# ---- design 1 ----
==> design_1/met3.png <==
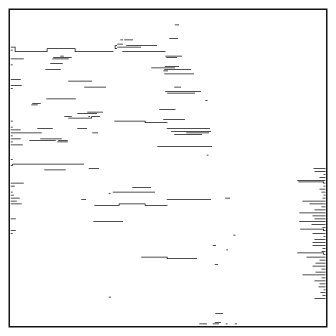

==> src/rtl/mon_pkg.sv <==
// Shared types and default addresses for the CPU run monitor.
package mon_pkg;

  typedef enum logic [2:0] {IDLE, RUN, DRAIN, CHECK, DONE} state_t;

  localparam logic [31:0] DEFAULT_RESET_VECTOR = 32'hBFC0_0000;
  localparam logic [31:0] DEFAULT_HALT_ADDR    = 32'h0000_0000;

endpackage

==> src/rtl/sat_counter.sv <==
// Up-counter that saturates at all-ones; clr reloads with the inc bit so a
// start cycle can count itself.
module sat_counter #(
  parameter int unsigned W = 16
) (
  input  logic         clk,
  input  logic         reset,
  input  logic         en,
  input  logic         clr,
  input  logic         inc,
  output logic [W-1:0] q
);

  always_ff @(posedge clk or negedge reset) begin
    if (!reset) begin
      q <= '0;
    end else if (en) begin
      if (clr) begin
        q <= {{(W-1){1'b0}}, inc};
      end else if (inc && (q != '1)) begin
        q <= q + {{(W-1){1'b0}}, 1'b1};
      end
    end
  end

endmodule

==> src/rtl/cpu_run_monitor.sv <==
// Watches a CPU's fetch stream from reset vector to halt, counts cycles and
// fetches, enforces timeout/drain limits and grades the final v0.
module cpu_run_monitor
  import mon_pkg::*;
#(
  parameter logic [31:0] RESET_VECTOR   = DEFAULT_RESET_VECTOR,
  parameter logic [31:0] HALT_ADDR      = DEFAULT_HALT_ADDR,
  parameter int unsigned TIMEOUT_CYCLES = 1000,
  parameter int unsigned DRAIN_CYCLES   = 4,
  parameter int unsigned CNT_W          = 16
) (
  input  logic             clk,
  input  logic             reset,
  input  logic             clk_enable,
  input  logic             active,
  input  logic [31:0]      instr_address,
  input  logic [31:0]      register_v0,
  input  logic [31:0]      expected_v0,
  input  logic             check_en,
  output logic             done,
  output logic             pass,
  output logic             fail,
  output logic             timeout,
  output logic             halt_err,
  output logic [CNT_W-1:0] cycle_count,
  output logic [CNT_W-1:0] fetch_count,
  output logic [31:0]      final_v0
);

  state_t           state_q, state_d;
  logic [31:0]      prev_addr_q, prev_addr_d, final_v0_d;
  logic             done_d, pass_d, fail_d, timeout_d, halt_err_d;
  logic [CNT_W-1:0] drain_count;
  logic             start, halt_hit, timeout_hit, drain_last, new_fetch;
  logic             cyc_clr, cyc_inc, fetch_clr, fetch_inc, drain_clr, drain_inc;

  sat_counter #(.W(CNT_W)) u_cycle_cnt (
    .clk(clk), .reset(reset), .en(clk_enable), .clr(cyc_clr), .inc(cyc_inc), .q(cycle_count)
  );
  sat_counter #(.W(CNT_W)) u_fetch_cnt (
    .clk(clk), .reset(reset), .en(clk_enable), .clr(fetch_clr), .inc(fetch_inc), .q(fetch_count)
  );
  sat_counter #(.W(CNT_W)) u_drain_cnt (
    .clk(clk), .reset(reset), .en(clk_enable), .clr(drain_clr), .inc(drain_inc), .q(drain_count)
  );

  // Next state, next registered outputs and counter controls.
  always_comb begin
    state_d     = state_q;
    prev_addr_d = prev_addr_q;
    final_v0_d  = final_v0;
    done_d      = done;
    pass_d      = pass;
    fail_d      = fail;
    timeout_d   = timeout;
    halt_err_d  = halt_err;
    cyc_clr     = 1'b0;
    cyc_inc     = 1'b0;
    fetch_clr   = 1'b0;
    fetch_inc   = 1'b0;
    drain_clr   = 1'b0;
    drain_inc   = 1'b0;
    start       = active && (instr_address == RESET_VECTOR);
    halt_hit    = (instr_address == HALT_ADDR);
    timeout_hit = (cycle_count == CNT_W'(TIMEOUT_CYCLES));
    drain_last  = (drain_count == CNT_W'(DRAIN_CYCLES - 1));
    new_fetch   = (instr_address != prev_addr_q);

    case (state_q)
      IDLE: begin
        if (start) begin
          state_d     = RUN;
          cyc_clr     = 1'b1;
          cyc_inc     = 1'b1;
          fetch_clr   = 1'b1;
          fetch_inc   = 1'b1;
          prev_addr_d = instr_address;
        end
      end
      RUN: begin
        prev_addr_d = instr_address;
        if (halt_hit) begin
          state_d    = DRAIN;
          cyc_inc    = 1'b1;
          fetch_inc  = new_fetch;
          drain_clr  = 1'b1;
          final_v0_d = register_v0;
        end else if (!active) begin
          state_d    = DONE;
          cyc_inc    = 1'b1;
          fetch_inc  = new_fetch;
          done_d     = 1'b1;
          fail_d     = 1'b1;
          halt_err_d = 1'b1;
        end else if (timeout_hit) begin
          // Counters freeze at the limit rather than stepping past it.
          state_d   = DONE;
          done_d    = 1'b1;
          fail_d    = 1'b1;
          timeout_d = 1'b1;
        end else begin
          cyc_inc   = 1'b1;
          fetch_inc = new_fetch;
        end
      end
      DRAIN: begin
        final_v0_d = register_v0;
        if (!active) begin
          state_d = CHECK;
        end else if (drain_last) begin
          state_d    = DONE;
          done_d     = 1'b1;
          fail_d     = 1'b1;
          halt_err_d = 1'b1;
        end else begin
          drain_inc = 1'b1;
        end
      end
      CHECK: begin
        state_d = DONE;
        done_d  = 1'b1;
        pass_d  = !check_en || (final_v0 == expected_v0);
        fail_d  = !pass_d;
      end
      DONE: begin
      end
      default: state_d = IDLE;
    endcase
  end

  always_ff @(posedge clk or negedge reset) begin
    if (!reset) begin
      state_q     <= IDLE;
      prev_addr_q <= '0;
      final_v0    <= '0;
      done        <= 1'b0;
      pass        <= 1'b0;
      fail        <= 1'b0;
      timeout     <= 1'b0;
      halt_err    <= 1'b0;
    end else if (clk_enable) begin
      state_q     <= state_d;
      prev_addr_q <= prev_addr_d;
      final_v0    <= final_v0_d;
      done        <= done_d;
      pass        <= pass_d;
      fail        <= fail_d;
      timeout     <= timeout_d;
      halt_err    <= halt_err_d;
    end
  end

endmodule

==> config.mk <==
export PLATFORM = sky130hd
export DESIGN_NAME = cpu_run_monitor
export DESIGN_NICKNAME = d
export VERILOG_FILES = /design/src/rtl/mon_pkg.sv /design/src/rtl/sat_counter.sv /design/src/rtl/cpu_run_monitor.sv
export SDC_FILE = /design/constraint.sdc
export NUM_CORES = 1
export LEC_CHECK = 0
export ABC_AREA = 0
export CAP_MARGIN = 25
export CORE_MARGIN = 1
export CORE_UTILIZATION = 35
export DETAILED_ROUTE_END_ITERATION = 12
export HOLD_SLACK_MARGIN = 0.12
export PLACE_DENSITY = 0.64
export SLEW_MARGIN = 20
export SYNTH_ARGS = -nofsm -noshare
export SYNTH_HDL_FRONTEND = slang
export SYNTH_HIERARCHICAL = 1
export SYNTH_SLANG_ARGS = --single-unit
==> constraint.sdc <==
create_clock -name clk -period 3.2 [get_ports clk]
set_input_delay 0.48 -clock clk [delete_from_list [all_inputs] [get_ports clk]]
set_output_delay 0.48 -clock clk [all_outputs]
set_load 0.02 [all_outputs]
# ---- design 2 ----
[src/rtl/logIP_pkg.sv]
// Shared definitions for the UART receiver: FSM state encoding and default bit period.
package logIP_pkg;

   typedef enum logic [2:0] {
      IDLE,
      START,
      DATA,
      STOP,
      WAIT_HIGH
   } state_t;

   // 100 MHz system clock, 115200 baud
   localparam int unsigned CLK_PER_BIT_DEF = 868;

endpackage

[src/rtl/syncro.sv]
// Two-flop synchronizer for asynchronous inputs; output lags input by 2 clocks.
// Reset value is parameterizable; it defaults to all ones so an idle-high line stays quiet.
module syncro #(
   parameter int              WIDTH   = 1,
   parameter logic [WIDTH-1:0] RST_VAL = {WIDTH{1'b1}}
) (
   input  logic             clk_i,
   input  logic             rst_in,
   input  logic [WIDTH-1:0] d,
   output logic [WIDTH-1:0] q
);

   logic [WIDTH-1:0] meta;

   always_ff @(posedge clk_i or negedge rst_in) begin
      if (!rst_in) begin
         meta <= RST_VAL;
         q    <= RST_VAL;
      end else begin
         meta <= d;
         q    <= meta;
      end
   end

endmodule

[src/rtl/uart_rx.sv]
// 8N1 UART receiver; stb_o/ferr_o pulse 1 clk after the stop-bit sample (+2 clk synchronizer).
// No backpressure: each byte is presented once on data_o; UART_RX_MAJORITY_EN enables 3-sample voting.
module uart_rx
   import logIP_pkg::*;
#(
   parameter int unsigned CLK_PER_BIT = CLK_PER_BIT_DEF
) (
   input  logic       clk_i,
   input  logic       rst_in,
   input  logic       rx_i,
   output logic [7:0] data_o,
   output logic       stb_o,
   output logic       ferr_o
);

   localparam int CW = $clog2(CLK_PER_BIT);
   // With voting, the decision lands one cycle after mid-bit so the window is centred.
`ifdef UART_RX_MAJORITY_EN
   localparam int unsigned START_PT = CLK_PER_BIT / 2 + 1;
`else
   localparam int unsigned START_PT = CLK_PER_BIT / 2;
`endif
   localparam int unsigned BIT_PT = CLK_PER_BIT - 1;

   logic          rxs;
   logic          smp;
   state_t        state, state_nxt;
   logic [CW-1:0] cnt;
   logic [2:0]    bit_cnt;
   logic [7:0]    shreg;
   logic          tick, shift_en, stb_nxt, ferr_nxt;

   syncro #(.WIDTH(1)) u_sync (
      .clk_i  (clk_i),
      .rst_in (rst_in),
      .d      (rx_i),
      .q      (rxs)
   );

`ifdef UART_RX_MAJORITY_EN
   logic [1:0] hist;

   always_ff @(posedge clk_i or negedge rst_in) begin
      if (!rst_in) hist <= 2'b11;
      else         hist <= {hist[0], rxs};
   end

   assign smp = (rxs & hist[0]) | (rxs & hist[1]) | (hist[0] & hist[1]);
`else
   assign smp = rxs;
`endif

   always_ff @(posedge clk_i or negedge rst_in) begin
      if (!rst_in) state <= IDLE;
      else         state <= state_nxt;
   end

   always_comb begin
      state_nxt = state;
      tick      = 1'b0;
      shift_en  = 1'b0;
      stb_nxt   = 1'b0;
      ferr_nxt  = 1'b0;
      case (state)
         IDLE: begin
            if (!rxs) state_nxt = START;
         end
         START: begin
            tick = (cnt == CW'(START_PT));
            if (tick) state_nxt = smp ? IDLE : DATA;
         end
         DATA: begin
            tick = (cnt == CW'(BIT_PT));
            if (tick) begin
               shift_en = 1'b1;
               if (bit_cnt == 3'd7) state_nxt = STOP;
            end
         end
         STOP: begin
            tick = (cnt == CW'(BIT_PT));
            if (tick) begin
               if (smp) begin
                  stb_nxt   = 1'b1;
                  state_nxt = IDLE;
               end else begin
                  ferr_nxt  = 1'b1;
                  state_nxt = WAIT_HIGH;
               end
            end
         end
         WAIT_HIGH: begin
            if (rxs) state_nxt = IDLE;
         end
         default: state_nxt = IDLE;
      endcase
   end

   always_ff @(posedge clk_i or negedge rst_in) begin
      if (!rst_in) begin
         cnt     <= '0;
         bit_cnt <= 3'd0;
         shreg   <= 8'h00;
         data_o  <= 8'h00;
         stb_o   <= 1'b0;
         ferr_o  <= 1'b0;
      end else begin
         stb_o  <= stb_nxt;
         ferr_o <= ferr_nxt;
         // Baud counter restarts at every sample so the next sample is one bit period later.
         if (state == IDLE || state == WAIT_HIGH || tick) cnt <= '0;
         else                                              cnt <= cnt + 1'b1;
         if (state != DATA)  bit_cnt <= 3'd0;
         else if (shift_en)  bit_cnt <= bit_cnt + 3'd1;
         if (shift_en) shreg  <= {smp, shreg[7:1]};
         if (stb_nxt)  data_o <= shreg;
      end
   end

endmodule
[config.mk]
export PLATFORM = sky130hd
export DESIGN_NAME = uart_rx
export DESIGN_NICKNAME = d
export VERILOG_FILES = /design/src/rtl/logIP_pkg.sv /design/src/rtl/syncro.sv /design/src/rtl/uart_rx.sv
export SDC_FILE = /design/constraint.sdc
export NUM_CORES = 1
export LEC_CHECK = 0
export CAP_MARGIN = 30
export CORE_ASPECT_RATIO = 1.75
export CORE_UTILIZATION = 61
export CTS_CLUSTER_SIZE = 12
export DETAILED_ROUTE_END_ITERATION = 10
export GPL_TIMING_DRIVEN = 0
export HOLD_SLACK_MARGIN = 0.06
export PLACE_DENSITY = 0.88
export REMOVE_ABC_BUFFERS = 1
export SYNTH_ARGS = -nofsm -noshare
export SYNTH_HDL_FRONTEND = slang
export SYNTH_SLANG_ARGS = --single-unit
[constraint.sdc]
create_clock -name clk_i -period 5.8 [get_ports clk_i]
set_input_delay 0.58 -clock clk_i [delete_from_list [all_inputs] [get_ports clk_i]]
set_output_delay 0.58 -clock clk_i [all_outputs]
set_load 0.02 [all_outputs]
# ---- design 3 ----
File: src/rtl/mem_arbiter_pkg.sv
// Shared definitions for the BlockRam bus arbiter: requester indices,
// arbiter state encoding, default bus widths and a one-hot helper.
package mem_arbiter_pkg;

  localparam int DEFAULT_MADDR_WIDTH = 16;
  localparam int DEFAULT_MDATA_WIDTH = 32;

  localparam int NUM_REQ      = 2;
  localparam int REQ_DIJKSTRA = 0;
  localparam int REQ_HOST     = 1;

  typedef enum logic {
    IDLE    = 1'b0,
    GRANTED = 1'b1
  } arb_state_e;

  // Requester index to one-hot grant vector.
  function automatic logic [NUM_REQ-1:0] req_onehot(input logic idx);
    logic [NUM_REQ-1:0] oh;
    oh      = '0;
    oh[idx] = 1'b1;
    return oh;
  endfunction

endpackage

File: src/rtl/mem_arbiter_if.sv
// Requester-side and BlockRam-side bus of the memory arbiter.
//   master : arbiter view (takes requests, drives the BlockRam port)
//   slave  : environment view (requesters + BlockRam)
// Requester n uses slice/bit n of every rq_* signal.
interface mem_arbiter_if #(
  parameter int MADDR_WIDTH = mem_arbiter_pkg::DEFAULT_MADDR_WIDTH,
  parameter int MDATA_WIDTH = mem_arbiter_pkg::DEFAULT_MDATA_WIDTH
);
  import mem_arbiter_pkg::*;

  logic [NUM_REQ-1:0]                  rq_read_enable;
  logic [NUM_REQ-1:0]                  rq_write_enable;
  logic [NUM_REQ-1:0][MADDR_WIDTH-1:0] rq_addr;
  logic [NUM_REQ-1:0][MDATA_WIDTH-1:0] rq_write_data;
  logic [NUM_REQ-1:0]                  rq_read_ready;
  logic [NUM_REQ-1:0]                  rq_write_ready;
  logic [MDATA_WIDTH-1:0]              rq_read_data;

  logic                                mem_read_enable;
  logic                                mem_write_enable;
  logic [MADDR_WIDTH-1:0]              mem_addr;
  logic [MDATA_WIDTH-1:0]              mem_write_data;
  logic                                mem_read_ready;
  logic                                mem_write_ready;
  logic [MDATA_WIDTH-1:0]              mem_read_data;

  modport master (
    input  rq_read_enable, rq_write_enable, rq_addr, rq_write_data,
    input  mem_read_ready, mem_write_ready, mem_read_data,
    output rq_read_ready, rq_write_ready, rq_read_data,
    output mem_read_enable, mem_write_enable, mem_addr, mem_write_data
  );

  modport slave (
    output rq_read_enable, rq_write_enable, rq_addr, rq_write_data,
    output mem_read_ready, mem_write_ready, mem_read_data,
    input  rq_read_ready, rq_write_ready, rq_read_data,
    input  mem_read_enable, mem_write_enable, mem_addr, mem_write_data
  );

endinterface

File: src/rtl/mem_arbiter_rr_arbiter2.sv
// Two-input round-robin pick.
//   pending : per-requester request
//   mask    : requesters excluded from arbitration
//   last    : index of the most recent owner; the other one wins a tie
//   pick    : one-hot winner, 0 when nobody is eligible
module rr_arbiter2
  import mem_arbiter_pkg::*;
(
  input  logic [NUM_REQ-1:0] pending,
  input  logic [NUM_REQ-1:0] mask,
  input  logic               last,
  output logic [NUM_REQ-1:0] pick
);

  logic [NUM_REQ-1:0] elig;
  assign elig = pending & ~mask;

  always_comb begin
    pick = '0;
    if (elig[REQ_DIJKSTRA] && elig[REQ_HOST])
      pick = req_onehot(~last);
    else if (elig[REQ_DIJKSTRA])
      pick = req_onehot(1'b0);
    else if (elig[REQ_HOST])
      pick = req_onehot(1'b1);
  end

endmodule

File: src/rtl/mem_arbiter.sv
// Two-requester arbiter for the single-port BlockRam bus
// (requester 0 = Dijkstra core, requester 1 = host/graph loader).
// Grant is registered; the owner's request is muxed combinationally onto
// the memory port and memory ready strobes are routed back to it only.
// A watchdog drops an owner that sees no ready for TIMEOUT granted cycles
// and masks it until it lowers its enables.
//   clock, reset  : clock, async active-low reset
//   bus           : requester + BlockRam signals (master modport)
//   grant         : one-hot current owner, 0 when idle
//   timeout_error : sticky watchdog flag, cleared only by reset
module mem_arbiter #(
  parameter int MADDR_WIDTH = mem_arbiter_pkg::DEFAULT_MADDR_WIDTH,
  parameter int MDATA_WIDTH = mem_arbiter_pkg::DEFAULT_MDATA_WIDTH,
  parameter int TIMEOUT     = 64
) (
  input  logic               clock,
  input  logic               reset,
  mem_arbiter_if.master      bus,
  output logic [1:0]         grant,
  output logic               timeout_error
);
  import mem_arbiter_pkg::*;

  localparam int WD_W = $clog2(TIMEOUT + 1);

  arb_state_e         state_q, state_d;
  logic               owner_q, owner_d;
  logic               last_q, last_d;
  logic [NUM_REQ-1:0] mask_q, mask_d;
  logic [WD_W-1:0]    wdog_q, wdog_d;
  logic               terr_d;

  logic [NUM_REQ-1:0] pending, pick;
  logic               mem_rdy;
  logic [MADDR_WIDTH-1:0] sel_addr;
  logic [MDATA_WIDTH-1:0] sel_wdata;

  assign pending = bus.rq_read_enable | bus.rq_write_enable;
  assign mem_rdy = bus.mem_read_ready | bus.mem_write_ready;

  rr_arbiter2 u_rr (
    .pending (pending),
    .mask    (mask_q),
    .last    (last_q),
    .pick    (pick)
  );

  always_ff @(posedge clock or negedge reset) begin
    if (!reset) begin
      state_q       <= IDLE;
      owner_q       <= 1'b0;
      last_q        <= 1'b1;
      mask_q        <= '0;
      wdog_q        <= '0;
      timeout_error <= 1'b0;
    end else begin
      state_q       <= state_d;
      owner_q       <= owner_d;
      last_q        <= last_d;
      mask_q        <= mask_d;
      wdog_q        <= wdog_d;
      timeout_error <= terr_d;
    end
  end

  always_comb begin
    state_d = state_q;
    owner_d = owner_q;
    last_d  = last_q;
    wdog_d  = wdog_q;
    terr_d  = timeout_error;
    // A mask bit lives only while its requester keeps an enable up.
    mask_d  = mask_q & pending;
    case (state_q)
      IDLE: begin
        wdog_d = '0;
        if (pick != '0) begin
          state_d = GRANTED;
          owner_d = pick[REQ_HOST];
        end
      end
      GRANTED: begin
        if (!pending[owner_q]) begin
          state_d = IDLE;
          last_d  = owner_q;
          wdog_d  = '0;
        end else if (mem_rdy) begin
          wdog_d = '0;
        end else if (wdog_q == WD_W'(TIMEOUT - 1)) begin
          // TIMEOUT-th consecutive granted cycle without a ready.
          state_d         = IDLE;
          last_d          = owner_q;
          wdog_d          = '0;
          terr_d          = 1'b1;
          mask_d[owner_q] = 1'b1;
        end else begin
          wdog_d = wdog_q + WD_W'(1);
        end
      end
      default: state_d = IDLE;
    endcase
  end

  assign sel_addr  = bus.rq_addr[owner_q];
  assign sel_wdata = bus.rq_write_data[owner_q];

  always_comb begin
    grant                = '0;
    bus.mem_read_enable  = 1'b0;
    bus.mem_write_enable = 1'b0;
    bus.mem_addr         = '0;
    bus.mem_write_data   = '0;
    bus.rq_read_ready    = '0;
    bus.rq_write_ready   = '0;
    bus.rq_read_data     = '0;
    if (state_q == GRANTED) begin
      grant                          = req_onehot(owner_q);
      bus.mem_addr                   = sel_addr;
      bus.mem_write_data             = sel_wdata;
      bus.mem_write_enable           = bus.rq_write_enable[owner_q];
      // Write wins when the owner raises both enables.
      bus.mem_read_enable            = bus.rq_read_enable[owner_q] &
                                       ~bus.rq_write_enable[owner_q];
      bus.rq_read_ready[owner_q]     = bus.mem_read_ready;
      bus.rq_write_ready[owner_q]    = bus.mem_write_ready;
      bus.rq_read_data               = bus.mem_read_data;
    end
  end

endmodule

File: src/flat_wrapper.sv
// flat-port wrapper written by rule: the top's interface ports become plain ports
module mem_arbiter_flat import mem_arbiter_pkg::*;
#(
  parameter int MADDR_WIDTH = mem_arbiter_pkg::DEFAULT_MADDR_WIDTH,
  parameter int MDATA_WIDTH = mem_arbiter_pkg::DEFAULT_MDATA_WIDTH,
  parameter int TIMEOUT     = 64
)
  (clock, reset, grant, timeout_error, bus_rq_read_enable, bus_rq_write_enable, bus_rq_addr, bus_rq_write_data, bus_mem_read_ready, bus_mem_write_ready, bus_mem_read_data, bus_rq_read_ready, bus_rq_write_ready, bus_rq_read_data, bus_mem_read_enable, bus_mem_write_enable, bus_mem_addr, bus_mem_write_data);
  mem_arbiter_if #(.MADDR_WIDTH(MADDR_WIDTH), .MDATA_WIDTH(MDATA_WIDTH)) bus_i ();
  input  logic clock;
  input  logic reset;
  output logic [1:0] grant;
  output logic timeout_error;
  input wire logic [$bits(bus_i.rq_read_enable)-1:0] bus_rq_read_enable;
  input wire logic [$bits(bus_i.rq_write_enable)-1:0] bus_rq_write_enable;
  input wire logic [$bits(bus_i.rq_addr)-1:0] bus_rq_addr;
  input wire logic [$bits(bus_i.rq_write_data)-1:0] bus_rq_write_data;
  input wire logic [$bits(bus_i.mem_read_ready)-1:0] bus_mem_read_ready;
  input wire logic [$bits(bus_i.mem_write_ready)-1:0] bus_mem_write_ready;
  input wire logic [$bits(bus_i.mem_read_data)-1:0] bus_mem_read_data;
  output wire logic [$bits(bus_i.rq_read_ready)-1:0] bus_rq_read_ready;
  output wire logic [$bits(bus_i.rq_write_ready)-1:0] bus_rq_write_ready;
  output wire logic [$bits(bus_i.rq_read_data)-1:0] bus_rq_read_data;
  output wire logic [$bits(bus_i.mem_read_enable)-1:0] bus_mem_read_enable;
  output wire logic [$bits(bus_i.mem_write_enable)-1:0] bus_mem_write_enable;
  output wire logic [$bits(bus_i.mem_addr)-1:0] bus_mem_addr;
  output wire logic [$bits(bus_i.mem_write_data)-1:0] bus_mem_write_data;
  assign bus_i.rq_read_enable = bus_rq_read_enable;
  assign bus_i.rq_write_enable = bus_rq_write_enable;
  assign bus_i.rq_addr = bus_rq_addr;
  assign bus_i.rq_write_data = bus_rq_write_data;
  assign bus_i.mem_read_ready = bus_mem_read_ready;
  assign bus_i.mem_write_ready = bus_mem_write_ready;
  assign bus_i.mem_read_data = bus_mem_read_data;
  assign bus_rq_read_ready = bus_i.rq_read_ready;
  assign bus_rq_write_ready = bus_i.rq_write_ready;
  assign bus_rq_read_data = bus_i.rq_read_data;
  assign bus_mem_read_enable = bus_i.mem_read_enable;
  assign bus_mem_write_enable = bus_i.mem_write_enable;
  assign bus_mem_addr = bus_i.mem_addr;
  assign bus_mem_write_data = bus_i.mem_write_data;
  mem_arbiter #(.MADDR_WIDTH(MADDR_WIDTH), .MDATA_WIDTH(MDATA_WIDTH), .TIMEOUT(TIMEOUT)) u_core (.clock(clock), .reset(reset), .bus(bus_i), .grant(grant), .timeout_error(timeout_error));
endmodule
File: config.mk
export PLATFORM = sky130hd
export DESIGN_NAME = mem_arbiter_flat
export DESIGN_NICKNAME = d
export VERILOG_FILES = /design/src/rtl/mem_arbiter_pkg.sv /design/src/rtl/mem_arbiter_if.sv /design/src/rtl/mem_arbiter_rr_arbiter2.sv /design/src/rtl/mem_arbiter.sv /design/src/flat_wrapper.sv
export SDC_FILE = /design/constraint.sdc
export NUM_CORES = 1
export LEC_CHECK = 0
export CORE_AREA = 2 2 86 88
export DETAILED_ROUTE_END_ITERATION = 10
export DIE_AREA = 0 0 88 90
export HOLD_SLACK_MARGIN = 0.03
export PLACE_DENSITY = 0.81
export SYNTH_ARGS = -nofsm -noshare
export SYNTH_HDL_FRONTEND = slang
export SYNTH_HIERARCHICAL = 1
export SYNTH_SLANG_ARGS = --single-unit
File: constraint.sdc
create_clock -name clock -period 1.8 [get_ports clock]
set_clock_uncertainty 0.15 [all_clocks]
set_input_delay 0.36 -clock clock [delete_from_list [all_inputs] [get_ports clock]]
set_output_delay 0.36 -clock clock [all_outputs]
set_load 0.02 [all_outputs]

==> screenshots <==
Metal 1.
image #1
Scale bar: 20 um.
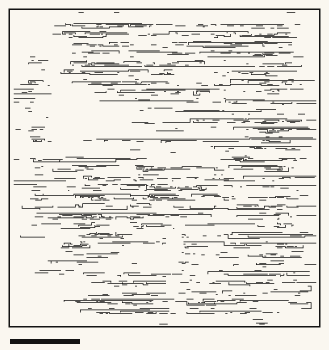
image #2
Scale bar: 10 um.
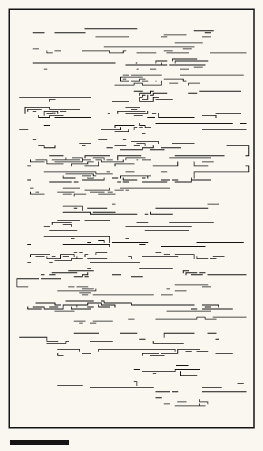
image #3
Scale bar: 50 um.
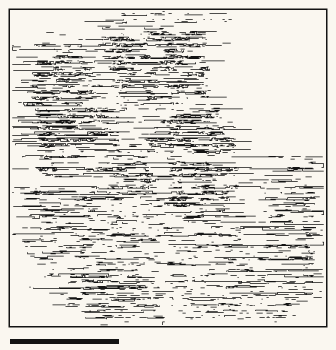
image #1: design 3
image #3: design 1
image #2: design 2
- largest die: image #3
- smallest die: image #2

==> design_2/met3.png <==
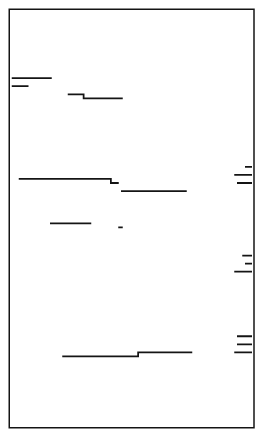
main direction: horizontal
share of all routed wire: 3.6%
wire length on this layer: 93.6 um
nets with wire on the layer: 13
longest straight run: 15.4 um

==> reports/qor.txt, design 2 <==
Slew HR: 0.4834
CTS buffer count: 5
Clock-pin slew on the worst setup and hold paths: 0.07 ns
Yosys chip area: 1627 um2
Count leader, synth: dfrtp_1
Fraction of registers with async set/reset: 1.000
Crit-path max FO: 9
CP delay by family, top: simple AND/OR/NAND/NOR gates
GP Congestion: 0.8234
H-tree depth: 2
Detail Route met3 WL: 93 um
Fmax: 388.9 MHz
Die W: 41.04 um
Port Buffers: 12
Io pins: 13
Status: completed
Worst Path Required: 5.97 ns
First-pass GRT wire length: 4.195 mm
Int Power: 405.0 uW
Setup-failing EPs final: 0
Drc violations: 0
Initial antenna violation count: 0
Nets: 151
Post-DP Area: 1739 um2
Flop-to-flop setup slack: 3.23 ns
Switch Pwr: 90.02 uW
CP Launch Type: flip-flop
Setup bufs post-CTS: 0
Bufs and invs on worst path: 0
Clk_skew: 0.004590 ns
Met2 wire len: 1.393 mm
VDD IR max: 0.2638 mV
CTS tree: built
Top cell area share: 0.5231
Area growth syn-to-layout: 14.69%
Die height: 70.31 um
DP Wirelength: 1.859 mm
Core box area: 2522 um2
Flops after synth: 36
RSZ-0062 raised after global routing: false
DRT iter0 DRCs: 14
Worst Setup End Kind: flip-flop
Combinational share of power: 0.012
Top pwr grp: registers
Leak: 0.9135 nW
Count of library flops with an enable pin: 0
Max clock buf depth: 2
Worst-case reg-to-reg path depth: 4
Largest net degree at the start of global routing: 37
P_comb: 5.91 uW
Met2 Track Usage GR: 0.3542
## design 2: per-stage QoR
stage	total power [mW]	setup WS, ns	std cells
floorplan	0.2581	3.390	125
global placement	0.2641	3.286	163
detailed placement	0.2641	3.220	163
CTS	0.5044	3.218	171
global route	0.5114	3.146	171
finish	0.4950	3.228	171
## design 2: cell type report
| type | instances | area (um2) |
|---|---|---|
| flip-flops and latches | 36 | 903.4 |
| repair buffers | 12 | 115.1 |
| clock buffers | 7 | 96.34 |
| multi-input cells | 84 | 669.4 |
| well taps | 26 | 32.53 |
| clock inverters | 1 | 30.03 |
| inverters | 5 | 18.77 |
| fillers | 185 | 656.9 |
## design 2: state kept, by name (all words and copies together) (netlist names)
name	count
u_sync.q	1
u_sync.meta	1
cnt	10
ferr_o	1
stb_o	1
data_o	8
state	3
shreg	8
bit_cnt	3
## design 2: logic make-up after synthesis
kind of cell | Yosys count | share of synthesized area
flip-flops | 36 | 0.5554
adder cells (fa/ha/maj) | 4 | 0.03077
buffers and inverters | 12 | 0.03308
AND/OR/NAND/NOR | 41 | 0.1385
AND-OR/OR-AND | 13 | 0.05770
XOR/XNOR | 9 | 0.04846
multiplexers | 17 | 0.1362
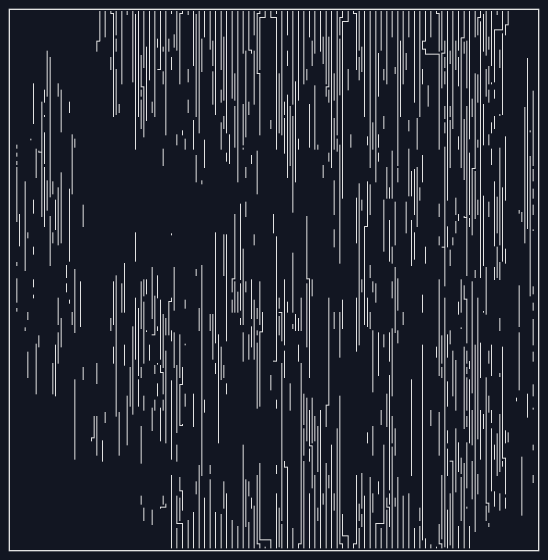
(design_3/met2.png)
share of all routed wire: 50%
main direction: vertical

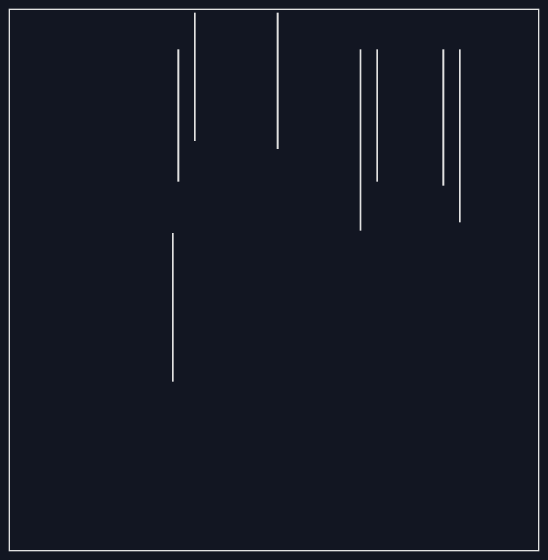
(design_3/met4.png)
wire length on this layer: 192 um
share of all routed wire: 2.2%
longest straight run: 29.9 um
main direction: vertical
nets with wire on the layer: 8

==> reports/qor.txt, design 3 <==
Status: finished, violations left
Violated checks: setup timing
Synth cell count leaders: nor2b_1 (51), mux2i_1 (49), and2_1 (36)
Reg power frac: 0.065
Met1 Resource Use GR: 0.2457
Combinational share of power: 0.893
Yosys chip area: 1839 um2
Layout cell share with drive strength beyond 1: 0.3305
P_seq: 400 uW
Met1 WL: 3.408 mm
FFs & Latches: 13
GP Congestion: 0.8494
Clock buffers: 4
Non-clock buffer share of cell area: 0.5691
Top pwr grp: combinational logic
Final Core Density: 0.6523
Net Count, Synth: 360
Drc violations: 0
Tally of OpenROAD warnings: 28
Int Power: 3.508 mW
Post-Synth XOR/XNOR Area: 0.01429
Worst path most repeated cell: buf_12
WP data arrival: 1.48 ns
Worst hold slack: 0.2670 ns
Power Dens Cells: 1351 nW/um2
Comb gates: 186
Setup WS post-layout: -0.1891 ns
Reg area: 329.1 um2
Grt peak-use layer: met2
Port Buffers: 224
Slew HR: 0.7724
Unique cell types: 38
GRT Total Usage: 0.2032
DRT iter0 DRCs: 33
Clk Latency, worst-skew pair: 0.25 ns
Routed Antenna Nets: 0
Count of pins over their slew limit: 0
Clock-pin slew on the worst setup and hold paths: 0.05 ns
P_comb: 5.52 mW
Area growth syn-to-layout: 149.0%
Vias in the first global route: 2,464
Initial antenna violation count: 0
Detail Route met3 WL: 674 um
Cell area leaders: mux2i_1 (27%), nor2b_1 (17%), dfrtp_1 (16%)
Crit path largest cell delay: 0.44 ns
CP Class: reg2out
Top cell area share: 0.2667
Largest net degree at the start of global routing: 27
Setup-failing EPs final: 53
RSZ-0062 raised after global routing: true
Hold buffers post-CTS: 0
Setup TNS: -5.374 ns
-- design 3: kinds of logic (layout without fill, tap and decap cells) --
family          Yosys count  in the layout
simple gates            118            118
mux                      49             49
buf+inv                  24            273
compound gates           15             15
flops                    13             13
xor+xnor                  3              3
fa+ha+maj                 1              1
-- design 3: critical path: cells and delay by family (launching register included) --
kind                   cells  cell delay (ns)
muxes                      1             0.11
buffers and inverters      4             0.57
and+or+nand+nor            1             0.11
DFF                        1             0.44
-- design 3: state kept, by name (all words and copies together) (netlist names) --
signal                flops
u_core/wdog_q             7
u_core/state_q            1
u_core/timeout_error      1
u_core/owner_q            1
u_core/last_q             1
u_core/mask_q             2
-- design 3: how the worst max path moves through the flow --
stage / depth (start not counted) / to / slack, ns / from
after global routing: 6 / bus_mem_write_data[1] / -0.23 / u_core/owner_q
final: 6 / bus_mem_write_data[1] / -0.19 / u_core/owner_q
after CTS: 5 / bus_mem_write_data[5] / -0.23 / u_core/owner_q
after detailed placement: 5 / bus_mem_read_enable / -0.44 / bus_rq_write_enable[1]
after floorplan: 4 / bus_rq_read_ready[0] / 0.06 / u_core/owner_q
after global placement: 5 / bus_mem_read_enable / -0.44 / bus_rq_write_enable[0]
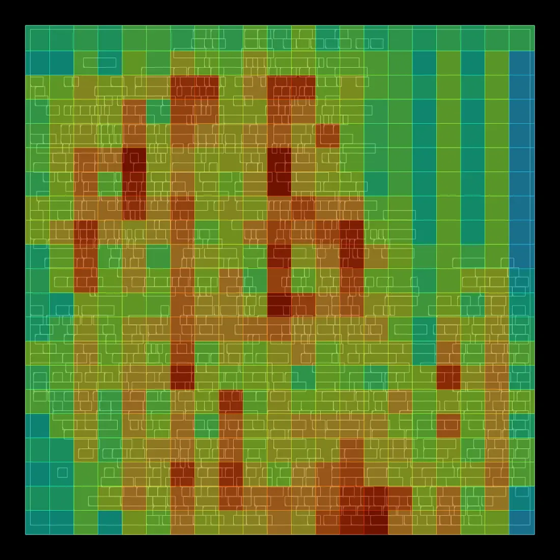
(design_1/final_congestion.png)
met1 Resource Use GR: 0.2474
GRT Total Usage: 0.1949
Final Core Density: 0.5034
met2 Track Usage GR: 0.3272
met3 Resource Use GR: 0.04434

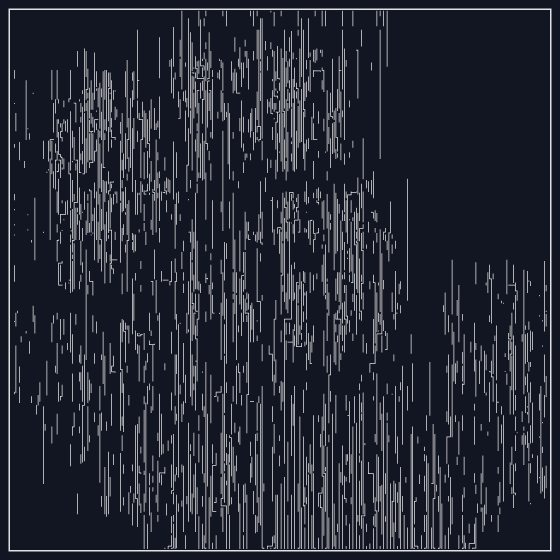
(design_1/met2.png)
main direction: vertical
share of all routed wire: 48%
nets with wire on the layer: 899
wire length on this layer: 9,560 um
longest straight run: 48.6 um

## Picture notes: design_1/met3.png
nets with wire on the layer: 123
share of all routed wire: 4.8%
longest straight run: 32.7 um
wire length on this layer: 956 um

==> reports/qor.txt, design 1 <==
Slew HR: 0.4880
Routed Antenna Nets: 0
CP Class: in2reg
Comb/total area: 0.3854
Initial antenna violation count: 0
Gr ovfl total: 0
Hold wc startpoint: done
Post_cts resized: 0
Worst flop-to-flop path endpoint: u_cycle_cnt/q[15]
Non-clk invs: 26
Largest registers: final_v0 x32, prev_addr_q x32
Port Buffers: 169
Largest net degree at the start of global routing: 46
Seq area share: 0.2958
Largest class: multi-input combinational cells
Final cell count without fillers: 1,200
Mux frac, synth: 0.1110
Grt peak-use layer: met2
Post-Synth XOR/XNOR Area: 0.07804
Status: completed
FP Util: 0.3561
Core box area: 20,170 um2
WL/cell: 16.49 um
Top non-seq family: simple AND/OR/NAND/NOR gates
Non-clock buffer share of cell area: 0.2157
FILL cells: 1,878
Cell count after synthesis: 695
DP Wirelength: 14.59 mm
Worst setup path endpoint: u_cycle_cnt/q[15]
TritonCTS Sinks: 120
Setup bufs post-CTS: 0
Io pins: 170
Routed vias/inst: 5.418
Leak: 4.453 nW
Clock-cell share of area: 0.06027
CP Launch Type: input pin
Fin area: 10,150 um2
Clock-pin slew on the worst setup and hold paths: 0.06 ns
Syn_area_per_cell: 10.34 um2
Measured slew at the worst slew-check pin: 0.7610 ns
Flop-to-flop setup slack: 0.68 ns
Commonest flop: dfrtp_1
Count of library flops with an enable pin: 0
DRT iter0 DRCs: 345
Dpl cells: 1,168
Die W: 145.3 um
Clock buffers: 18
Ys cells: 695
Area growth syn-to-layout: 41.33%
Vias in the first global route: 6,584
Unique cell types: 67
Tally of OpenROAD warnings: 26
CTS tree: built
Antenna diodes: 0
# rows: 52
Simple Share, Synth: 0.2318
## design 1: worst max-delay path, stage by stage
cell and delay, ns:
clkdlybuf4s50_1 0.42, nor3_1 0.23, buf_4 0.16, nand4_1 0.18, buf_4 0.22, nor3_2 0.20
nand3_1 0.13, buf_4 0.15, nand2_1 0.09, and4_1 0.28, nand3_1 0.16, or2_2 0.32
a211o_1 0.26
## design 1: power breakdown
part	internal, mW	switching, mW
clock	1.25	0.740
combinational	0.246	0.171
sequential	1.58	0.0411
total	3.08	0.952
## design 1: synthesized netlist by cell type (8+ instances only)
library cell  instances  area (um2)
a211o_1               8       70.07
xor2_1               64       560.5
or4_1                 8       60.06
a21oi_1               9       45.04
nor4_1               43       269.0
nand4_1              32       200.2
nand3_1              37       185.2
mux2_2               57       641.9
inv_1                24       90.09
o311ai_0             17       148.9
dfrtp_1             120        3003
and4_1               11       96.34
nor3_1               13       65.06
nor2_1               25       93.84
nand2_1              49       183.9
or3_1                 8       50.05
clkbuf_1             13       48.80
o211ai_1             15       112.6
and3_1                9       56.30
mux2_4                9       135.1
buf_6                10       112.6

# ---- design 4 ----
==> design_4/met3.png <==
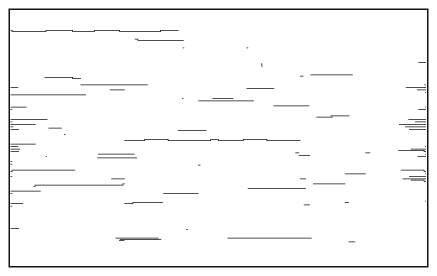

## src/rtl/sram_l1_req_ctrl.sv

```systemverilog
// Request sequencer in front of the L1 SRAM wrapper: request FIFO, csb/we timing FSM, read response register.
// Optional read-wait timeout enabled by defining SRAM_L1_REQ_TIMEOUT_EN.
module sram_l1_req_ctrl #(
    parameter int ADDR_WIDTH = 9,
    parameter int DATA_WIDTH = 32,
    parameter int NUM_WMASKS = 4,
    parameter int FIFO_DEPTH = 4,
    parameter int WR_HOLD    = 2,
    parameter int TIMEOUT    = 80
) (
    input  logic                  clk,
    input  logic                  rst_n,
    input  logic                  req_valid,
    output logic                  req_ready,
    input  logic                  req_wr,
    input  logic [ADDR_WIDTH-1:0] req_addr,
    input  logic [DATA_WIDTH-1:0] req_wdata,
    input  logic [NUM_WMASKS-1:0] req_wmask,
    output logic                  rsp_valid,
    input  logic                  rsp_ready,
    output logic [DATA_WIDTH-1:0] rsp_rdata,
    output logic                  rsp_err,
    output logic [ADDR_WIDTH-1:0] sram_addr,
    output logic [DATA_WIDTH-1:0] sram_din,
    output logic [NUM_WMASKS-1:0] sram_wmask,
    output logic                  sram_csb,
    output logic                  sram_we,
    input  logic [DATA_WIDTH-1:0] sram_dout,
    input  logic                  sram_data_ready
);

    localparam int PW = (FIFO_DEPTH > 1) ? $clog2(FIFO_DEPTH) : 1;
    localparam int CW = PW + 1;
    localparam int HW = (WR_HOLD > 1) ? $clog2(WR_HOLD) : 1;

    if (FIFO_DEPTH < 2 || (FIFO_DEPTH & (FIFO_DEPTH - 1)) != 0 || WR_HOLD < 1 || TIMEOUT < 1) begin : g_bad_param
        $error("sram_l1_req_ctrl: illegal parameter combination");
    end

    typedef enum logic [2:0] {S_IDLE, S_SETUP, S_WR, S_RD, S_GAP} state_t;

    // FIFO storage
    logic                  r_fifo_wr    [FIFO_DEPTH];
    logic [ADDR_WIDTH-1:0] r_fifo_addr  [FIFO_DEPTH];
    logic [DATA_WIDTH-1:0] r_fifo_wdata [FIFO_DEPTH];
    logic [NUM_WMASKS-1:0] r_fifo_wmask [FIFO_DEPTH];
    logic [PW-1:0]         r_wptr, r_rptr;
    logic [CW-1:0]         r_count;

    state_t                r_state;
    logic                  r_csb, r_we, r_is_wr;
    logic [ADDR_WIDTH-1:0] r_addr;
    logic [DATA_WIDTH-1:0] r_din;
    logic [NUM_WMASKS-1:0] r_wmask;
    logic [HW-1:0]         r_hcnt;
    logic                  r_rsp_valid;
    logic [DATA_WIDTH-1:0] r_rsp_rdata;

    logic w_full, w_empty, w_push, w_pop, w_head_wr;

    assign w_full    = (r_count == CW'(FIFO_DEPTH));
    assign w_empty   = (r_count == '0);
    assign w_push    = req_valid && !w_full;
    assign w_head_wr = r_fifo_wr[r_rptr];
    // A head read waits for the previous response to drain; writes behind it stay queued.
    assign w_pop     = (r_state == S_IDLE) && !w_empty && (w_head_wr || !r_rsp_valid);

    always_ff @(posedge clk) begin
        if (w_push) begin
            r_fifo_wr[r_wptr]    <= req_wr;
            r_fifo_addr[r_wptr]  <= req_addr;
            r_fifo_wdata[r_wptr] <= req_wdata;
            r_fifo_wmask[r_wptr] <= req_wmask;
        end
    end

    always_ff @(posedge clk or negedge rst_n) begin
        if (!rst_n) begin
            r_wptr  <= '0;
            r_rptr  <= '0;
            r_count <= '0;
        end else begin
            if (w_push) r_wptr <= r_wptr + PW'(1);
            if (w_pop)  r_rptr <= r_rptr + PW'(1);
            case ({w_push, w_pop})
                2'b10:   r_count <= r_count + CW'(1);
                2'b01:   r_count <= r_count - CW'(1);
                default: r_count <= r_count;
            endcase
        end
    end

`ifdef SRAM_L1_REQ_TIMEOUT_EN
    localparam int TW = (TIMEOUT > 1) ? $clog2(TIMEOUT) : 1;
    logic [TW-1:0] r_tcnt;
    logic          r_rsp_err;
    assign rsp_err = r_rsp_err;
`else
    assign rsp_err = 1'b0;
`endif

    always_ff @(posedge clk or negedge rst_n) begin
        if (!rst_n) begin
            r_state     <= S_IDLE;
            r_csb       <= 1'b1;
            r_we        <= 1'b1;
            r_is_wr     <= 1'b0;
            r_addr      <= '0;
            r_din       <= '0;
            r_wmask     <= '0;
            r_hcnt      <= '0;
            r_rsp_valid <= 1'b0;
            r_rsp_rdata <= '0;
`ifdef SRAM_L1_REQ_TIMEOUT_EN
            r_tcnt      <= '0;
            r_rsp_err   <= 1'b0;
`endif
        end else begin
            if (r_rsp_valid && rsp_ready) r_rsp_valid <= 1'b0;
            case (r_state)
                S_IDLE: begin
                    if (w_pop) begin
                        r_is_wr <= w_head_wr;
                        r_addr  <= r_fifo_addr[r_rptr];
                        r_din   <= r_fifo_wdata[r_rptr];
                        r_wmask <= r_fifo_wmask[r_rptr];
                        r_state <= S_SETUP;
                    end
                end
                S_SETUP: begin
                    r_csb  <= 1'b0;
                    r_we   <= !r_is_wr;
                    r_hcnt <= '0;
`ifdef SRAM_L1_REQ_TIMEOUT_EN
                    r_tcnt <= '0;
`endif
                    r_state <= r_is_wr ? S_WR : S_RD;
                end
                S_WR: begin
                    if (r_hcnt == HW'(WR_HOLD - 1)) begin
                        r_csb   <= 1'b1;
                        r_we    <= 1'b1;
                        r_state <= S_GAP;
                    end else begin
                        r_hcnt <= r_hcnt + HW'(1);
                    end
                end
                S_RD: begin
                    if (sram_data_ready) begin
                        r_rsp_valid <= 1'b1;
                        r_rsp_rdata <= sram_dout;
`ifdef SRAM_L1_REQ_TIMEOUT_EN
                        r_rsp_err   <= 1'b0;
`endif
                        r_csb       <= 1'b1;
                        r_state     <= S_GAP;
                    end
`ifdef SRAM_L1_REQ_TIMEOUT_EN
                    else if (r_tcnt == TW'(TIMEOUT - 1)) begin
                        r_rsp_valid <= 1'b1;
                        r_rsp_rdata <= '0;
                        r_rsp_err   <= 1'b1;
                        r_csb       <= 1'b1;
                        r_state     <= S_GAP;
                    end else begin
                        r_tcnt <= r_tcnt + TW'(1);
                    end
`endif
                end
                S_GAP: begin
                    r_state <= S_IDLE;
                end
                default: begin
                    r_csb   <= 1'b1;
                    r_we    <= 1'b1;
                    r_state <= S_IDLE;
                end
            endcase
        end
    end

    assign req_ready  = !w_full;
    assign rsp_valid  = r_rsp_valid;
    assign rsp_rdata  = r_rsp_rdata;
    assign sram_addr  = r_addr;
    assign sram_din   = r_din;
    assign sram_wmask = r_wmask;
    assign sram_csb   = r_csb;
    assign sram_we    = r_we;

endmodule

```

## config.mk

```make
export PLATFORM = sky130hd
export DESIGN_NAME = sram_l1_req_ctrl
export DESIGN_NICKNAME = d
export VERILOG_FILES = /design/src/rtl/sram_l1_req_ctrl.sv
export SDC_FILE = /design/constraint.sdc
export NUM_CORES = 1
export LEC_CHECK = 0
export CAP_MARGIN = 20
export CORE_ASPECT_RATIO = 0.6
export CORE_MARGIN = 4
export CORE_UTILIZATION = 35
export CTS_BUF_LIST = sky130_fd_sc_hd__clkbuf_8
export DETAILED_ROUTE_END_ITERATION = 7
export GPL_ROUTABILITY_DRIVEN = 0
export PLACE_DENSITY_LB_ADDON = 0.1
export SYNTH_ARGS = -nofsm -noshare
export SYNTH_HDL_FRONTEND = slang
export SYNTH_SLANG_ARGS = --single-unit
```

## constraint.sdc

```tcl
create_clock -name clk -period 2.75 [get_ports clk]
set_input_delay 0.275 -clock clk [delete_from_list [all_inputs] [get_ports clk]]
set_output_delay 0.275 -clock clk [all_outputs]
set_load 0.03 [all_outputs]
```

# ---- design 5 ----
### src/rtl/amo_memory_responder.sv
`default_nettype none
// ============================================================================
//  Module      : amo_memory_responder
//  Description : Memory-side responder for RV32A atomics. Accepts one
//                AMO/LR/SC request at a time, performs the read-modify-write
//                on a single-port memory and returns the original word.
//                Holds a single LR/SC reservation that external store snoops,
//                own AMO writes, SC, a new LR or reset can clear.
//  Ports       : clk, rst (sync, active-high)
//                req_*_i / req_ready_o     : core-side request channel
//                mem_*_o / mem_*_i         : single-port memory command/read
//                snoop_valid_i/addr_i      : store snoop from other masters
//                rsp_*_o / rsp_ready_i     : response channel (held until ready)
//  Config      : define AMO_RESP_RES_TIMEOUT_EN to let the reservation expire
//                RES_TIMEOUT cycles after the LR that set it.
//  Revision    : 1.0 - initial release
// ============================================================================
module amo_memory_responder #(
    parameter int ID_W        = 4,
    parameter int RES_TIMEOUT = 255
) (
    input  logic            clk,
    input  logic            rst,
    input  logic            req_valid_i,
    output logic            req_ready_o,
    input  logic [4:0]      req_fn5_i,
    input  logic [31:0]     req_addr_i,
    input  logic [31:0]     req_wdata_i,
    input  logic [ID_W-1:0] req_id_i,
    output logic            mem_req_valid_o,
    input  logic            mem_req_ready_i,
    output logic            mem_we_o,
    output logic [31:0]     mem_addr_o,
    output logic [31:0]     mem_wdata_o,
    input  logic            mem_rvalid_i,
    input  logic [31:0]     mem_rdata_i,
    input  logic            snoop_valid_i,
    input  logic [31:0]     snoop_addr_i,
    output logic            rsp_valid_o,
    input  logic            rsp_ready_i,
    output logic [31:0]     rsp_data_o,
    output logic [ID_W-1:0] rsp_id_o,
    output logic            rsp_err_o
);

    // RV32A funct5 encodings
    localparam logic [4:0] c_FN_ADD  = 5'b00000;
    localparam logic [4:0] c_FN_SWAP = 5'b00001;
    localparam logic [4:0] c_FN_LR   = 5'b00010;
    localparam logic [4:0] c_FN_SC   = 5'b00011;
    localparam logic [4:0] c_FN_XOR  = 5'b00100;
    localparam logic [4:0] c_FN_OR   = 5'b01000;
    localparam logic [4:0] c_FN_AND  = 5'b01100;
    localparam logic [4:0] c_FN_MIN  = 5'b10000;
    localparam logic [4:0] c_FN_MAX  = 5'b10100;
    localparam logic [4:0] c_FN_MINU = 5'b11000;
    localparam logic [4:0] c_FN_MAXU = 5'b11100;

    typedef enum logic [2:0] {
        S_IDLE    = 3'd0,
        S_RD_REQ  = 3'd1,
        S_RD_WAIT = 3'd2,
        S_WR_REQ  = 3'd3,
        S_RESP    = 3'd4
    } state_t;

    state_t          state_q;
    logic [4:0]      fn5_q;
    logic [29:0]     waddr_q;
    logic [31:0]     rs2_q;
    logic [ID_W-1:0] id_q;
    logic            lr_snooped_q;   // matching snoop seen while an LR is reading
    logic            res_valid_q;
    logic [29:0]     res_addr_q;

    logic            req_ready_q;
    logic            mem_req_valid_q;
    logic            mem_we_q;
    logic [31:0]     mem_addr_q;
    logic [31:0]     mem_wdata_q;
    logic            rsp_valid_q;
    logic [31:0]     rsp_data_q;
    logic [ID_W-1:0] rsp_id_q;
    logic            rsp_err_q;

    logic            w_accept;
    logic            w_res_live;
    logic            w_snoop_hit_res;
    logic            w_snoop_hit_cur;
    logic            w_sc_ok;
    logic            w_supported;
    logic [31:0]     w_new_word;

    // Only word addresses are compared or issued
    logic            w_unused_addr_lsbs;
    assign w_unused_addr_lsbs = ^{req_addr_i[1:0], snoop_addr_i[1:0]};

    function automatic logic [31:0] amo_alu(input logic [31:0] old_w,
                                            input logic [31:0] rs2,
                                            input logic [4:0]  fn);
        logic [31:0] res;
        res = old_w;
        case (fn)
            c_FN_SWAP: res = rs2;
            c_FN_ADD:  res = old_w + rs2;
            c_FN_XOR:  res = old_w ^ rs2;
            c_FN_AND:  res = old_w & rs2;
            c_FN_OR:   res = old_w | rs2;
            // Strict compares so that equal operands keep the old word
            c_FN_MIN:  res = ($signed(rs2) < $signed(old_w)) ? rs2 : old_w;
            c_FN_MAX:  res = ($signed(rs2) > $signed(old_w)) ? rs2 : old_w;
            c_FN_MINU: res = (rs2 < old_w) ? rs2 : old_w;
            c_FN_MAXU: res = (rs2 > old_w) ? rs2 : old_w;
            default:   res = old_w;
        endcase
        return res;
    endfunction

`ifdef AMO_RESP_RES_TIMEOUT_EN
    localparam int c_CNT_W = (RES_TIMEOUT > 1) ? $clog2(RES_TIMEOUT + 1) : 1;
    logic [c_CNT_W-1:0] res_cnt_q;
    // A counter sitting at zero is the expiry cycle: the reservation is
    // already treated as gone so an SC accepted now fails.
    assign w_res_live = res_valid_q && (res_cnt_q != '0);
`else
    logic w_unused_timeout;
    assign w_unused_timeout = (RES_TIMEOUT != 0);
    assign w_res_live       = res_valid_q;
`endif

    assign w_accept        = req_valid_i && req_ready_q;
    assign w_snoop_hit_res = snoop_valid_i && res_valid_q && (snoop_addr_i[31:2] == res_addr_q);
    assign w_snoop_hit_cur = snoop_valid_i && (snoop_addr_i[31:2] == waddr_q);
    // A snoop to the same word in the SC accept cycle beats the SC
    assign w_sc_ok         = w_res_live && (res_addr_q == req_addr_i[31:2]) &&
                             !(snoop_valid_i && (snoop_addr_i[31:2] == req_addr_i[31:2]));
    assign w_supported     = (fn5_q == c_FN_SWAP) || (fn5_q == c_FN_ADD)  || (fn5_q == c_FN_XOR) ||
                             (fn5_q == c_FN_AND)  || (fn5_q == c_FN_OR)   || (fn5_q == c_FN_MIN) ||
                             (fn5_q == c_FN_MAX)  || (fn5_q == c_FN_MINU) || (fn5_q == c_FN_MAXU);
    assign w_new_word      = amo_alu(mem_rdata_i, rs2_q, fn5_q);

    always_ff @(posedge clk) begin
        if (rst) begin
            state_q         <= S_IDLE;
            fn5_q           <= '0;
            waddr_q         <= '0;
            rs2_q           <= '0;
            id_q            <= '0;
            lr_snooped_q    <= 1'b0;
            res_valid_q     <= 1'b0;
            res_addr_q      <= '0;
            req_ready_q     <= 1'b1;
            mem_req_valid_q <= 1'b0;
            mem_we_q        <= 1'b0;
            mem_addr_q      <= '0;
            mem_wdata_q     <= '0;
            rsp_valid_q     <= 1'b0;
            rsp_data_q      <= '0;
            rsp_id_q        <= '0;
            rsp_err_q       <= 1'b0;
`ifdef AMO_RESP_RES_TIMEOUT_EN
            res_cnt_q       <= '0;
`endif
        end else begin
            // Background reservation maintenance; state-specific updates
            // below are later in the block and take precedence.
            if (w_snoop_hit_res) begin
                res_valid_q <= 1'b0;
            end
`ifdef AMO_RESP_RES_TIMEOUT_EN
            if (res_valid_q) begin
                if (res_cnt_q == '0) begin
                    res_valid_q <= 1'b0;
                end else begin
                    res_cnt_q <= res_cnt_q - c_CNT_W'(1);
                end
            end
`endif
            case (state_q)
                S_IDLE: begin
                    if (w_accept) begin
                        fn5_q        <= req_fn5_i;
                        waddr_q      <= req_addr_i[31:2];
                        rs2_q        <= req_wdata_i;
                        id_q         <= req_id_i;
                        lr_snooped_q <= 1'b0;
                        req_ready_q  <= 1'b0;
                        mem_addr_q   <= {req_addr_i[31:2], 2'b00};
                        if (req_fn5_i == c_FN_SC) begin
                            // SC never reads; it either writes rs2 or fails at once
                            res_valid_q <= 1'b0;
                            rsp_id_q    <= req_id_i;
                            rsp_err_q   <= 1'b0;
                            if (w_sc_ok) begin
                                rsp_data_q      <= 32'd0;
                                mem_req_valid_q <= 1'b1;
                                mem_we_q        <= 1'b1;
                                mem_wdata_q     <= req_wdata_i;
                                state_q         <= S_WR_REQ;
                            end else begin
                                rsp_data_q  <= 32'd1;
                                rsp_valid_q <= 1'b1;
                                state_q     <= S_RESP;
                            end
                        end else begin
                            mem_req_valid_q <= 1'b1;
                            mem_we_q        <= 1'b0;
                            state_q         <= S_RD_REQ;
                        end
                    end
                end

                S_RD_REQ: begin
                    if (w_snoop_hit_cur) begin
                        lr_snooped_q <= 1'b1;
                    end
                    if (mem_req_ready_i) begin
                        mem_req_valid_q <= 1'b0;
                        state_q         <= S_RD_WAIT;
                    end
                end

                S_RD_WAIT: begin
                    if (w_snoop_hit_cur) begin
                        lr_snooped_q <= 1'b1;
                    end
                    if (mem_rvalid_i) begin
                        rsp_data_q <= mem_rdata_i;
                        rsp_id_q   <= id_q;
                        if (fn5_q == c_FN_LR) begin
                            // LR replaces any older reservation unless the word
                            // was stored to while the read was in flight
                            if (!lr_snooped_q && !w_snoop_hit_cur) begin
                                res_valid_q <= 1'b1;
                                res_addr_q  <= waddr_q;
`ifdef AMO_RESP_RES_TIMEOUT_EN
                                res_cnt_q   <= c_CNT_W'(RES_TIMEOUT);
`endif
                            end
                            rsp_err_q   <= 1'b0;
                            rsp_valid_q <= 1'b1;
                            state_q     <= S_RESP;
                        end else if (w_supported) begin
                            if (res_valid_q && (res_addr_q == waddr_q)) begin
                                res_valid_q <= 1'b0;
                            end
                            rsp_err_q       <= 1'b0;
                            mem_req_valid_q <= 1'b1;
                            mem_we_q        <= 1'b1;
                            mem_wdata_q     <= w_new_word;
                            state_q         <= S_WR_REQ;
                        end else begin
                            rsp_err_q   <= 1'b1;
                            rsp_valid_q <= 1'b1;
                            state_q     <= S_RESP;
                        end
                    end
                end

                S_WR_REQ: begin
                    if (mem_req_ready_i) begin
                        mem_req_valid_q <= 1'b0;
                        mem_we_q        <= 1'b0;
                        rsp_valid_q     <= 1'b1;
                        state_q         <= S_RESP;
                    end
                end

                S_RESP: begin
                    if (rsp_ready_i) begin
                        rsp_valid_q <= 1'b0;
                        req_ready_q <= 1'b1;
                        state_q     <= S_IDLE;
                    end
                end

                default: begin
                    state_q         <= S_IDLE;
                    req_ready_q     <= 1'b1;
                    mem_req_valid_q <= 1'b0;
                    rsp_valid_q     <= 1'b0;
                end
            endcase
        end
    end

    assign req_ready_o     = req_ready_q;
    assign mem_req_valid_o = mem_req_valid_q;
    assign mem_we_o        = mem_we_q;
    assign mem_addr_o      = mem_addr_q;
    assign mem_wdata_o     = mem_wdata_q;
    assign rsp_valid_o     = rsp_valid_q;
    assign rsp_data_o      = rsp_data_q;
    assign rsp_id_o        = rsp_id_q;
    assign rsp_err_o       = rsp_err_q;

endmodule
`default_nettype wire
### config.mk
export PLATFORM = sky130hd
export DESIGN_NAME = amo_memory_responder
export DESIGN_NICKNAME = d
export VERILOG_FILES = /design/src/rtl/amo_memory_responder.sv
export SDC_FILE = /design/constraint.sdc
export NUM_CORES = 1
export LEC_CHECK = 0
export CORE_MARGIN = 2
export CORE_UTILIZATION = 55
export CTS_CLUSTER_SIZE = 40
export DETAILED_ROUTE_END_ITERATION = 12
export DONT_BUFFER_PORTS = 1
export PLACE_DENSITY = 0.8
export SYNTH_ARGS = -nofsm -noshare
export SYNTH_HDL_FRONTEND = slang
export SYNTH_SLANG_ARGS = --single-unit
export TNS_END_PERCENT = 30
### constraint.sdc
create_clock -name clk -period 3.75 [get_ports clk]
set_input_delay 0.9375 -clock clk [delete_from_list [all_inputs] [get_ports clk]]
set_output_delay 0.9375 -clock clk [all_outputs]
set_load 0.01 [all_outputs]
==> design_5/met3.png <==
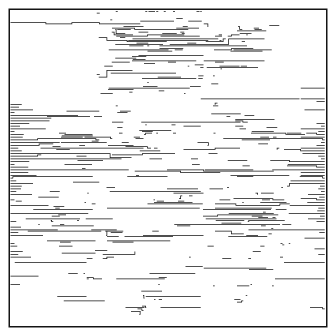
nets with wire on the layer: 267
wire length on this layer: 4,410 um

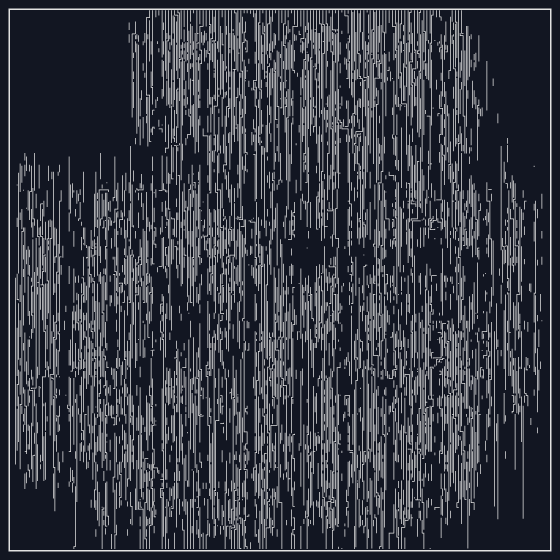
(design_5/met2.png)
share of all routed wire: 46%
main direction: vertical

==> reports/qor.txt, design 5 <==
Status: finished, violations left
Violated checks: DRC
Gr ovfl total: 0
Count of plain and timing-repair buffers: 151
Flop-to-flop setup slack: 0.19 ns
Drt pass-1 iters: 12
Synth warnings: 0
Synth Cell Area: 12,970 um2
Grt peak-use layer: met2
Met2 Track Usage GR: 0.5402
Worst R2R Start: rs2_q[28]
Clock-pin slew on the worst setup and hold paths: 0.08 ns
Nets: 1,985
Vias: 13,010
FP Util: 0.5560
Met2 wire len: 19.91 mm
Worst-case reg-to-reg path depth: 15
Worst Path Required: 4.08 ns
Synth cell count leaders: nand2_1 (216), dfxtp_1 (179), a21oi_1 (166)
GP Congestion: 1.057
CTS root buffer: clkbuf_16
RSZ-0062 raised after global routing: true
Met1 WL: 17.69 mm
DP Wirelength: 31.51 mm
Final cell count without fillers: 2,077
CTS tree: built
Top sig layer: met4
Seq area share: 0.2413
Count of pins over their slew limit: 0
Cell count along the critical path: 15
H-tree depth: 4
Count of library flops with an enable pin: 0
CP Class: in2reg
CP Launch Type: input pin
Vias in the first global route: 12,350
First-pass GRT wire length: 66.55 mm
Worst hold slack: 0.4607 ns
CTS buffer count: 17
Io pins: 249
Tally of OpenROAD warnings: 98
Setup WS post-layout: 0.1355 ns
Post-detailed-routing wire length: 43.69 mm
Ys cells: 1,687
Commonest flop: dfxtp_1
Initial antenna violation count: 0
FILL cells: 2,003
Drc violations: 1
Minimum clock period: 3.614 ns
[design 5: what timing repair did]
item / in CTS / in global routing
resized: 0 / 13
hold endpoints to repair: 0 / 0
endpoints found under the setup margin: 0 / 32
setup buffers: 0 / 1
[design 5: cells by family after synthesis]
logic type      Yosys count  share of synthesized area
flops                   179                     0.2762
xor+xnor                177                     0.1195
fa+ha+maj                97                    0.09413
mux                      35                    0.02806
compound gates          440                     0.2243
simple gates            558                     0.1960
buf+inv                 200                    0.06153
other cells               1                  0.0002890
[design 5: per-stage QoR]
| step | TNS (ns) | area, um2 | total power, mW | utilization |
|---|---|---|---|---|
| after floorplan | 0 | 12980 | 3.942 | - |
| after global placement | -9.501 | 14140 | 4.743 | 0.6062 |
| after detailed placement | -10.19 | 14140 | 4.794 | 0.6062 |
| after CTS | 0 | 14750 | 6.643 | 0.6320 |
| after global routing | -0.02051 | 14850 | 7.046 | 0.6366 |
| final | 0 | 14860 | 6.723 | 0.6367 |
[design 5: where the power goes]
| part | leakage [nW] | switching (mW) | internal, mW |
|---|---|---|---|
| combinational | 4.26 | 1.49 | 1.02 |
| sequential | 1.45 | 0.293 | 2.06 |
| clock | 0.298 | 0.887 | 0.971 |
| total | 6.01 | 2.67 | 4.05 |
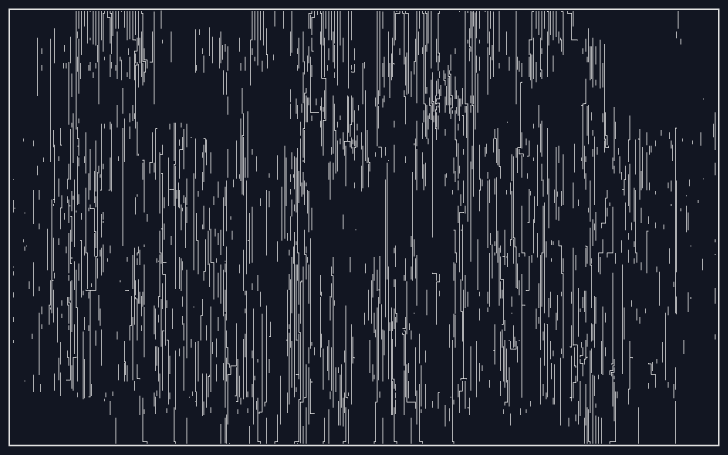
(design_4/met2.png)
wire length on this layer: 10,900 um
share of all routed wire: 49%
main direction: vertical
longest straight run: 59.8 um
nets with wire on the layer: 723

Notes on design_4/met3.png above:
main direction: horizontal
wire length on this layer: 1,090 um
nets with wire on the layer: 64
share of all routed wire: 4.9%

==> reports/qor.txt, design 4 <==
Status: completed
Port Buffers: 163
Met2 Track Usage GR: 0.2253
RSZ-0062 raised after global routing: false
Top cell area share: 0.5370
Setup WS pre-CTS: 0.2424 ns
Commonest flop: edfxtp_1
Largest net degree at the start of global routing: 54
TritonCTS Sinks: 276
Crit. Startpoint: r_state[1]
Post-route clock period utilization: 0.9143
Leak: 4.857 nW
Int Power: 10.38 mW
Fmax: 397.7 MHz
Combinational share of power: 0.390
Fraction of registers with async set/reset: 0.3333
Grt peak-use layer: met2
Minimum clock period: 2.514 ns
Cell count along the critical path: 9
Area growth syn-to-layout: 29.75%
Tally of OpenROAD warnings: 29
Initial antenna violation count: 0
Largest registers: r_fifo_wdata x128, r_fifo_addr x36
Setup TNS: 0 ns
Worst Setup End Kind: flip-flop
Clk_skew: 0.01835 ns
Worst Path Required: 3.23 ns
Ys cells: 488
-- design 4: area by class of cell --
class,count,area (um2)
inverters,10,37.54
repair buffers,180,1847
diodes,1,2.502
well taps,375,469.2
flip-flops and latches,276,7835
multi-input cells,180,2322
fillers,2477,15480
clock inverters,29,120.1
clock buffers,52,715.7
-- design 4: power by group through the flow --
stage / sequential (mW) / combinational [mW] / clock [mW]
3_3_place_gp: 6.38 / 6.24 / 0
4_1_cts: 6.37 / 6.32 / 3.45
5_1_grt: 6.49 / 6.61 / 3.65
2_1_floorplan: 7.49 / 2.77 / 0
6_report: 6.35 / 6.16 / 3.29
3_5_place_dp: 6.44 / 6.30 / 0
-- design 4: how the worst min path moves through the flow --
stage | end | slack (ns) | start | depth (start not counted)
global route | rsp_valid | 0.25 | rsp_ready | 2
floorplan | r_count[0] | -0.02 | rst_n | 0
global placement | rsp_rdata[21] | 0.36 | rst_n | 1
finish | rsp_valid | 0.28 | rsp_ready | 2
CTS | rsp_valid | 0.23 | rsp_ready | 2
detailed placement | sram_din[12] | 0.37 | rst_n | 1
-- design 4: timing repair --
item / in CTS / in global routing
endpoints found under the setup margin: 0 / 0
hold endpoints to repair: 39 / 0
hold buffers: 1 / 0

# ---- design 6 ----
[src/rtl/alu_rs.sv]
// ALU reservation station: a compacting, age-ordered entry array in which the
// oldest entry sits in slot 0 and the oldest ready entry is offered for issue.

package alu_rs_pkg;

   typedef logic [5:0] phys_reg_tag_t;
   typedef logic [4:0] ROB_index_t;
   typedef logic [3:0] alu_op_t;

   localparam alu_op_t ALU_ADD = 4'd0;
   localparam alu_op_t ALU_SUB = 4'd1;
   localparam alu_op_t ALU_AND = 4'd2;
   localparam alu_op_t ALU_OR  = 4'd3;
   localparam alu_op_t ALU_XOR = 4'd4;
   localparam alu_op_t ALU_SLT = 4'd5;
   localparam alu_op_t ALU_SLL = 4'd6;
   localparam alu_op_t ALU_SRL = 4'd7;
   localparam alu_op_t ALU_SRA = 4'd8;
   localparam alu_op_t ALU_LUI = 4'd9;

   typedef struct packed {
      logic          needed;
      logic          ready;
      phys_reg_tag_t tag;
   } source_t;

   typedef struct packed {
      alu_op_t       op;
      logic          itype;
      source_t       source_0;
      source_t       source_1;
      phys_reg_tag_t dest_tag;
      logic [15:0]   imm16;
      ROB_index_t    ROB_index;
   } ALU_RS_input_struct_t;

endpackage

module alu_rs
   import alu_rs_pkg::*;
#(
   parameter int RS_DEPTH = 4
) (
   input  logic                 CLK,
   input  logic                 nRST,
   input  logic                 dispatch_valid,
   output logic                 dispatch_ready,
   input  ALU_RS_input_struct_t dispatch_struct,
   input  logic                 wakeup_valid,
   input  phys_reg_tag_t        wakeup_tag,
   input  logic                 kill_valid,
   input  ROB_index_t           kill_ROB_index,
   output logic                 issue_valid,
   input  logic                 issue_ready,
   output alu_op_t              issue_op,
   output logic                 issue_itype,
   output phys_reg_tag_t        issue_source_0_tag,
   output phys_reg_tag_t        issue_source_1_tag,
   output phys_reg_tag_t        issue_dest_tag,
   output logic [15:0]          issue_imm16,
   output ROB_index_t           issue_ROB_index
);

   localparam int IDX_W = (RS_DEPTH > 1) ? $clog2(RS_DEPTH) : 1;
   localparam int CNT_W = $clog2(RS_DEPTH + 1);
   localparam logic [CNT_W-1:0] DEPTH_C = CNT_W'(RS_DEPTH);

   logic [RS_DEPTH-1:0]  entry_valid;
   logic [RS_DEPTH-1:0]  next_valid;
   ALU_RS_input_struct_t entry      [RS_DEPTH];
   ALU_RS_input_struct_t next_entry [RS_DEPTH];
   logic [RS_DEPTH-1:0]  issuable;
   logic [RS_DEPTH-1:0]  remove;
   logic [IDX_W-1:0]     sel;
   logic                 issue_fire;
   logic                 dispatch_accept;
   logic                 dispatch_killed;
   ALU_RS_input_struct_t dispatch_woken;
   logic [CNT_W-1:0]     wr_ptr;

   function automatic logic src_ok(input source_t s);
      return (!s.needed) || s.ready;
   endfunction

   function automatic source_t wake_src(input source_t s, input logic v,
                                        input phys_reg_tag_t t);
      source_t r;
      r = s;
      if (v && s.needed && (s.tag == t)) begin
         r.ready = 1'b1;
      end else begin
         r.ready = s.ready;
      end
      return r;
   endfunction

   function automatic ALU_RS_input_struct_t wake_entry(input ALU_RS_input_struct_t e,
                                                       input logic v,
                                                       input phys_reg_tag_t t);
      ALU_RS_input_struct_t r;
      r          = e;
      r.source_0 = wake_src(e.source_0, v, t);
      r.source_1 = wake_src(e.source_1, v, t);
      return r;
   endfunction

   // Issue eligibility uses only registered ready bits, so a wakeup or a
   // dispatch never reaches the issue port in the cycle it arrives.
   always_comb begin
      for (int i = 0; i < RS_DEPTH; i++) begin
         issuable[i] = entry_valid[i] && src_ok(entry[i].source_0)
                       && src_ok(entry[i].source_1);
      end
   end

   // Oldest issuable entry wins: scanning downward leaves the lowest index.
   always_comb begin
      sel = '0;
      for (int i = RS_DEPTH - 1; i >= 0; i--) begin
         sel = issuable[i] ? IDX_W'(i) : sel;
      end
   end

   assign issue_valid        = |issuable;
   assign issue_op           = entry[sel].op;
   assign issue_itype        = entry[sel].itype;
   assign issue_source_0_tag = entry[sel].source_0.tag;
   assign issue_source_1_tag = entry[sel].source_1.tag;
   assign issue_dest_tag     = entry[sel].dest_tag;
   assign issue_imm16        = entry[sel].imm16;
   assign issue_ROB_index    = entry[sel].ROB_index;

   assign issue_fire      = issue_valid && issue_ready;
   // Entries are contiguous from slot 0, so the top slot being empty means count < depth.
   assign dispatch_ready  = !entry_valid[RS_DEPTH-1];
   assign dispatch_accept = dispatch_valid && dispatch_ready;
   assign dispatch_killed = kill_valid && (dispatch_struct.ROB_index == kill_ROB_index);
   assign dispatch_woken  = wake_entry(dispatch_struct, wakeup_valid, wakeup_tag);

   // An entry leaves on issue or kill; both hitting it still removes it once.
   always_comb begin
      for (int i = 0; i < RS_DEPTH; i++) begin
         remove[i] = entry_valid[i] &&
                     ((issue_fire && (IDX_W'(i) == sel)) ||
                      (kill_valid && (entry[i].ROB_index == kill_ROB_index)));
      end
   end

   // Compaction: survivors slide down in age order, then the new dispatch lands.
   always_comb begin
      next_valid = '0;
      wr_ptr     = '0;
      for (int i = 0; i < RS_DEPTH; i++) begin
         next_entry[i] = '0;
      end
      for (int i = 0; i < RS_DEPTH; i++) begin
         if (entry_valid[i] && !remove[i]) begin
            next_entry[IDX_W'(wr_ptr)] = wake_entry(entry[i], wakeup_valid, wakeup_tag);
            next_valid[IDX_W'(wr_ptr)] = 1'b1;
            wr_ptr                     = wr_ptr + CNT_W'(1);
         end else begin
            wr_ptr = wr_ptr;
         end
      end
      if (dispatch_accept && !dispatch_killed && (wr_ptr < DEPTH_C)) begin
         next_entry[IDX_W'(wr_ptr)] = dispatch_woken;
         next_valid[IDX_W'(wr_ptr)] = 1'b1;
      end else begin
         wr_ptr = wr_ptr;
      end
   end

   // Entry array state register.
   always_ff @(posedge CLK or negedge nRST) begin
      if (!nRST) begin
         entry_valid <= '0;
         for (int i = 0; i < RS_DEPTH; i++) begin
            entry[i] <= '0;
         end
      end else begin
         entry_valid <= next_valid;
         for (int i = 0; i < RS_DEPTH; i++) begin
            entry[i] <= next_entry[i];
         end
      end
   end

endmodule

[config.mk]
export PLATFORM = sky130hd
export DESIGN_NAME = alu_rs
export DESIGN_NICKNAME = d
export VERILOG_FILES = /design/src/rtl/alu_rs.sv
export SDC_FILE = /design/constraint.sdc
export NUM_CORES = 1
export LEC_CHECK = 0
export CORE_MARGIN = 3
export CORE_UTILIZATION = 50
export DETAILED_ROUTE_END_ITERATION = 12
export HOLD_SLACK_MARGIN = 0.03
export PLACE_DENSITY_LB_ADDON = 0.25
export SKIP_LAST_GASP = 1
export SYNTH_ARGS = -nofsm -noshare
export SYNTH_HDL_FRONTEND = slang
export SYNTH_SLANG_ARGS = --single-unit
[constraint.sdc]
create_clock -name CLK -period 6.2 [get_ports CLK]
set_input_delay 1.24 -clock CLK [delete_from_list [all_inputs] [get_ports CLK]]
set_output_delay 1.24 -clock CLK [all_outputs]
set_load 0.05 [all_outputs]
# ---- design 7 ----
`src/rtl/main_memory_controller_if.sv`:
```
// Bus bundle between the instruction-cache controller, the block fetch controller
// and main memory. durum carries the controller's FSM state for observation.
interface main_memory_controller_if #(
  parameter int ADRES_BIT = 32,
  parameter int VERI_BIT  = 32,
  parameter int BLOK_BIT  = 128
);
  // Cache side: the request is level-sensitive and is only sampled in BOSTA;
  // okuma_istek_hazir_o pulses for one cycle when veri_blok_o holds the full block.
  logic [ADRES_BIT-1:0] anabellek_denetleyici_okuma_istek_adres_i;
  logic                 anabellek_denetleyici_okuma_istek_gecerli_i;
  logic [BLOK_BIT-1:0]  anabellek_denetleyici_okuma_veri_blok_o;
  logic                 anabellek_denetleyici_okuma_istek_hazir_o;
  // Memory side: a request transfers on a cycle with gecerli_o && hazir_i;
  // exactly one response beat (yanit_gecerli_i) is expected per transfer.
  logic [ADRES_BIT-1:0] bellek_istek_adres_o;
  logic                 bellek_istek_gecerli_o;
  logic                 bellek_istek_hazir_i;
  logic [VERI_BIT-1:0]  bellek_yanit_veri_i;
  logic                 bellek_yanit_gecerli_i;
  logic [1:0]           durum;

  modport slave (
    input  anabellek_denetleyici_okuma_istek_adres_i,
    input  anabellek_denetleyici_okuma_istek_gecerli_i,
    output anabellek_denetleyici_okuma_veri_blok_o,
    output anabellek_denetleyici_okuma_istek_hazir_o,
    output bellek_istek_adres_o,
    output bellek_istek_gecerli_o,
    input  bellek_istek_hazir_i,
    input  bellek_yanit_veri_i,
    input  bellek_yanit_gecerli_i,
    output durum
  );

  modport master (
    output anabellek_denetleyici_okuma_istek_adres_i,
    output anabellek_denetleyici_okuma_istek_gecerli_i,
    input  anabellek_denetleyici_okuma_veri_blok_o,
    input  anabellek_denetleyici_okuma_istek_hazir_o,
    input  bellek_istek_adres_o,
    input  bellek_istek_gecerli_o,
    output bellek_istek_hazir_i,
    output bellek_yanit_veri_i,
    output bellek_yanit_gecerli_i,
    input  durum
  );
endinterface

```
`src/rtl/main_memory_controller.sv`:
```
// Fetches a 4-word cache block from main memory, one outstanding word request at a time.
// Define ANABELLEK_KRITIK_KELIME_EN to fetch the critical word first (wrapping order).
module main_memory_controller #(
  parameter int ADRES_BIT = 32,
  parameter int VERI_BIT  = 32,
  parameter int BLOK_BIT  = 128
) (
  input  logic                          clk_i,
  input  logic                          rst_i,
  main_memory_controller_if.slave       bus
);

  localparam logic [1:0] BOSTA = 2'd0;
  localparam logic [1:0] ISTEK = 2'd1;
  localparam logic [1:0] YANIT = 2'd2;
  localparam logic [1:0] TAMAM = 2'd3;

  logic [1:0]           state;
  logic [ADRES_BIT-5:0] base;
  logic [1:0]           beat;
  logic [1:0]           count;
  logic [BLOK_BIT-1:0]  blok;
  logic [1:0]           start_beat;

`ifdef ANABELLEK_KRITIK_KELIME_EN
  logic [1:0] unused_adres_low;
  assign start_beat       = bus.anabellek_denetleyici_okuma_istek_adres_i[3:2];
  assign unused_adres_low = bus.anabellek_denetleyici_okuma_istek_adres_i[1:0];
`else
  logic [3:0] unused_adres_low;
  assign start_beat       = 2'b00;
  assign unused_adres_low = bus.anabellek_denetleyici_okuma_istek_adres_i[3:0];
`endif

  always_ff @(posedge clk_i or negedge rst_i) begin
    if (!rst_i) begin
      state <= BOSTA;
      base  <= '0;
      beat  <= 2'b00;
      count <= 2'b00;
      blok  <= '0;
    end else begin
      case (state)
        BOSTA: begin
          if (bus.anabellek_denetleyici_okuma_istek_gecerli_i) begin
            base  <= bus.anabellek_denetleyici_okuma_istek_adres_i[ADRES_BIT-1:4];
            beat  <= start_beat;
            count <= 2'b00;
            state <= ISTEK;
          end
        end
        ISTEK: begin
          if (bus.bellek_istek_hazir_i) state <= YANIT;
        end
        YANIT: begin
          // Slot follows the beat, so the block layout is the same in either fetch order.
          if (bus.bellek_yanit_gecerli_i) begin
            blok[beat*VERI_BIT +: VERI_BIT] <= bus.bellek_yanit_veri_i;
            if (count == 2'd3) begin
              state <= TAMAM;
            end else begin
              count <= count + 2'd1;
              beat  <= beat + 2'd1;
              state <= ISTEK;
            end
          end
        end
        TAMAM:   state <= BOSTA;
        default: state <= BOSTA;
      endcase
    end
  end

  // Beat wraps inside its 2-bit field, so it never carries into the block base.
  assign bus.bellek_istek_adres_o                      = {base, beat, 2'b00};
  assign bus.bellek_istek_gecerli_o                    = (state == ISTEK);
  assign bus.anabellek_denetleyici_okuma_istek_hazir_o = (state == TAMAM);
  assign bus.anabellek_denetleyici_okuma_veri_blok_o   = blok;
  assign bus.durum                                     = state;

endmodule

```
`src/flat_wrapper.sv`:
```
// flat-port wrapper written by rule: the top's interface ports become plain ports
module main_memory_controller_flat 
#(
  parameter int ADRES_BIT = 32,
  parameter int VERI_BIT  = 32,
  parameter int BLOK_BIT  = 128
)
  (clk_i, rst_i, bus_anabellek_denetleyici_okuma_istek_adres_i, bus_anabellek_denetleyici_okuma_istek_gecerli_i, bus_anabellek_denetleyici_okuma_veri_blok_o, bus_anabellek_denetleyici_okuma_istek_hazir_o, bus_bellek_istek_adres_o, bus_bellek_istek_gecerli_o, bus_bellek_istek_hazir_i, bus_bellek_yanit_veri_i, bus_bellek_yanit_gecerli_i, bus_durum);
  main_memory_controller_if #(.ADRES_BIT(ADRES_BIT), .VERI_BIT(VERI_BIT), .BLOK_BIT(BLOK_BIT)) bus_i ();
  input  logic clk_i;
  input  logic rst_i;
  input wire logic [$bits(bus_i.anabellek_denetleyici_okuma_istek_adres_i)-1:0] bus_anabellek_denetleyici_okuma_istek_adres_i;
  input wire logic [$bits(bus_i.anabellek_denetleyici_okuma_istek_gecerli_i)-1:0] bus_anabellek_denetleyici_okuma_istek_gecerli_i;
  output wire logic [$bits(bus_i.anabellek_denetleyici_okuma_veri_blok_o)-1:0] bus_anabellek_denetleyici_okuma_veri_blok_o;
  output wire logic [$bits(bus_i.anabellek_denetleyici_okuma_istek_hazir_o)-1:0] bus_anabellek_denetleyici_okuma_istek_hazir_o;
  output wire logic [$bits(bus_i.bellek_istek_adres_o)-1:0] bus_bellek_istek_adres_o;
  output wire logic [$bits(bus_i.bellek_istek_gecerli_o)-1:0] bus_bellek_istek_gecerli_o;
  input wire logic [$bits(bus_i.bellek_istek_hazir_i)-1:0] bus_bellek_istek_hazir_i;
  input wire logic [$bits(bus_i.bellek_yanit_veri_i)-1:0] bus_bellek_yanit_veri_i;
  input wire logic [$bits(bus_i.bellek_yanit_gecerli_i)-1:0] bus_bellek_yanit_gecerli_i;
  output wire logic [$bits(bus_i.durum)-1:0] bus_durum;
  assign bus_i.anabellek_denetleyici_okuma_istek_adres_i = bus_anabellek_denetleyici_okuma_istek_adres_i;
  assign bus_i.anabellek_denetleyici_okuma_istek_gecerli_i = bus_anabellek_denetleyici_okuma_istek_gecerli_i;
  assign bus_anabellek_denetleyici_okuma_veri_blok_o = bus_i.anabellek_denetleyici_okuma_veri_blok_o;
  assign bus_anabellek_denetleyici_okuma_istek_hazir_o = bus_i.anabellek_denetleyici_okuma_istek_hazir_o;
  assign bus_bellek_istek_adres_o = bus_i.bellek_istek_adres_o;
  assign bus_bellek_istek_gecerli_o = bus_i.bellek_istek_gecerli_o;
  assign bus_i.bellek_istek_hazir_i = bus_bellek_istek_hazir_i;
  assign bus_i.bellek_yanit_veri_i = bus_bellek_yanit_veri_i;
  assign bus_i.bellek_yanit_gecerli_i = bus_bellek_yanit_gecerli_i;
  assign bus_durum = bus_i.durum;
  main_memory_controller #(.ADRES_BIT(ADRES_BIT), .VERI_BIT(VERI_BIT), .BLOK_BIT(BLOK_BIT)) u_core (.clk_i(clk_i), .rst_i(rst_i), .bus(bus_i));
endmodule
```
`config.mk`:
```
export PLATFORM = sky130hd
export DESIGN_NAME = main_memory_controller_flat
export DESIGN_NICKNAME = d
export VERILOG_FILES = /design/src/rtl/main_memory_controller_if.sv /design/src/rtl/main_memory_controller.sv /design/src/flat_wrapper.sv
export SDC_FILE = /design/constraint.sdc
export NUM_CORES = 1
export LEC_CHECK = 0
export ABC_AREA = 1
export ABC_CLOCK_PERIOD_IN_PS = 5900
export CORE_AREA = 4 4 196 141
export DETAILED_ROUTE_END_ITERATION = 10
export DIE_AREA = 0 0 200 145
export PLACE_DENSITY = 0.56
export SLEW_MARGIN = 0
export SYNTH_ARGS = -nofsm -noshare
export SYNTH_HDL_FRONTEND = slang
export SYNTH_SLANG_ARGS = --single-unit
```
`constraint.sdc`:
```
create_clock -name clk_i -period 5.9 [get_ports clk_i]
set_input_delay 1.18 -clock clk_i [delete_from_list [all_inputs] [get_ports clk_i]]
set_output_delay 1.18 -clock clk_i [all_outputs]
set_load 0.02 [all_outputs]
```
==> design_6/met4.png <==
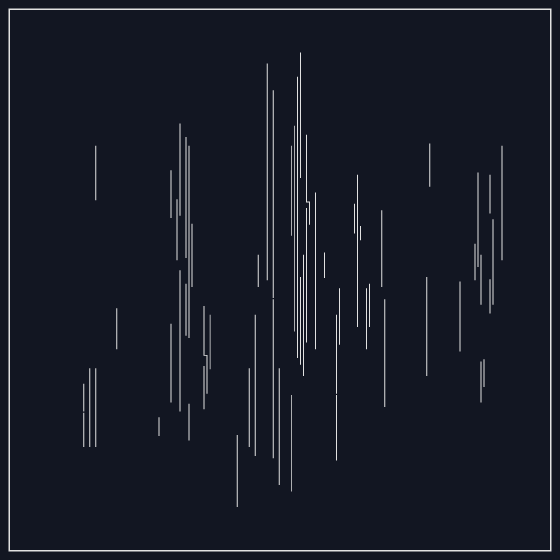
longest straight run: 85.7 um
share of all routed wire: 3.6%
main direction: vertical
nets with wire on the layer: 40

==> reports/qor.txt, design 6 <==
Status: completed
Count of pins over their slew limit: 0
Synth warnings: 0
Antenna diodes: 0
Hold Crit Class: reg2reg
Top Layout Cells: dfrtp_1 (196), o21ai_0 (165), clkdlybuf4s50_1 (109)
Hold wc startpoint: entry[55]
Leak: 6.795 nW
Vias in the first global route: 11,910
Flops after synth: 196
Post-route clock period utilization: 0.8677
Crit. Startpoint: entry_valid[3]
Crit-path slowest cell: nor3_2
Cell count along the critical path: 6
Max_cap viols: 0
Hold buffers post-CTS: 0
Setup WS post-layout: 0.8204 ns
Met1 Resource Use GR: 0.4220
Initial antenna violation count: 0
Net Count, Synth: 1,410
Core box area: 24,600 um2
Met2 Track Usage GR: 0.5129
Setup-failing EPs final: 0
Top pwr grp: combinational logic
CP cell instances: o221ai_1 -> and2_1 -> nor3_2 -> buf_4 -> o21ai_0 -> clkdlybuf4s50_1
Worst R2R Start: entry[148]
Worst-case reg-to-reg path depth: 15
Top sig layer: met4
Sw frac: 0.4700
P_seq: 1.97 mW
Int Power: 3.593 mW
Hold depth: 2
Adder share: 0.007910
Ys cells: 1,337
Largest net degree at the start of global routing: 101
FP Util: 0.5143
Die height: 165.1 um
Worst hold slack: 0.5876 ns
Fin. Hold Viols: 0
Clock-pin slew on the worst setup and hold paths: 0.07 ns
Switch Pwr: 3.185 mW
Clk Latency, worst-skew pair: 0.44 ns
Tot Pwr: 6.778 mW
Synth Cell Area: 12,650 um2
FILL cells: 2,104
[design 6: sequential cells by signal (all words and copies together), names as in the netlist]
name and flops:
entry 192, entry_valid 4
[design 6: final cells by class]
type | instances | area (um2) | area share
Tap cell | 324 | 405.4 | 0.02761
Clock inverter | 13 | 165.2 | 0.01125
Timing Repair Buffer | 149 | 1435 | 0.09775
Clock buffer | 18 | 439.2 | 0.02991
Inverter | 46 | 172.7 | 0.01176
Sequential cell | 196 | 4905 | 0.3341
Multi-Input combinational cell | 963 | 7159 | 0.4876
[design 6: synth_stat cells, types with 39 or more instances]
cell type    n  share of area
a221o_1     77          0.061
a221oi_1    67          0.046
a22oi_1     90          0.053
and3_1      47          0.023
clkbuf_1    93          0.028
dfrtp_1    196           0.39
inv_1       45          0.013
mux2_2      39          0.035
mux2i_1     71          0.056
nand2_1     99          0.029
nand3_1     59          0.023
nor2_1      39          0.012
o21ai_0    165          0.065
xnor2_1     59          0.041
[design 6: worst register-to-register path, delay by kind of cell, from the launching register on]
family                   cells  cell delay, ns
buffers and inverters        6            1.51
adder cells (fa/ha/maj)      2            0.54
flip-flops                   1            0.42
AND-OR/OR-AND                3            0.75
AND/OR/NAND/NOR              2            0.28
XOR/XNOR                     2            0.32
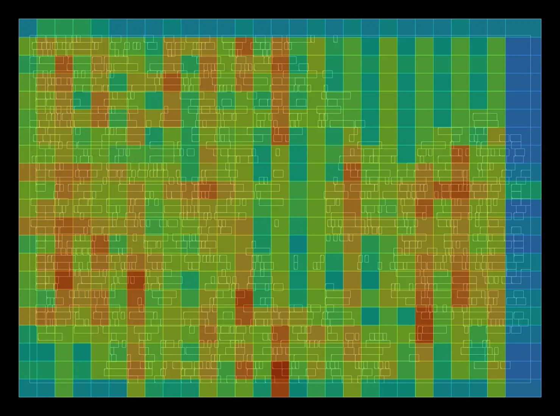
(design_7/final_congestion.png)
GRT Total Usage: 0.1551
met1 Resource Use GR: 0.2119
WL/cell: 16.55 um
grt peak-use layer: met2

==> reports/qor.txt, design 7 <==
Met1 WL: 10.39 mm
Io pins: 233
CP Class: reg2out
Count leader, synth: nand2_1
Synth Cell Area: 7331 um2
Drt pass-1 iters: 4
Yosys chip area: 7331 um2
DRT iter0 DRCs: 257
Hold wc startpoint: u_core.base[16]
Crit-path slowest cell: clkdlybuf4s50_1
Initial antenna violation count: 0
Routed Antenna Nets: 0
Syn_area_per_cell: 9.118 um2
Hold buffers post-CTS: 0
Max_cap viols: 0
Met2 wire len: 9.957 mm
Setup WS post-layout: 2.884 ns
Reg area: 4054 um2
Power Dens Cells: 415.5 nW/um2
Sw frac: 0.3945
Vias: 5,947
Minimum clock period: 3.016 ns
Setup TNS: 0 ns
Crit. Startpoint: u_core.bus.durum[1]
Vias in the first global route: 5,928
Status: completed
FP Util: 0.2867
Bufs and invs on worst path: 3
Post-synth seq share: 0.5530
WP data arrival: 1.84 ns
CTS buffer count: 17
Count of library flops with an enable pin: 0
[design 7: cell families after synthesis]
| family | count (synthesis) |
|---|---|
| adder cells (fa/ha/maj) | 6 |
| buffers and inverters | 95 |
| other | 1 |
| flip-flops | 162 |
| AND-OR/OR-AND | 130 |
| AND/OR/NAND/NOR | 410 |
[design 7: placed cells by master, fill, tap and decap left out, types with 3 or more instances in the layout]
cell,instances
buf_4,9
clkbuf_16,17
clkdlybuf4s50_1,225
clkinvlp_4,5
dfrtp_1,162
ha_1,6
inv_1,43
inv_6,4
nand2_1,316
nand2_4,5
nand3_1,66
nand4_1,4
nor2_1,12
nor2_2,3
o21ai_0,10
o21ai_1,41
o21ai_2,77
[design 7: sequential cells by signal (all words and copies together), names as in the netlist]
register and cells:
u_core.base 28, u_core.beat 2, u_core.bus.anabellek_denetleyici_okuma_veri_blok_o 128, u_core.bus.durum 2, u_core.count 2
[design 7: cell type report]
| cell class | instances | share of cell area |
|---|---|---|
| flip-flops and latches | 162 | 0.3941 |
| multi-input cells | 548 | 0.2661 |
| repair buffers | 235 | 0.2266 |
| clock buffers | 18 | 0.04269 |
| well taps | 331 | 0.04026 |
| inverters | 43 | 0.01569 |
| clock inverters | 13 | 0.01459 |

==> layout pictures side by side <==
Signal wires on met2.
(a)
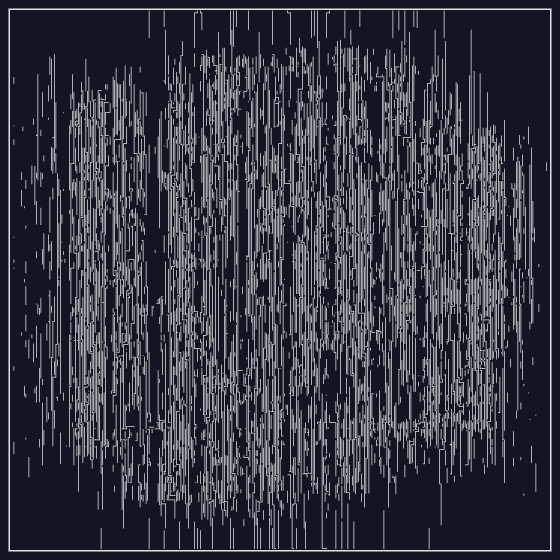
(b)
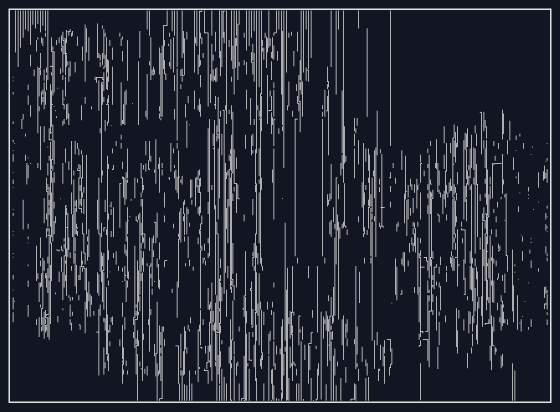
- design 7 = (b)
- design 6 = (a)

Key to (b):
nets with wire on the layer: 842
wire length on this layer: 9,960 um
share of all routed wire: 45%
main direction: vertical
longest straight run: 67.8 um


# ---- design 8 ----
==> design_8/met1.png <==
Scale bar: 20 um.
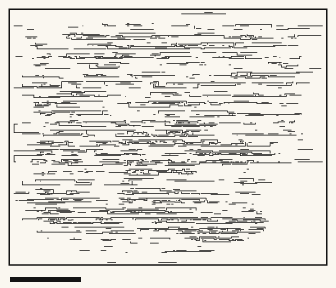

`config.mk`:
```
export PLATFORM = sky130hd
export DESIGN_NAME = ni_packetizer
export DESIGN_NICKNAME = d
export VERILOG_FILES = /design/src/rtl/noc_pkg.sv /design/src/rtl/ni_credit_counter.sv /design/src/rtl/ni_packetizer.sv
export SDC_FILE = /design/constraint.sdc
export NUM_CORES = 1
export LEC_CHECK = 0
export CAP_MARGIN = 0
export CORE_ASPECT_RATIO = 0.8
export CORE_UTILIZATION = 46
export DETAILED_ROUTE_END_ITERATION = 7
export PLACE_DENSITY = 0.79
export SYNTH_ARGS = -nofsm -noshare
export SYNTH_HDL_FRONTEND = slang
export SYNTH_SLANG_ARGS = --single-unit
```
`constraint.sdc`:
```
create_clock -name clk -period 2.7 [get_ports clk]
set_input_delay 0.54 -clock clk [delete_from_list [all_inputs] [get_ports clk]]
set_output_delay 0.54 -clock clk [all_outputs]
set_load 0.005 [all_outputs]
```
`src/rtl/noc_pkg.sv`:
```
// Shared NoC definitions: flit ids, packetizer states and address field helpers.
package noc_pkg;

   localparam int unsigned ADDR_W    = 4;
   localparam int unsigned FLIT_ID_W = 3;

   localparam logic [FLIT_ID_W-1:0] FLIT_HEADER = 3'b001;
   localparam logic [FLIT_ID_W-1:0] FLIT_BODY   = 3'b010;
   localparam logic [FLIT_ID_W-1:0] FLIT_TAIL   = 3'b100;

   typedef enum logic [1:0] {
      IDLE,
      HDR,
      PAY,
      ZTAIL
   } state_t;

   function automatic logic [1:0] addr_x(input logic [ADDR_W-1:0] addr);
      return addr[1:0];
   endfunction

   function automatic logic [1:0] addr_y(input logic [ADDR_W-1:0] addr);
      return addr[3:2];
   endfunction

   function automatic logic [ADDR_W-1:0] make_addr(input logic [1:0] y, input logic [1:0] x);
      return {y, x};
   endfunction

endpackage

```
`src/rtl/ni_credit_counter.sv`:
```
// Credit counter for the router input buffer; flags credits returned beyond its depth.
module ni_credit_counter #(
   parameter int unsigned CREDITS = 4
) (
   input  logic clk,
   input  logic rst,
   input  logic consume,
   input  logic credit_in,
   output logic has_credit,
   output logic credit_err
);

   localparam int unsigned CNT_W = $clog2(CREDITS + 1);
   localparam logic [CNT_W-1:0] CNT_MAX = CNT_W'(CREDITS);

   logic [CNT_W-1:0] cnt;

   assign has_credit = (cnt != '0);

   // A simultaneous consume and return cancel out; overflow is held and reported.
   always_ff @(posedge clk) begin
      if (rst) begin
         cnt        <= CNT_MAX;
         credit_err <= 1'b0;
      end else if (consume && has_credit && !credit_in) begin
         cnt <= cnt - CNT_W'(1);
      end else if (credit_in && !consume) begin
         if (cnt == CNT_MAX) begin
            credit_err <= 1'b1;
         end else begin
            cnt <= cnt + CNT_W'(1);
         end
      end
   end

endmodule

```
`src/rtl/ni_packetizer.sv`:
```
// NI transmit side: core message -> HEADER/BODY/TAIL flit stream with credit flow control.
module ni_packetizer
   import noc_pkg::*;
#(
   parameter int unsigned DATA_W  = 29,
   parameter int unsigned LEN_W   = 8,
   parameter int unsigned CREDITS = 4
) (
   input  logic                        clk,
   input  logic                        rst,
   input  logic [ADDR_W-1:0]           cur_addr_rst,
   input  logic                        msg_valid,
   output logic                        msg_ready,
   input  logic [ADDR_W-1:0]           msg_dst,
   input  logic [LEN_W-1:0]            msg_len,
   input  logic                        data_valid,
   output logic                        data_ready,
   input  logic [DATA_W-1:0]           data_in,
   output logic                        flit_valid,
   output logic [DATA_W+FLIT_ID_W-1:0] flit_out,
   input  logic                        credit_in,
   output logic                        credit_err
);

   localparam int unsigned FLIT_W = DATA_W + FLIT_ID_W;

   state_t              state, state_d;
   logic [ADDR_W-1:0]   cur_addr;
   logic [ADDR_W-1:0]   dst_q, dst_d;
   logic [LEN_W-1:0]    len_q, len_d;
   logic [LEN_W-1:0]    rem_q, rem_d;
   logic [DATA_W-1:0]   hdr_payload;
   logic [FLIT_W-1:0]   flit_d;
   logic                emit;
   logic                has_credit;

   ni_credit_counter #(
      .CREDITS (CREDITS)
   ) u_credit (
      .clk        (clk),
      .rst        (rst),
      .consume    (emit),
      .credit_in  (credit_in),
      .has_credit (has_credit),
      .credit_err (credit_err)
   );

   // State, latched descriptor and registered flit output.
   always_ff @(posedge clk) begin
      if (rst) begin
         state      <= IDLE;
         cur_addr   <= make_addr(addr_y(cur_addr_rst), addr_x(cur_addr_rst));
         dst_q      <= '0;
         len_q      <= '0;
         rem_q      <= '0;
         flit_valid <= 1'b0;
         flit_out   <= '0;
      end else begin
         state      <= state_d;
         dst_q      <= dst_d;
         len_q      <= len_d;
         rem_q      <= rem_d;
         flit_valid <= emit;
         flit_out   <= flit_d;
      end
   end

   // Next state, flit selection and handshake readies.
   always_comb begin
      state_d     = state;
      dst_d       = dst_q;
      len_d       = len_q;
      rem_d       = rem_q;
      flit_d      = flit_out;
      emit        = 1'b0;
      msg_ready   = 1'b0;
      data_ready  = 1'b0;

      hdr_payload                       = '0;
      hdr_payload[ADDR_W-1:0]           = cur_addr;
      hdr_payload[2*ADDR_W-1:ADDR_W]    = dst_q;
      hdr_payload[2*ADDR_W +: LEN_W]    = len_q;

      case (state)
         IDLE: begin
            msg_ready = 1'b1;
            if (msg_valid) begin
               dst_d   = msg_dst;
               len_d   = msg_len;
               state_d = HDR;
            end
         end
         HDR: begin
            if (has_credit) begin
               emit   = 1'b1;
               flit_d = {FLIT_HEADER, hdr_payload};
               if (len_q == '0) begin
                  state_d = ZTAIL;
               end else begin
                  rem_d   = len_q;
                  state_d = PAY;
               end
            end
         end
         PAY: begin
            data_ready = has_credit;
            if (has_credit && data_valid) begin
               emit  = 1'b1;
               rem_d = rem_q - LEN_W'(1);
               if (rem_q == LEN_W'(1)) begin
                  flit_d  = {FLIT_TAIL, data_in};
                  state_d = IDLE;
               end else begin
                  flit_d = {FLIT_BODY, data_in};
               end
            end
         end
         ZTAIL: begin
            if (has_credit) begin
               emit    = 1'b1;
               flit_d  = {FLIT_TAIL, DATA_W'(0)};
               state_d = IDLE;
            end
         end
         default: state_d = IDLE;
      endcase

      // Nothing is offered or consumed while reset is held.
      if (rst) begin
         msg_ready  = 1'b0;
         data_ready = 1'b0;
         emit       = 1'b0;
      end
   end

endmodule

```
# ---- design 9 ----
$ cat src/rtl/sync_fifo_param.sv
// Parametrised single-clock FIFO with occupancy count, almost-full/empty thresholds,
// synchronous flush and sticky overflow/underflow flags.
module sync_fifo_param #(
  parameter int unsigned DATA_WIDTH      = 16,
  parameter int unsigned DEPTH           = 8,
  parameter int unsigned ALMOST_FULL_TH  = 6,
  parameter int unsigned ALMOST_EMPTY_TH = 2
) (
  input  logic                     Clk_In,
  input  logic                     Reset_N_In,
  input  logic                     Flush_In,
  input  logic [DATA_WIDTH-1:0]    Data_In,
  input  logic                     Write_Enable_In,
  input  logic                     Read_Enable_In,
  input  logic                     Clear_Err_In,
  output logic [DATA_WIDTH-1:0]    Data_Out,
  output logic                     Data_Valid_Out,
  output logic                     FIFO_Empty,
  output logic                     FIFO_Full,
  output logic                     Almost_Empty,
  output logic                     Almost_Full,
  output logic [$clog2(DEPTH):0]   Fill_Count,
  output logic                     Overflow_Err,
  output logic                     Underflow_Err
);

  localparam int unsigned AW = $clog2(DEPTH);
  localparam int unsigned PW = AW + 1;
  localparam logic [AW:0] AF_TH = PW'(ALMOST_FULL_TH);
  localparam logic [AW:0] AE_TH = PW'(ALMOST_EMPTY_TH);

  logic [AW:0]           wptr;
  logic [AW:0]           rptr;
  logic [AW:0]           count;
  logic [DATA_WIDTH-1:0] mem [DEPTH];
  logic                  rd_ok;
  logic                  wr_ok;
  logic                  wr_req_ok;
  logic                  rd_req_ok;

  // Status flags decode straight from the registered pointers and count.
  always_comb begin
    FIFO_Empty   = (wptr == rptr);
    FIFO_Full    = (wptr[AW] != rptr[AW]) && (wptr[AW-1:0] == rptr[AW-1:0]);
    Almost_Empty = (count <= AE_TH);
    Almost_Full  = (count >= AF_TH);
    Fill_Count   = count;
    rd_ok        = Read_Enable_In & ~FIFO_Empty;
    wr_ok        = Write_Enable_In & (~FIFO_Full | rd_ok);
    wr_req_ok    = wr_ok & ~Flush_In;
    rd_req_ok    = rd_ok & ~Flush_In;
  end

  // Storage array is intentionally left unreset.
  always_ff @(posedge Clk_In) begin
    if (wr_req_ok) begin
      mem[wptr[AW-1:0]] <= Data_In;
    end
  end

  always_ff @(posedge Clk_In or negedge Reset_N_In) begin
    if (!Reset_N_In) begin
      wptr           <= '0;
      rptr           <= '0;
      count          <= '0;
      Data_Out       <= '0;
      Data_Valid_Out <= 1'b0;
    end else if (Flush_In) begin
      wptr           <= '0;
      rptr           <= '0;
      count          <= '0;
      Data_Valid_Out <= 1'b0;
    end else begin
      Data_Valid_Out <= rd_ok;
      if (wr_ok) begin
        wptr <= wptr + PW'(1);
      end
      if (rd_ok) begin
        Data_Out <= mem[rptr[AW-1:0]];
        rptr     <= rptr + PW'(1);
      end
      case ({wr_ok, rd_ok})
        2'b10:   count <= count + PW'(1);
        2'b01:   count <= count - PW'(1);
        default: count <= count;
      endcase
    end
  end

  // Sticky error flags: a new error in the same cycle as a clear keeps the flag set.
  always_ff @(posedge Clk_In or negedge Reset_N_In) begin
    if (!Reset_N_In) begin
      Overflow_Err  <= 1'b0;
      Underflow_Err <= 1'b0;
    end else begin
      Overflow_Err  <= (~Flush_In & Write_Enable_In & ~wr_ok) | (Overflow_Err & ~Clear_Err_In);
      Underflow_Err <= (~Flush_In & Read_Enable_In & ~rd_ok) | (Underflow_Err & ~Clear_Err_In);
    end
  end

  logic unused_ok;
  assign unused_ok = rd_req_ok;

endmodule

$ cat config.mk
export PLATFORM = sky130hd
export DESIGN_NAME = sync_fifo_param
export DESIGN_NICKNAME = d
export VERILOG_FILES = /design/src/rtl/sync_fifo_param.sv
export SDC_FILE = /design/constraint.sdc
export NUM_CORES = 1
export LEC_CHECK = 0
export CORE_MARGIN = 2
export CORE_UTILIZATION = 30
export DETAILED_ROUTE_END_ITERATION = 16
export GPL_TIMING_DRIVEN = 0
export PLACE_DENSITY = 0.52
export SKIP_CTS_REPAIR_TIMING = 1
export SLEW_MARGIN = 20
export SYNTH_ARGS = -nofsm -noshare
export SYNTH_HDL_FRONTEND = slang
export SYNTH_SLANG_ARGS = --single-unit
$ cat constraint.sdc
create_clock -name Clk_In -period 8.7 [get_ports Clk_In]
set_clock_uncertainty 0.2 [all_clocks]
set_input_delay 0.87 -clock Clk_In [delete_from_list [all_inputs] [get_ports Clk_In]]
set_output_delay 0.87 -clock Clk_In [all_outputs]
set_load 0.02 [all_outputs]
# ---- design 10 ----
==> config.mk <==
export PLATFORM = sky130hd
export DESIGN_NAME = timer_bank
export DESIGN_NICKNAME = d
export VERILOG_FILES = /design/src/rtl/timer_bank.sv
export SDC_FILE = /design/constraint.sdc
export NUM_CORES = 1
export LEC_CHECK = 0
export CORE_ASPECT_RATIO = 1.1
export CORE_MARGIN = 2
export CORE_UTILIZATION = 55
export CTS_BUF_LIST = sky130_fd_sc_hd__clkbuf_16
export CTS_CLUSTER_SIZE = 10
export DETAILED_ROUTE_END_ITERATION = 8
export PLACE_DENSITY_LB_ADDON = 0.08
export SYNTH_ARGS = -nofsm -noshare
export SYNTH_HDL_FRONTEND = slang
export SYNTH_SLANG_ARGS = --single-unit
export TNS_END_PERCENT = 100
==> constraint.sdc <==
create_clock -name clk -period 2.25 [get_ports clk]
set_input_delay 0.45 -clock clk [delete_from_list [all_inputs] [get_ports clk]]
set_output_delay 0.45 -clock clk [all_outputs]
set_load 0.02 [all_outputs]
==> src/rtl/timer_bank.sv <==
// Bank of independent countdown timers sharing one prescaler. Each channel
// is loaded/configured through a shared bus addressed by ch_select, raises a
// sticky pending flag on expiry, and the bank reports the lowest pending
// channel as an interrupt source.
// DATA_WIDTH must be at least 2 because the mode word uses DATA[1:0].

// One countdown channel: count/reload registers, enable and auto-reload bits,
// pending flag and IDLE/RUNNING/EXPIRED state.
module timer_bank_ch #(
    parameter int DATA_WIDTH = 16
) (
    input  logic                  clk,
    input  logic                  rst_n,
    input  logic                  tick_i,
    input  logic                  load_i,
    input  logic                  mode_i,
    input  logic                  ack_i,
    input  logic [DATA_WIDTH-1:0] data_i,
    output logic [DATA_WIDTH-1:0] count_o,
    output logic                  timeout_o,
    output logic                  pending_o
);
    typedef enum logic [1:0] {IDLE, RUNNING, EXPIRED} state_e;

    state_e                state_q, state_d;
    logic [DATA_WIDTH-1:0] count_q, count_d;
    logic [DATA_WIDTH-1:0] reload_q, reload_d;
    logic                  en_q, en_d;
    logic                  ar_q, ar_d;
    logic                  pend_q, pend_d;
    logic                  step;
    logic                  last;

    // A running, enabled channel consumes a tick; count==1 is the final tick.
    assign step = tick_i & en_q & (state_q == RUNNING);
    assign last = step & (count_q == DATA_WIDTH'(1));

    // Next-state: load beats mode write and expiry; a new expiry beats ack.
    always_comb begin
        state_d  = state_q;
        count_d  = count_q;
        reload_d = reload_q;
        en_d     = en_q;
        ar_d     = ar_q;
        pend_d   = pend_q;
        if (load_i) begin
            count_d  = data_i;
            reload_d = data_i;
            pend_d   = 1'b0;
            state_d  = (data_i != '0) ? RUNNING : EXPIRED;
        end else begin
            if (mode_i) begin
                en_d = data_i[0];
                ar_d = data_i[1];
            end
            if (last) begin
                if (ar_q) begin
                    count_d = reload_q;
                end else begin
                    count_d = '0;
                    state_d = EXPIRED;
                end
            end else if (step && count_q > DATA_WIDTH'(1)) begin
                count_d = count_q - DATA_WIDTH'(1);
            end
            pend_d = last | (pend_q & ~ack_i);
        end
    end

    // Channel registers, cleared asynchronously.
    always_ff @(posedge clk or negedge rst_n) begin
        if (!rst_n) begin
            state_q  <= IDLE;
            count_q  <= '0;
            reload_q <= '0;
            en_q     <= 1'b0;
            ar_q     <= 1'b0;
            pend_q   <= 1'b0;
        end else begin
            state_q  <= state_d;
            count_q  <= count_d;
            reload_q <= reload_d;
            en_q     <= en_d;
            ar_q     <= ar_d;
            pend_q   <= pend_d;
        end
    end

    assign count_o   = count_q;
    assign timeout_o = (state_q == EXPIRED);
    assign pending_o = pend_q;
endmodule

module timer_bank #(
    parameter int  DATA_WIDTH = 16,
    parameter int  CHANNELS   = 4,
    parameter int  PRESCALE   = 1,
    localparam int SEL_W      = (CHANNELS > 1) ? $clog2(CHANNELS) : 1
) (
    input  logic                  clk,
    input  logic                  reset,
    input  logic [DATA_WIDTH-1:0] DATA,
    input  logic                  timer_in,
    input  logic                  mode_in,
    input  logic                  ack,
    input  logic [SEL_W-1:0]      ch_select,
    output logic [DATA_WIDTH-1:0] REG_OUT_TIMER,
    output logic [CHANNELS-1:0]   timeout,
    output logic                  irq,
    output logic [SEL_W-1:0]      irq_ch
);
    localparam int PW = (PRESCALE > 1) ? $clog2(PRESCALE) : 1;

    logic [PW-1:0]                       psc_q, psc_d;
    logic                                tick;
    logic [CHANNELS-1:0]                 hit;
    logic [CHANNELS-1:0]                 pend;
    logic [CHANNELS-1:0][DATA_WIDTH-1:0] cnt;

    assign tick = (psc_q == PW'(PRESCALE - 1));

    // Free-running prescaler wraps on the tick cycle.
    always_comb begin
        psc_d = tick ? '0 : psc_q + PW'(1);
    end

    // Prescaler register.
    always_ff @(posedge clk or negedge reset) begin
        if (!reset) psc_q <= '0;
        else        psc_q <= psc_d;
    end

    // Selects beyond CHANNELS-1 match no channel, so those writes fall away.
    for (genvar i = 0; i < CHANNELS; i++) begin : g_ch
        assign hit[i] = (ch_select == SEL_W'(i));
        timer_bank_ch #(.DATA_WIDTH(DATA_WIDTH)) u_ch (
            .clk       (clk),
            .rst_n     (reset),
            .tick_i    (tick),
            .load_i    (timer_in & hit[i]),
            .mode_i    (mode_in & ~timer_in & hit[i]),
            .ack_i     (ack & hit[i]),
            .data_i    (DATA),
            .count_o   (cnt[i]),
            .timeout_o (timeout[i]),
            .pending_o (pend[i])
        );
    end

    // Readback mux; an unmatched select reads zero.
    always_comb begin
        REG_OUT_TIMER = '0;
        for (int i = 0; i < CHANNELS; i++)
            if (ch_select == SEL_W'(i)) REG_OUT_TIMER = cnt[i];
    end

    // Lowest-numbered pending channel wins.
    always_comb begin
        irq_ch = '0;
        for (int i = CHANNELS - 1; i >= 0; i--)
            if (pend[i]) irq_ch = SEL_W'(i);
    end

    assign irq = |pend;
endmodule
==> design_9/met2.png <==
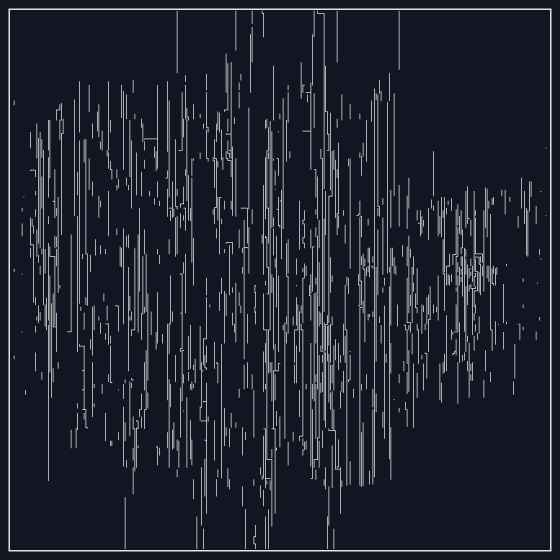
wire length on this layer: 6,820 um
share of all routed wire: 48%
nets with wire on the layer: 411
longest straight run: 110 um
main direction: vertical

==> reports/qor.txt, design 9 <==
Status: completed
Adder share: 0.01062
Nets: 469
WP data arrival: 2.36 ns
Measured slew at the worst slew-check pin: 0.9887 ns
Port Buffers: 46
Worst hold slack: 0.1475 ns
Setup-failing EPs final: 0
Vias: 3,459
Chip area: 23,190 um2
Routed vias/inst: 4.706
FFs & Latches: 159
Fin area: 8152 um2
Area growth syn-to-layout: 23.60%
Vias in the first global route: 3,636
Setup WS pre-CTS: 4.881 ns
Largest area contributor in the netlist: edfxtp_1
Worst Setup End Kind: output port
GP Congestion: 0.7726
Synth warnings: 0
Non-clock buffer share of cell area: 0.09102
Minimum clock period: 3.427 ns
Met3 Resource Use GR: 0.03612
Worst flop-to-flop path endpoint: Fill_Count[3]
Comb gates: 182
Top non-seq family: multiplexers
Die W: 152.3 um
Crit. Startpoint: rptr[3]
CP delay by family, top: buffers and inverters
Largest class: flip-flops and latches
H-tree depth: 4
Setup TNS: 0 ns
Top Layout Cells: edfxtp_1 (128), clkdlybuf4s50_1 (45), mux4_2 (32)
CTS tree: built
CTS root buffer: clkbuf_16
Highest-count logic cell in the final layout: edfxtp_1
Cell count along the critical path: 4
Fin. Hold Viols: 0
Dpl cells: 703
DRT iter0 DRCs: 239
Clock-pin slew on the worst setup and hold paths: 0.07 ns
Max_cap viols: 0
Drc violations: 0
TritonCTS Sinks: 159
Mux frac, synth: 0.1421
==> design 9: report_power, final <==
group	internal [mW]	total [mW]	switching (mW)
clock	0.428	0.742	0.314
sequential	0.879	0.922	0.0426
combinational	0.237	0.490	0.254
total	1.54	2.15	0.610
==> design 9: worst reg2reg max path, cell delays in order (launching register included) <==
cell and delay [ns]:
dfrtp_1 0.39, buf_6 0.15, xor2_2 0.19, o41ai_4 0.60, nor2_1 0.19, ha_1 0.36
a21oi_1 0.14, nand2_1 0.08, or3_1 0.30, o21ai_1 0.12, mux2_4 0.31
==> design 9: Yosys cell counts (2+ instances only) <==
library cell  count
o211ai_1          2
xnor2_1           5
buf_1             3
o21ai_2          16
ha_1              4
a31oi_1           2
edfxtp_1        128
mux4_2           32
a211oi_1          2
or3_1             2
dfrtp_1          31
o22ai_1           2
o32ai_1           2
nand3_1           6
xor2_1            8
nand2b_1          3
mux2i_1          19
buf_2             5
nor2_1           17
a21oi_1           5
nor3_1            3
o21ai_0           4
nand2_2          10
buf_6             4
nand2_1          19
inv_1             5
buf_8             2
clkbuf_1          6
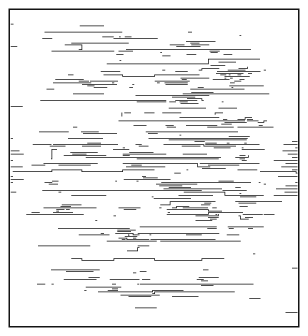
(design_10/met3.png)
nets with wire on the layer: 195
main direction: horizontal
wire length on this layer: 3,170 um
share of all routed wire: 10%
longest straight run: 68.1 um

==> reports/qor.txt, design 10 <==
Status: finished, violations left
Violated checks: setup timing
Antenna diodes: 0
Comb area: 4693 um2
Final Core Density: 0.7214
Worst Path Required: 2.56 ns
Max_cap viols: 0
Setup WS pre-CTS: -0.4952 ns
Simple Share, Synth: 0.2634
Crit. Startpoint: g_ch[1].u_ch.count_o[0]
Max clock buf depth: 2
Minimum clock period: 2.449 ns
Clock-pin slew on the worst setup and hold paths: 0.06 ns
Reg power frac: 0.383
CP delay by family, top: simple AND/OR/NAND/NOR gates
Unique cell types: 79
CTS buffer count: 17
Chip area: 16,770 um2
Reg area: 3709 um2
Post_cts resized: 40
CP Launch Type: flip-flop
Largest class: multi-input combinational cells
Routed Antenna Nets: 0
Combinational share of power: 0.337
Clock-cell share of area: 0.05084
Net Count, Synth: 1,027
Layout cell share with drive strength beyond 1: 0.2530
Setup-failing EPs final: 5
Clk_skew: 0.005031 ns
DP Wirelength: 22.15 mm
Core box area: 15,550 um2
Worst-case reg-to-reg path depth: 9
Hold buffers post-CTS: 1
Port Buffers: 45
Final cell count without fillers: 1,386
Post-Synth XOR/XNOR Area: 0.01502
Non-clk invs: 17
Setup TNS: -0.4653 ns
Post-synth seq share: 0.4274
Non-clock buffer share of cell area: 0.1725
Setup WS post-layout: -0.1990 ns
Tot Pwr: 10.23 mW
Power Dens Cells: 911.9 nW/um2
Setup bufs post-CTS: 4
Worst flop-to-flop path endpoint: g_ch[1].u_ch.count_o[10]
-- design 10: metal layers --
layer	routed length, um	share of wire	GRT usage	vias up
li1	-	-	-	3948
met3	3174	0.10	0.07576	111
met4	1746	0.056	0.1831	0
met2	13730	0.44	0.5620	542
met1	12630	0.40	0.5389	4243
met5	0	0	0	-
-- design 10: Yosys cell counts, types with 11 or more instances --
cell type	n	share of area
inv_1	17	0.0074
a21oi_1	51	0.029
nand3_1	34	0.020
nand2_1	251	0.11
dfrtp_1	148	0.43
nor3_1	23	0.013
clkbuf_1	42	0.018
o21ai_1	18	0.010
nor2_1	69	0.030
a31oi_1	25	0.018
nor4_1	19	0.014
mux4_2	16	0.042
a22oi_1	11	0.0095
o21ai_0	48	0.028
-- design 10: flip-flops by register name (all words and copies together) (netlist names) --
name / cells
g_ch.u_ch.count_o: 64
g_ch.u_ch.reload_q: 64
g_ch.u_ch.state_q: 8
g_ch.u_ch.ar_q: 4
g_ch.u_ch.en_q: 4
g_ch.u_ch.pending_o: 4
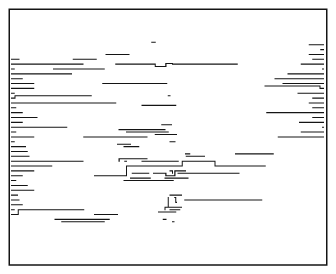
(design_8/met3.png)
wire length on this layer: 748 um
share of all routed wire: 9.9%
main direction: horizontal
nets with wire on the layer: 77

## Picture notes: design_8/met1.png
share of all routed wire: 43%
wire length on this layer: 3,240 um
longest straight run: 24.4 um
nets with wire on the layer: 380

==> reports/qor.txt, design 8 <==
Fin. Hold Viols: 0
Max clock buf depth: 2
DRT iter0 DRCs: 272
Post-detailed-routing wire length: 7.575 mm
Drc violations: 0
Met1 WL: 3.244 mm
Met2 wire len: 3.483 mm
Hold EP: flit_out[22]
Worst hold slack: 0.4496 ns
Largest area contributor in the netlist: dfxtp_1
Detail Route met3 WL: 747 um
P_seq: 1.44 mW
FFs & Latches: 63
Top sig layer: met4
Largest registers: flit_out x32, len_q x8, rem_q x8
Clock-pin slew on the worst setup and hold paths: 0.07 ns
Yosys chip area: 2760 um2
Tap Count: 78
Top Layout Cells: clkdlybuf4s50_1 (84), dfxtp_1 (59), nor2_1 (43)
Cell count after synthesis: 313
Nets: 447
Vias: 2,727
Crit-path max FO: 14
Status: completed
H-tree depth: 3
Core box area: 5615 um2
CTS root buffer: clkbuf_8
TritonCTS Sinks: 63
Seq area share: 0.3315
Largest class: multi-input combinational cells
Hold wc startpoint: flit_out[22]
Leak: 1.437 nW
Setup-failing EPs final: 0
P_comb: 1.81 mW
CTS buffer count: 9
Minimum clock period: 2.308 ns
Count of plain and timing-repair buffers: 97
Mux frac, synth: 0.05077
Routed Antenna Nets: 0
Simple Share, Synth: 0.2167
Clk_skew: 0.01171 ns
GRT Total Usage: 0.2526
Max_cap viols: 0
FP Util: 0.4915
First-pass GRT wire length: 12.09 mm
Non-clk invs: 7
Combinational share of power: 0.431
design 8: how the worst max path moves through the flow:
stage	start	end	slack (ns)
after floorplan	state[1]	u_credit.cnt[2]	0.79
after global placement	data_valid	u_credit.cnt[2]	0.40
after detailed placement	data_valid	u_credit.cnt[2]	0.38
after CTS	state[1]	data_ready	0.38
after global routing	state[1]	data_ready	0.27
final	state[1]	data_ready	0.39
design 8: stage by stage:
step	cells	cell area (um2)	power [mW]	util	setup slack, ns
after floorplan	313	2760	2.492	-	0.7916
after global placement	461	3691	3.189	0.6573	0.3980
after detailed placement	461	3691	3.231	0.6573	0.3801
after CTS	477	3925	4.199	0.6990	0.3751
after global routing	477	3925	4.451	0.6990	0.2664
final	477	3925	4.201	0.6990	0.3925
design 8: cell usage after synthesis (all sizes together) (4+ instances only):
master and instances:
nand3 15, nor4 5, edfxtp 4, o21ai 4
nor2 44, buf 13, nor3 25, o31ai 4
inv 6, nor2b 4, a21oi 24, a221oi 16
o311ai 4, clkbuf 14, dfxtp 59, mux2i 14
nand2 21
design 8: worst register-to-register path: stages, from the launching register on:
cell and delay [ns]:
dfxtp_1 0.61, nor2b_2 0.55, buf_4 0.27, buf_4 0.25
nand3_1 0.10, a21oi_1 0.18

## Gallery

Routing congestion.
Plate I
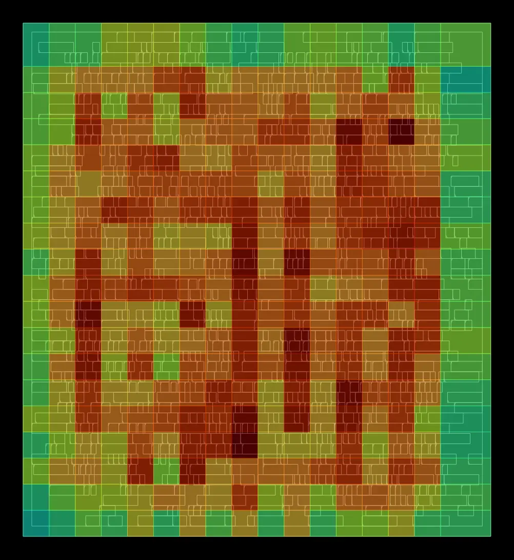
Plate II
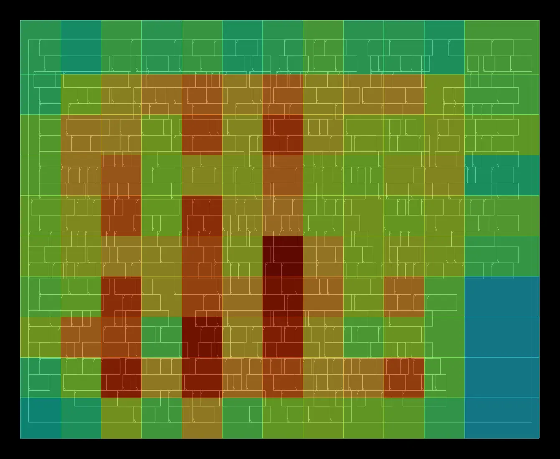
Plate III
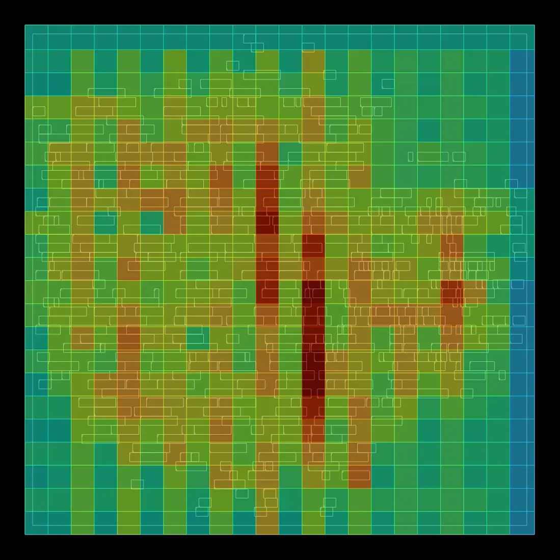
Of these, lowest utilization: Plate III
| picture | from |
|---|---|
| Plate I | design 10 |
| Plate III | design 9 |
| Plate II | design 8 |



## Gallery

Routing congestion.
picture 1
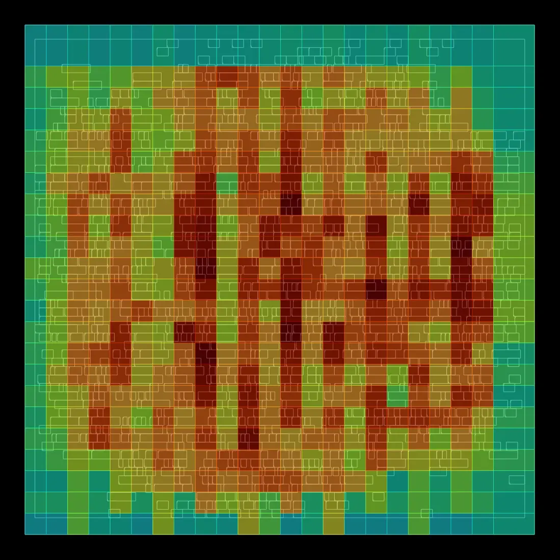
picture 2
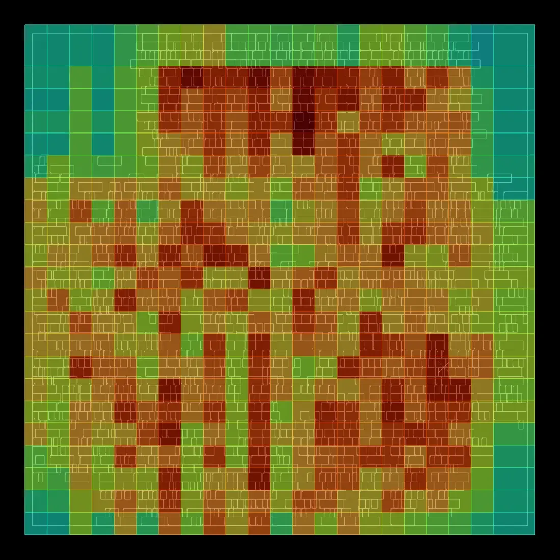
picture 3
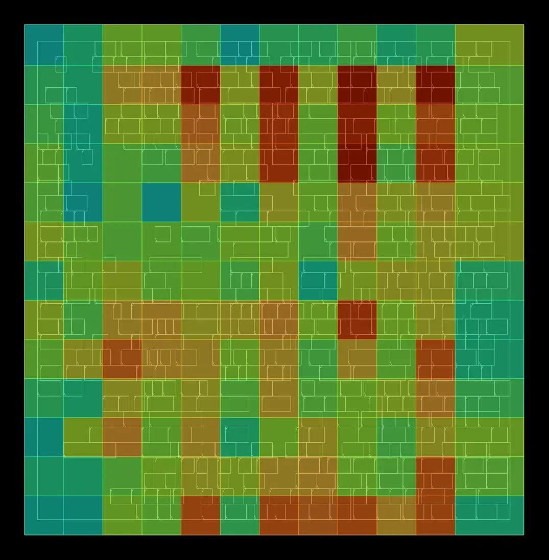
picture 4
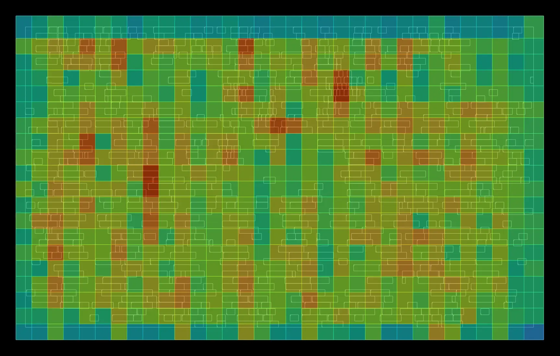
- most wire per cell: picture 1
- picture 1 = design 6
- picture 4 = design 4
- picture 2 = design 5
- picture 3 = design 3


==> screenshots <==
The metal 3 layer.
panel A
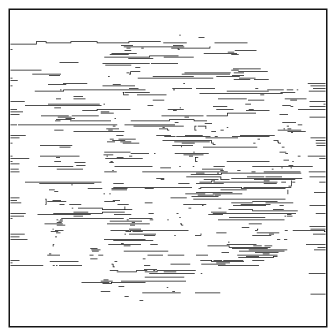
panel B
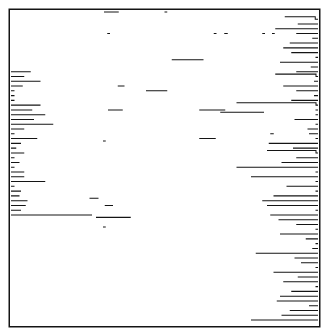
panel C
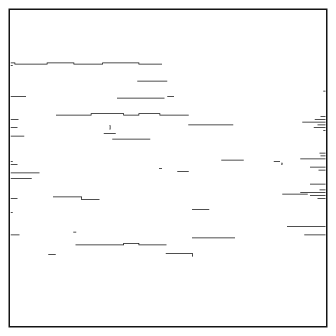
panel D
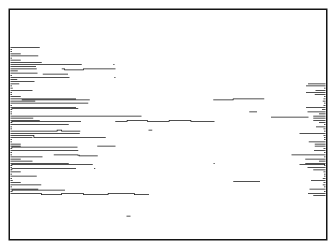
Design 9 is panel C.
Design 7 is panel D.
Design 6 is panel A.
Design 3 is panel B.

No activity file was given, so power comes from the tool's default toggle rates.
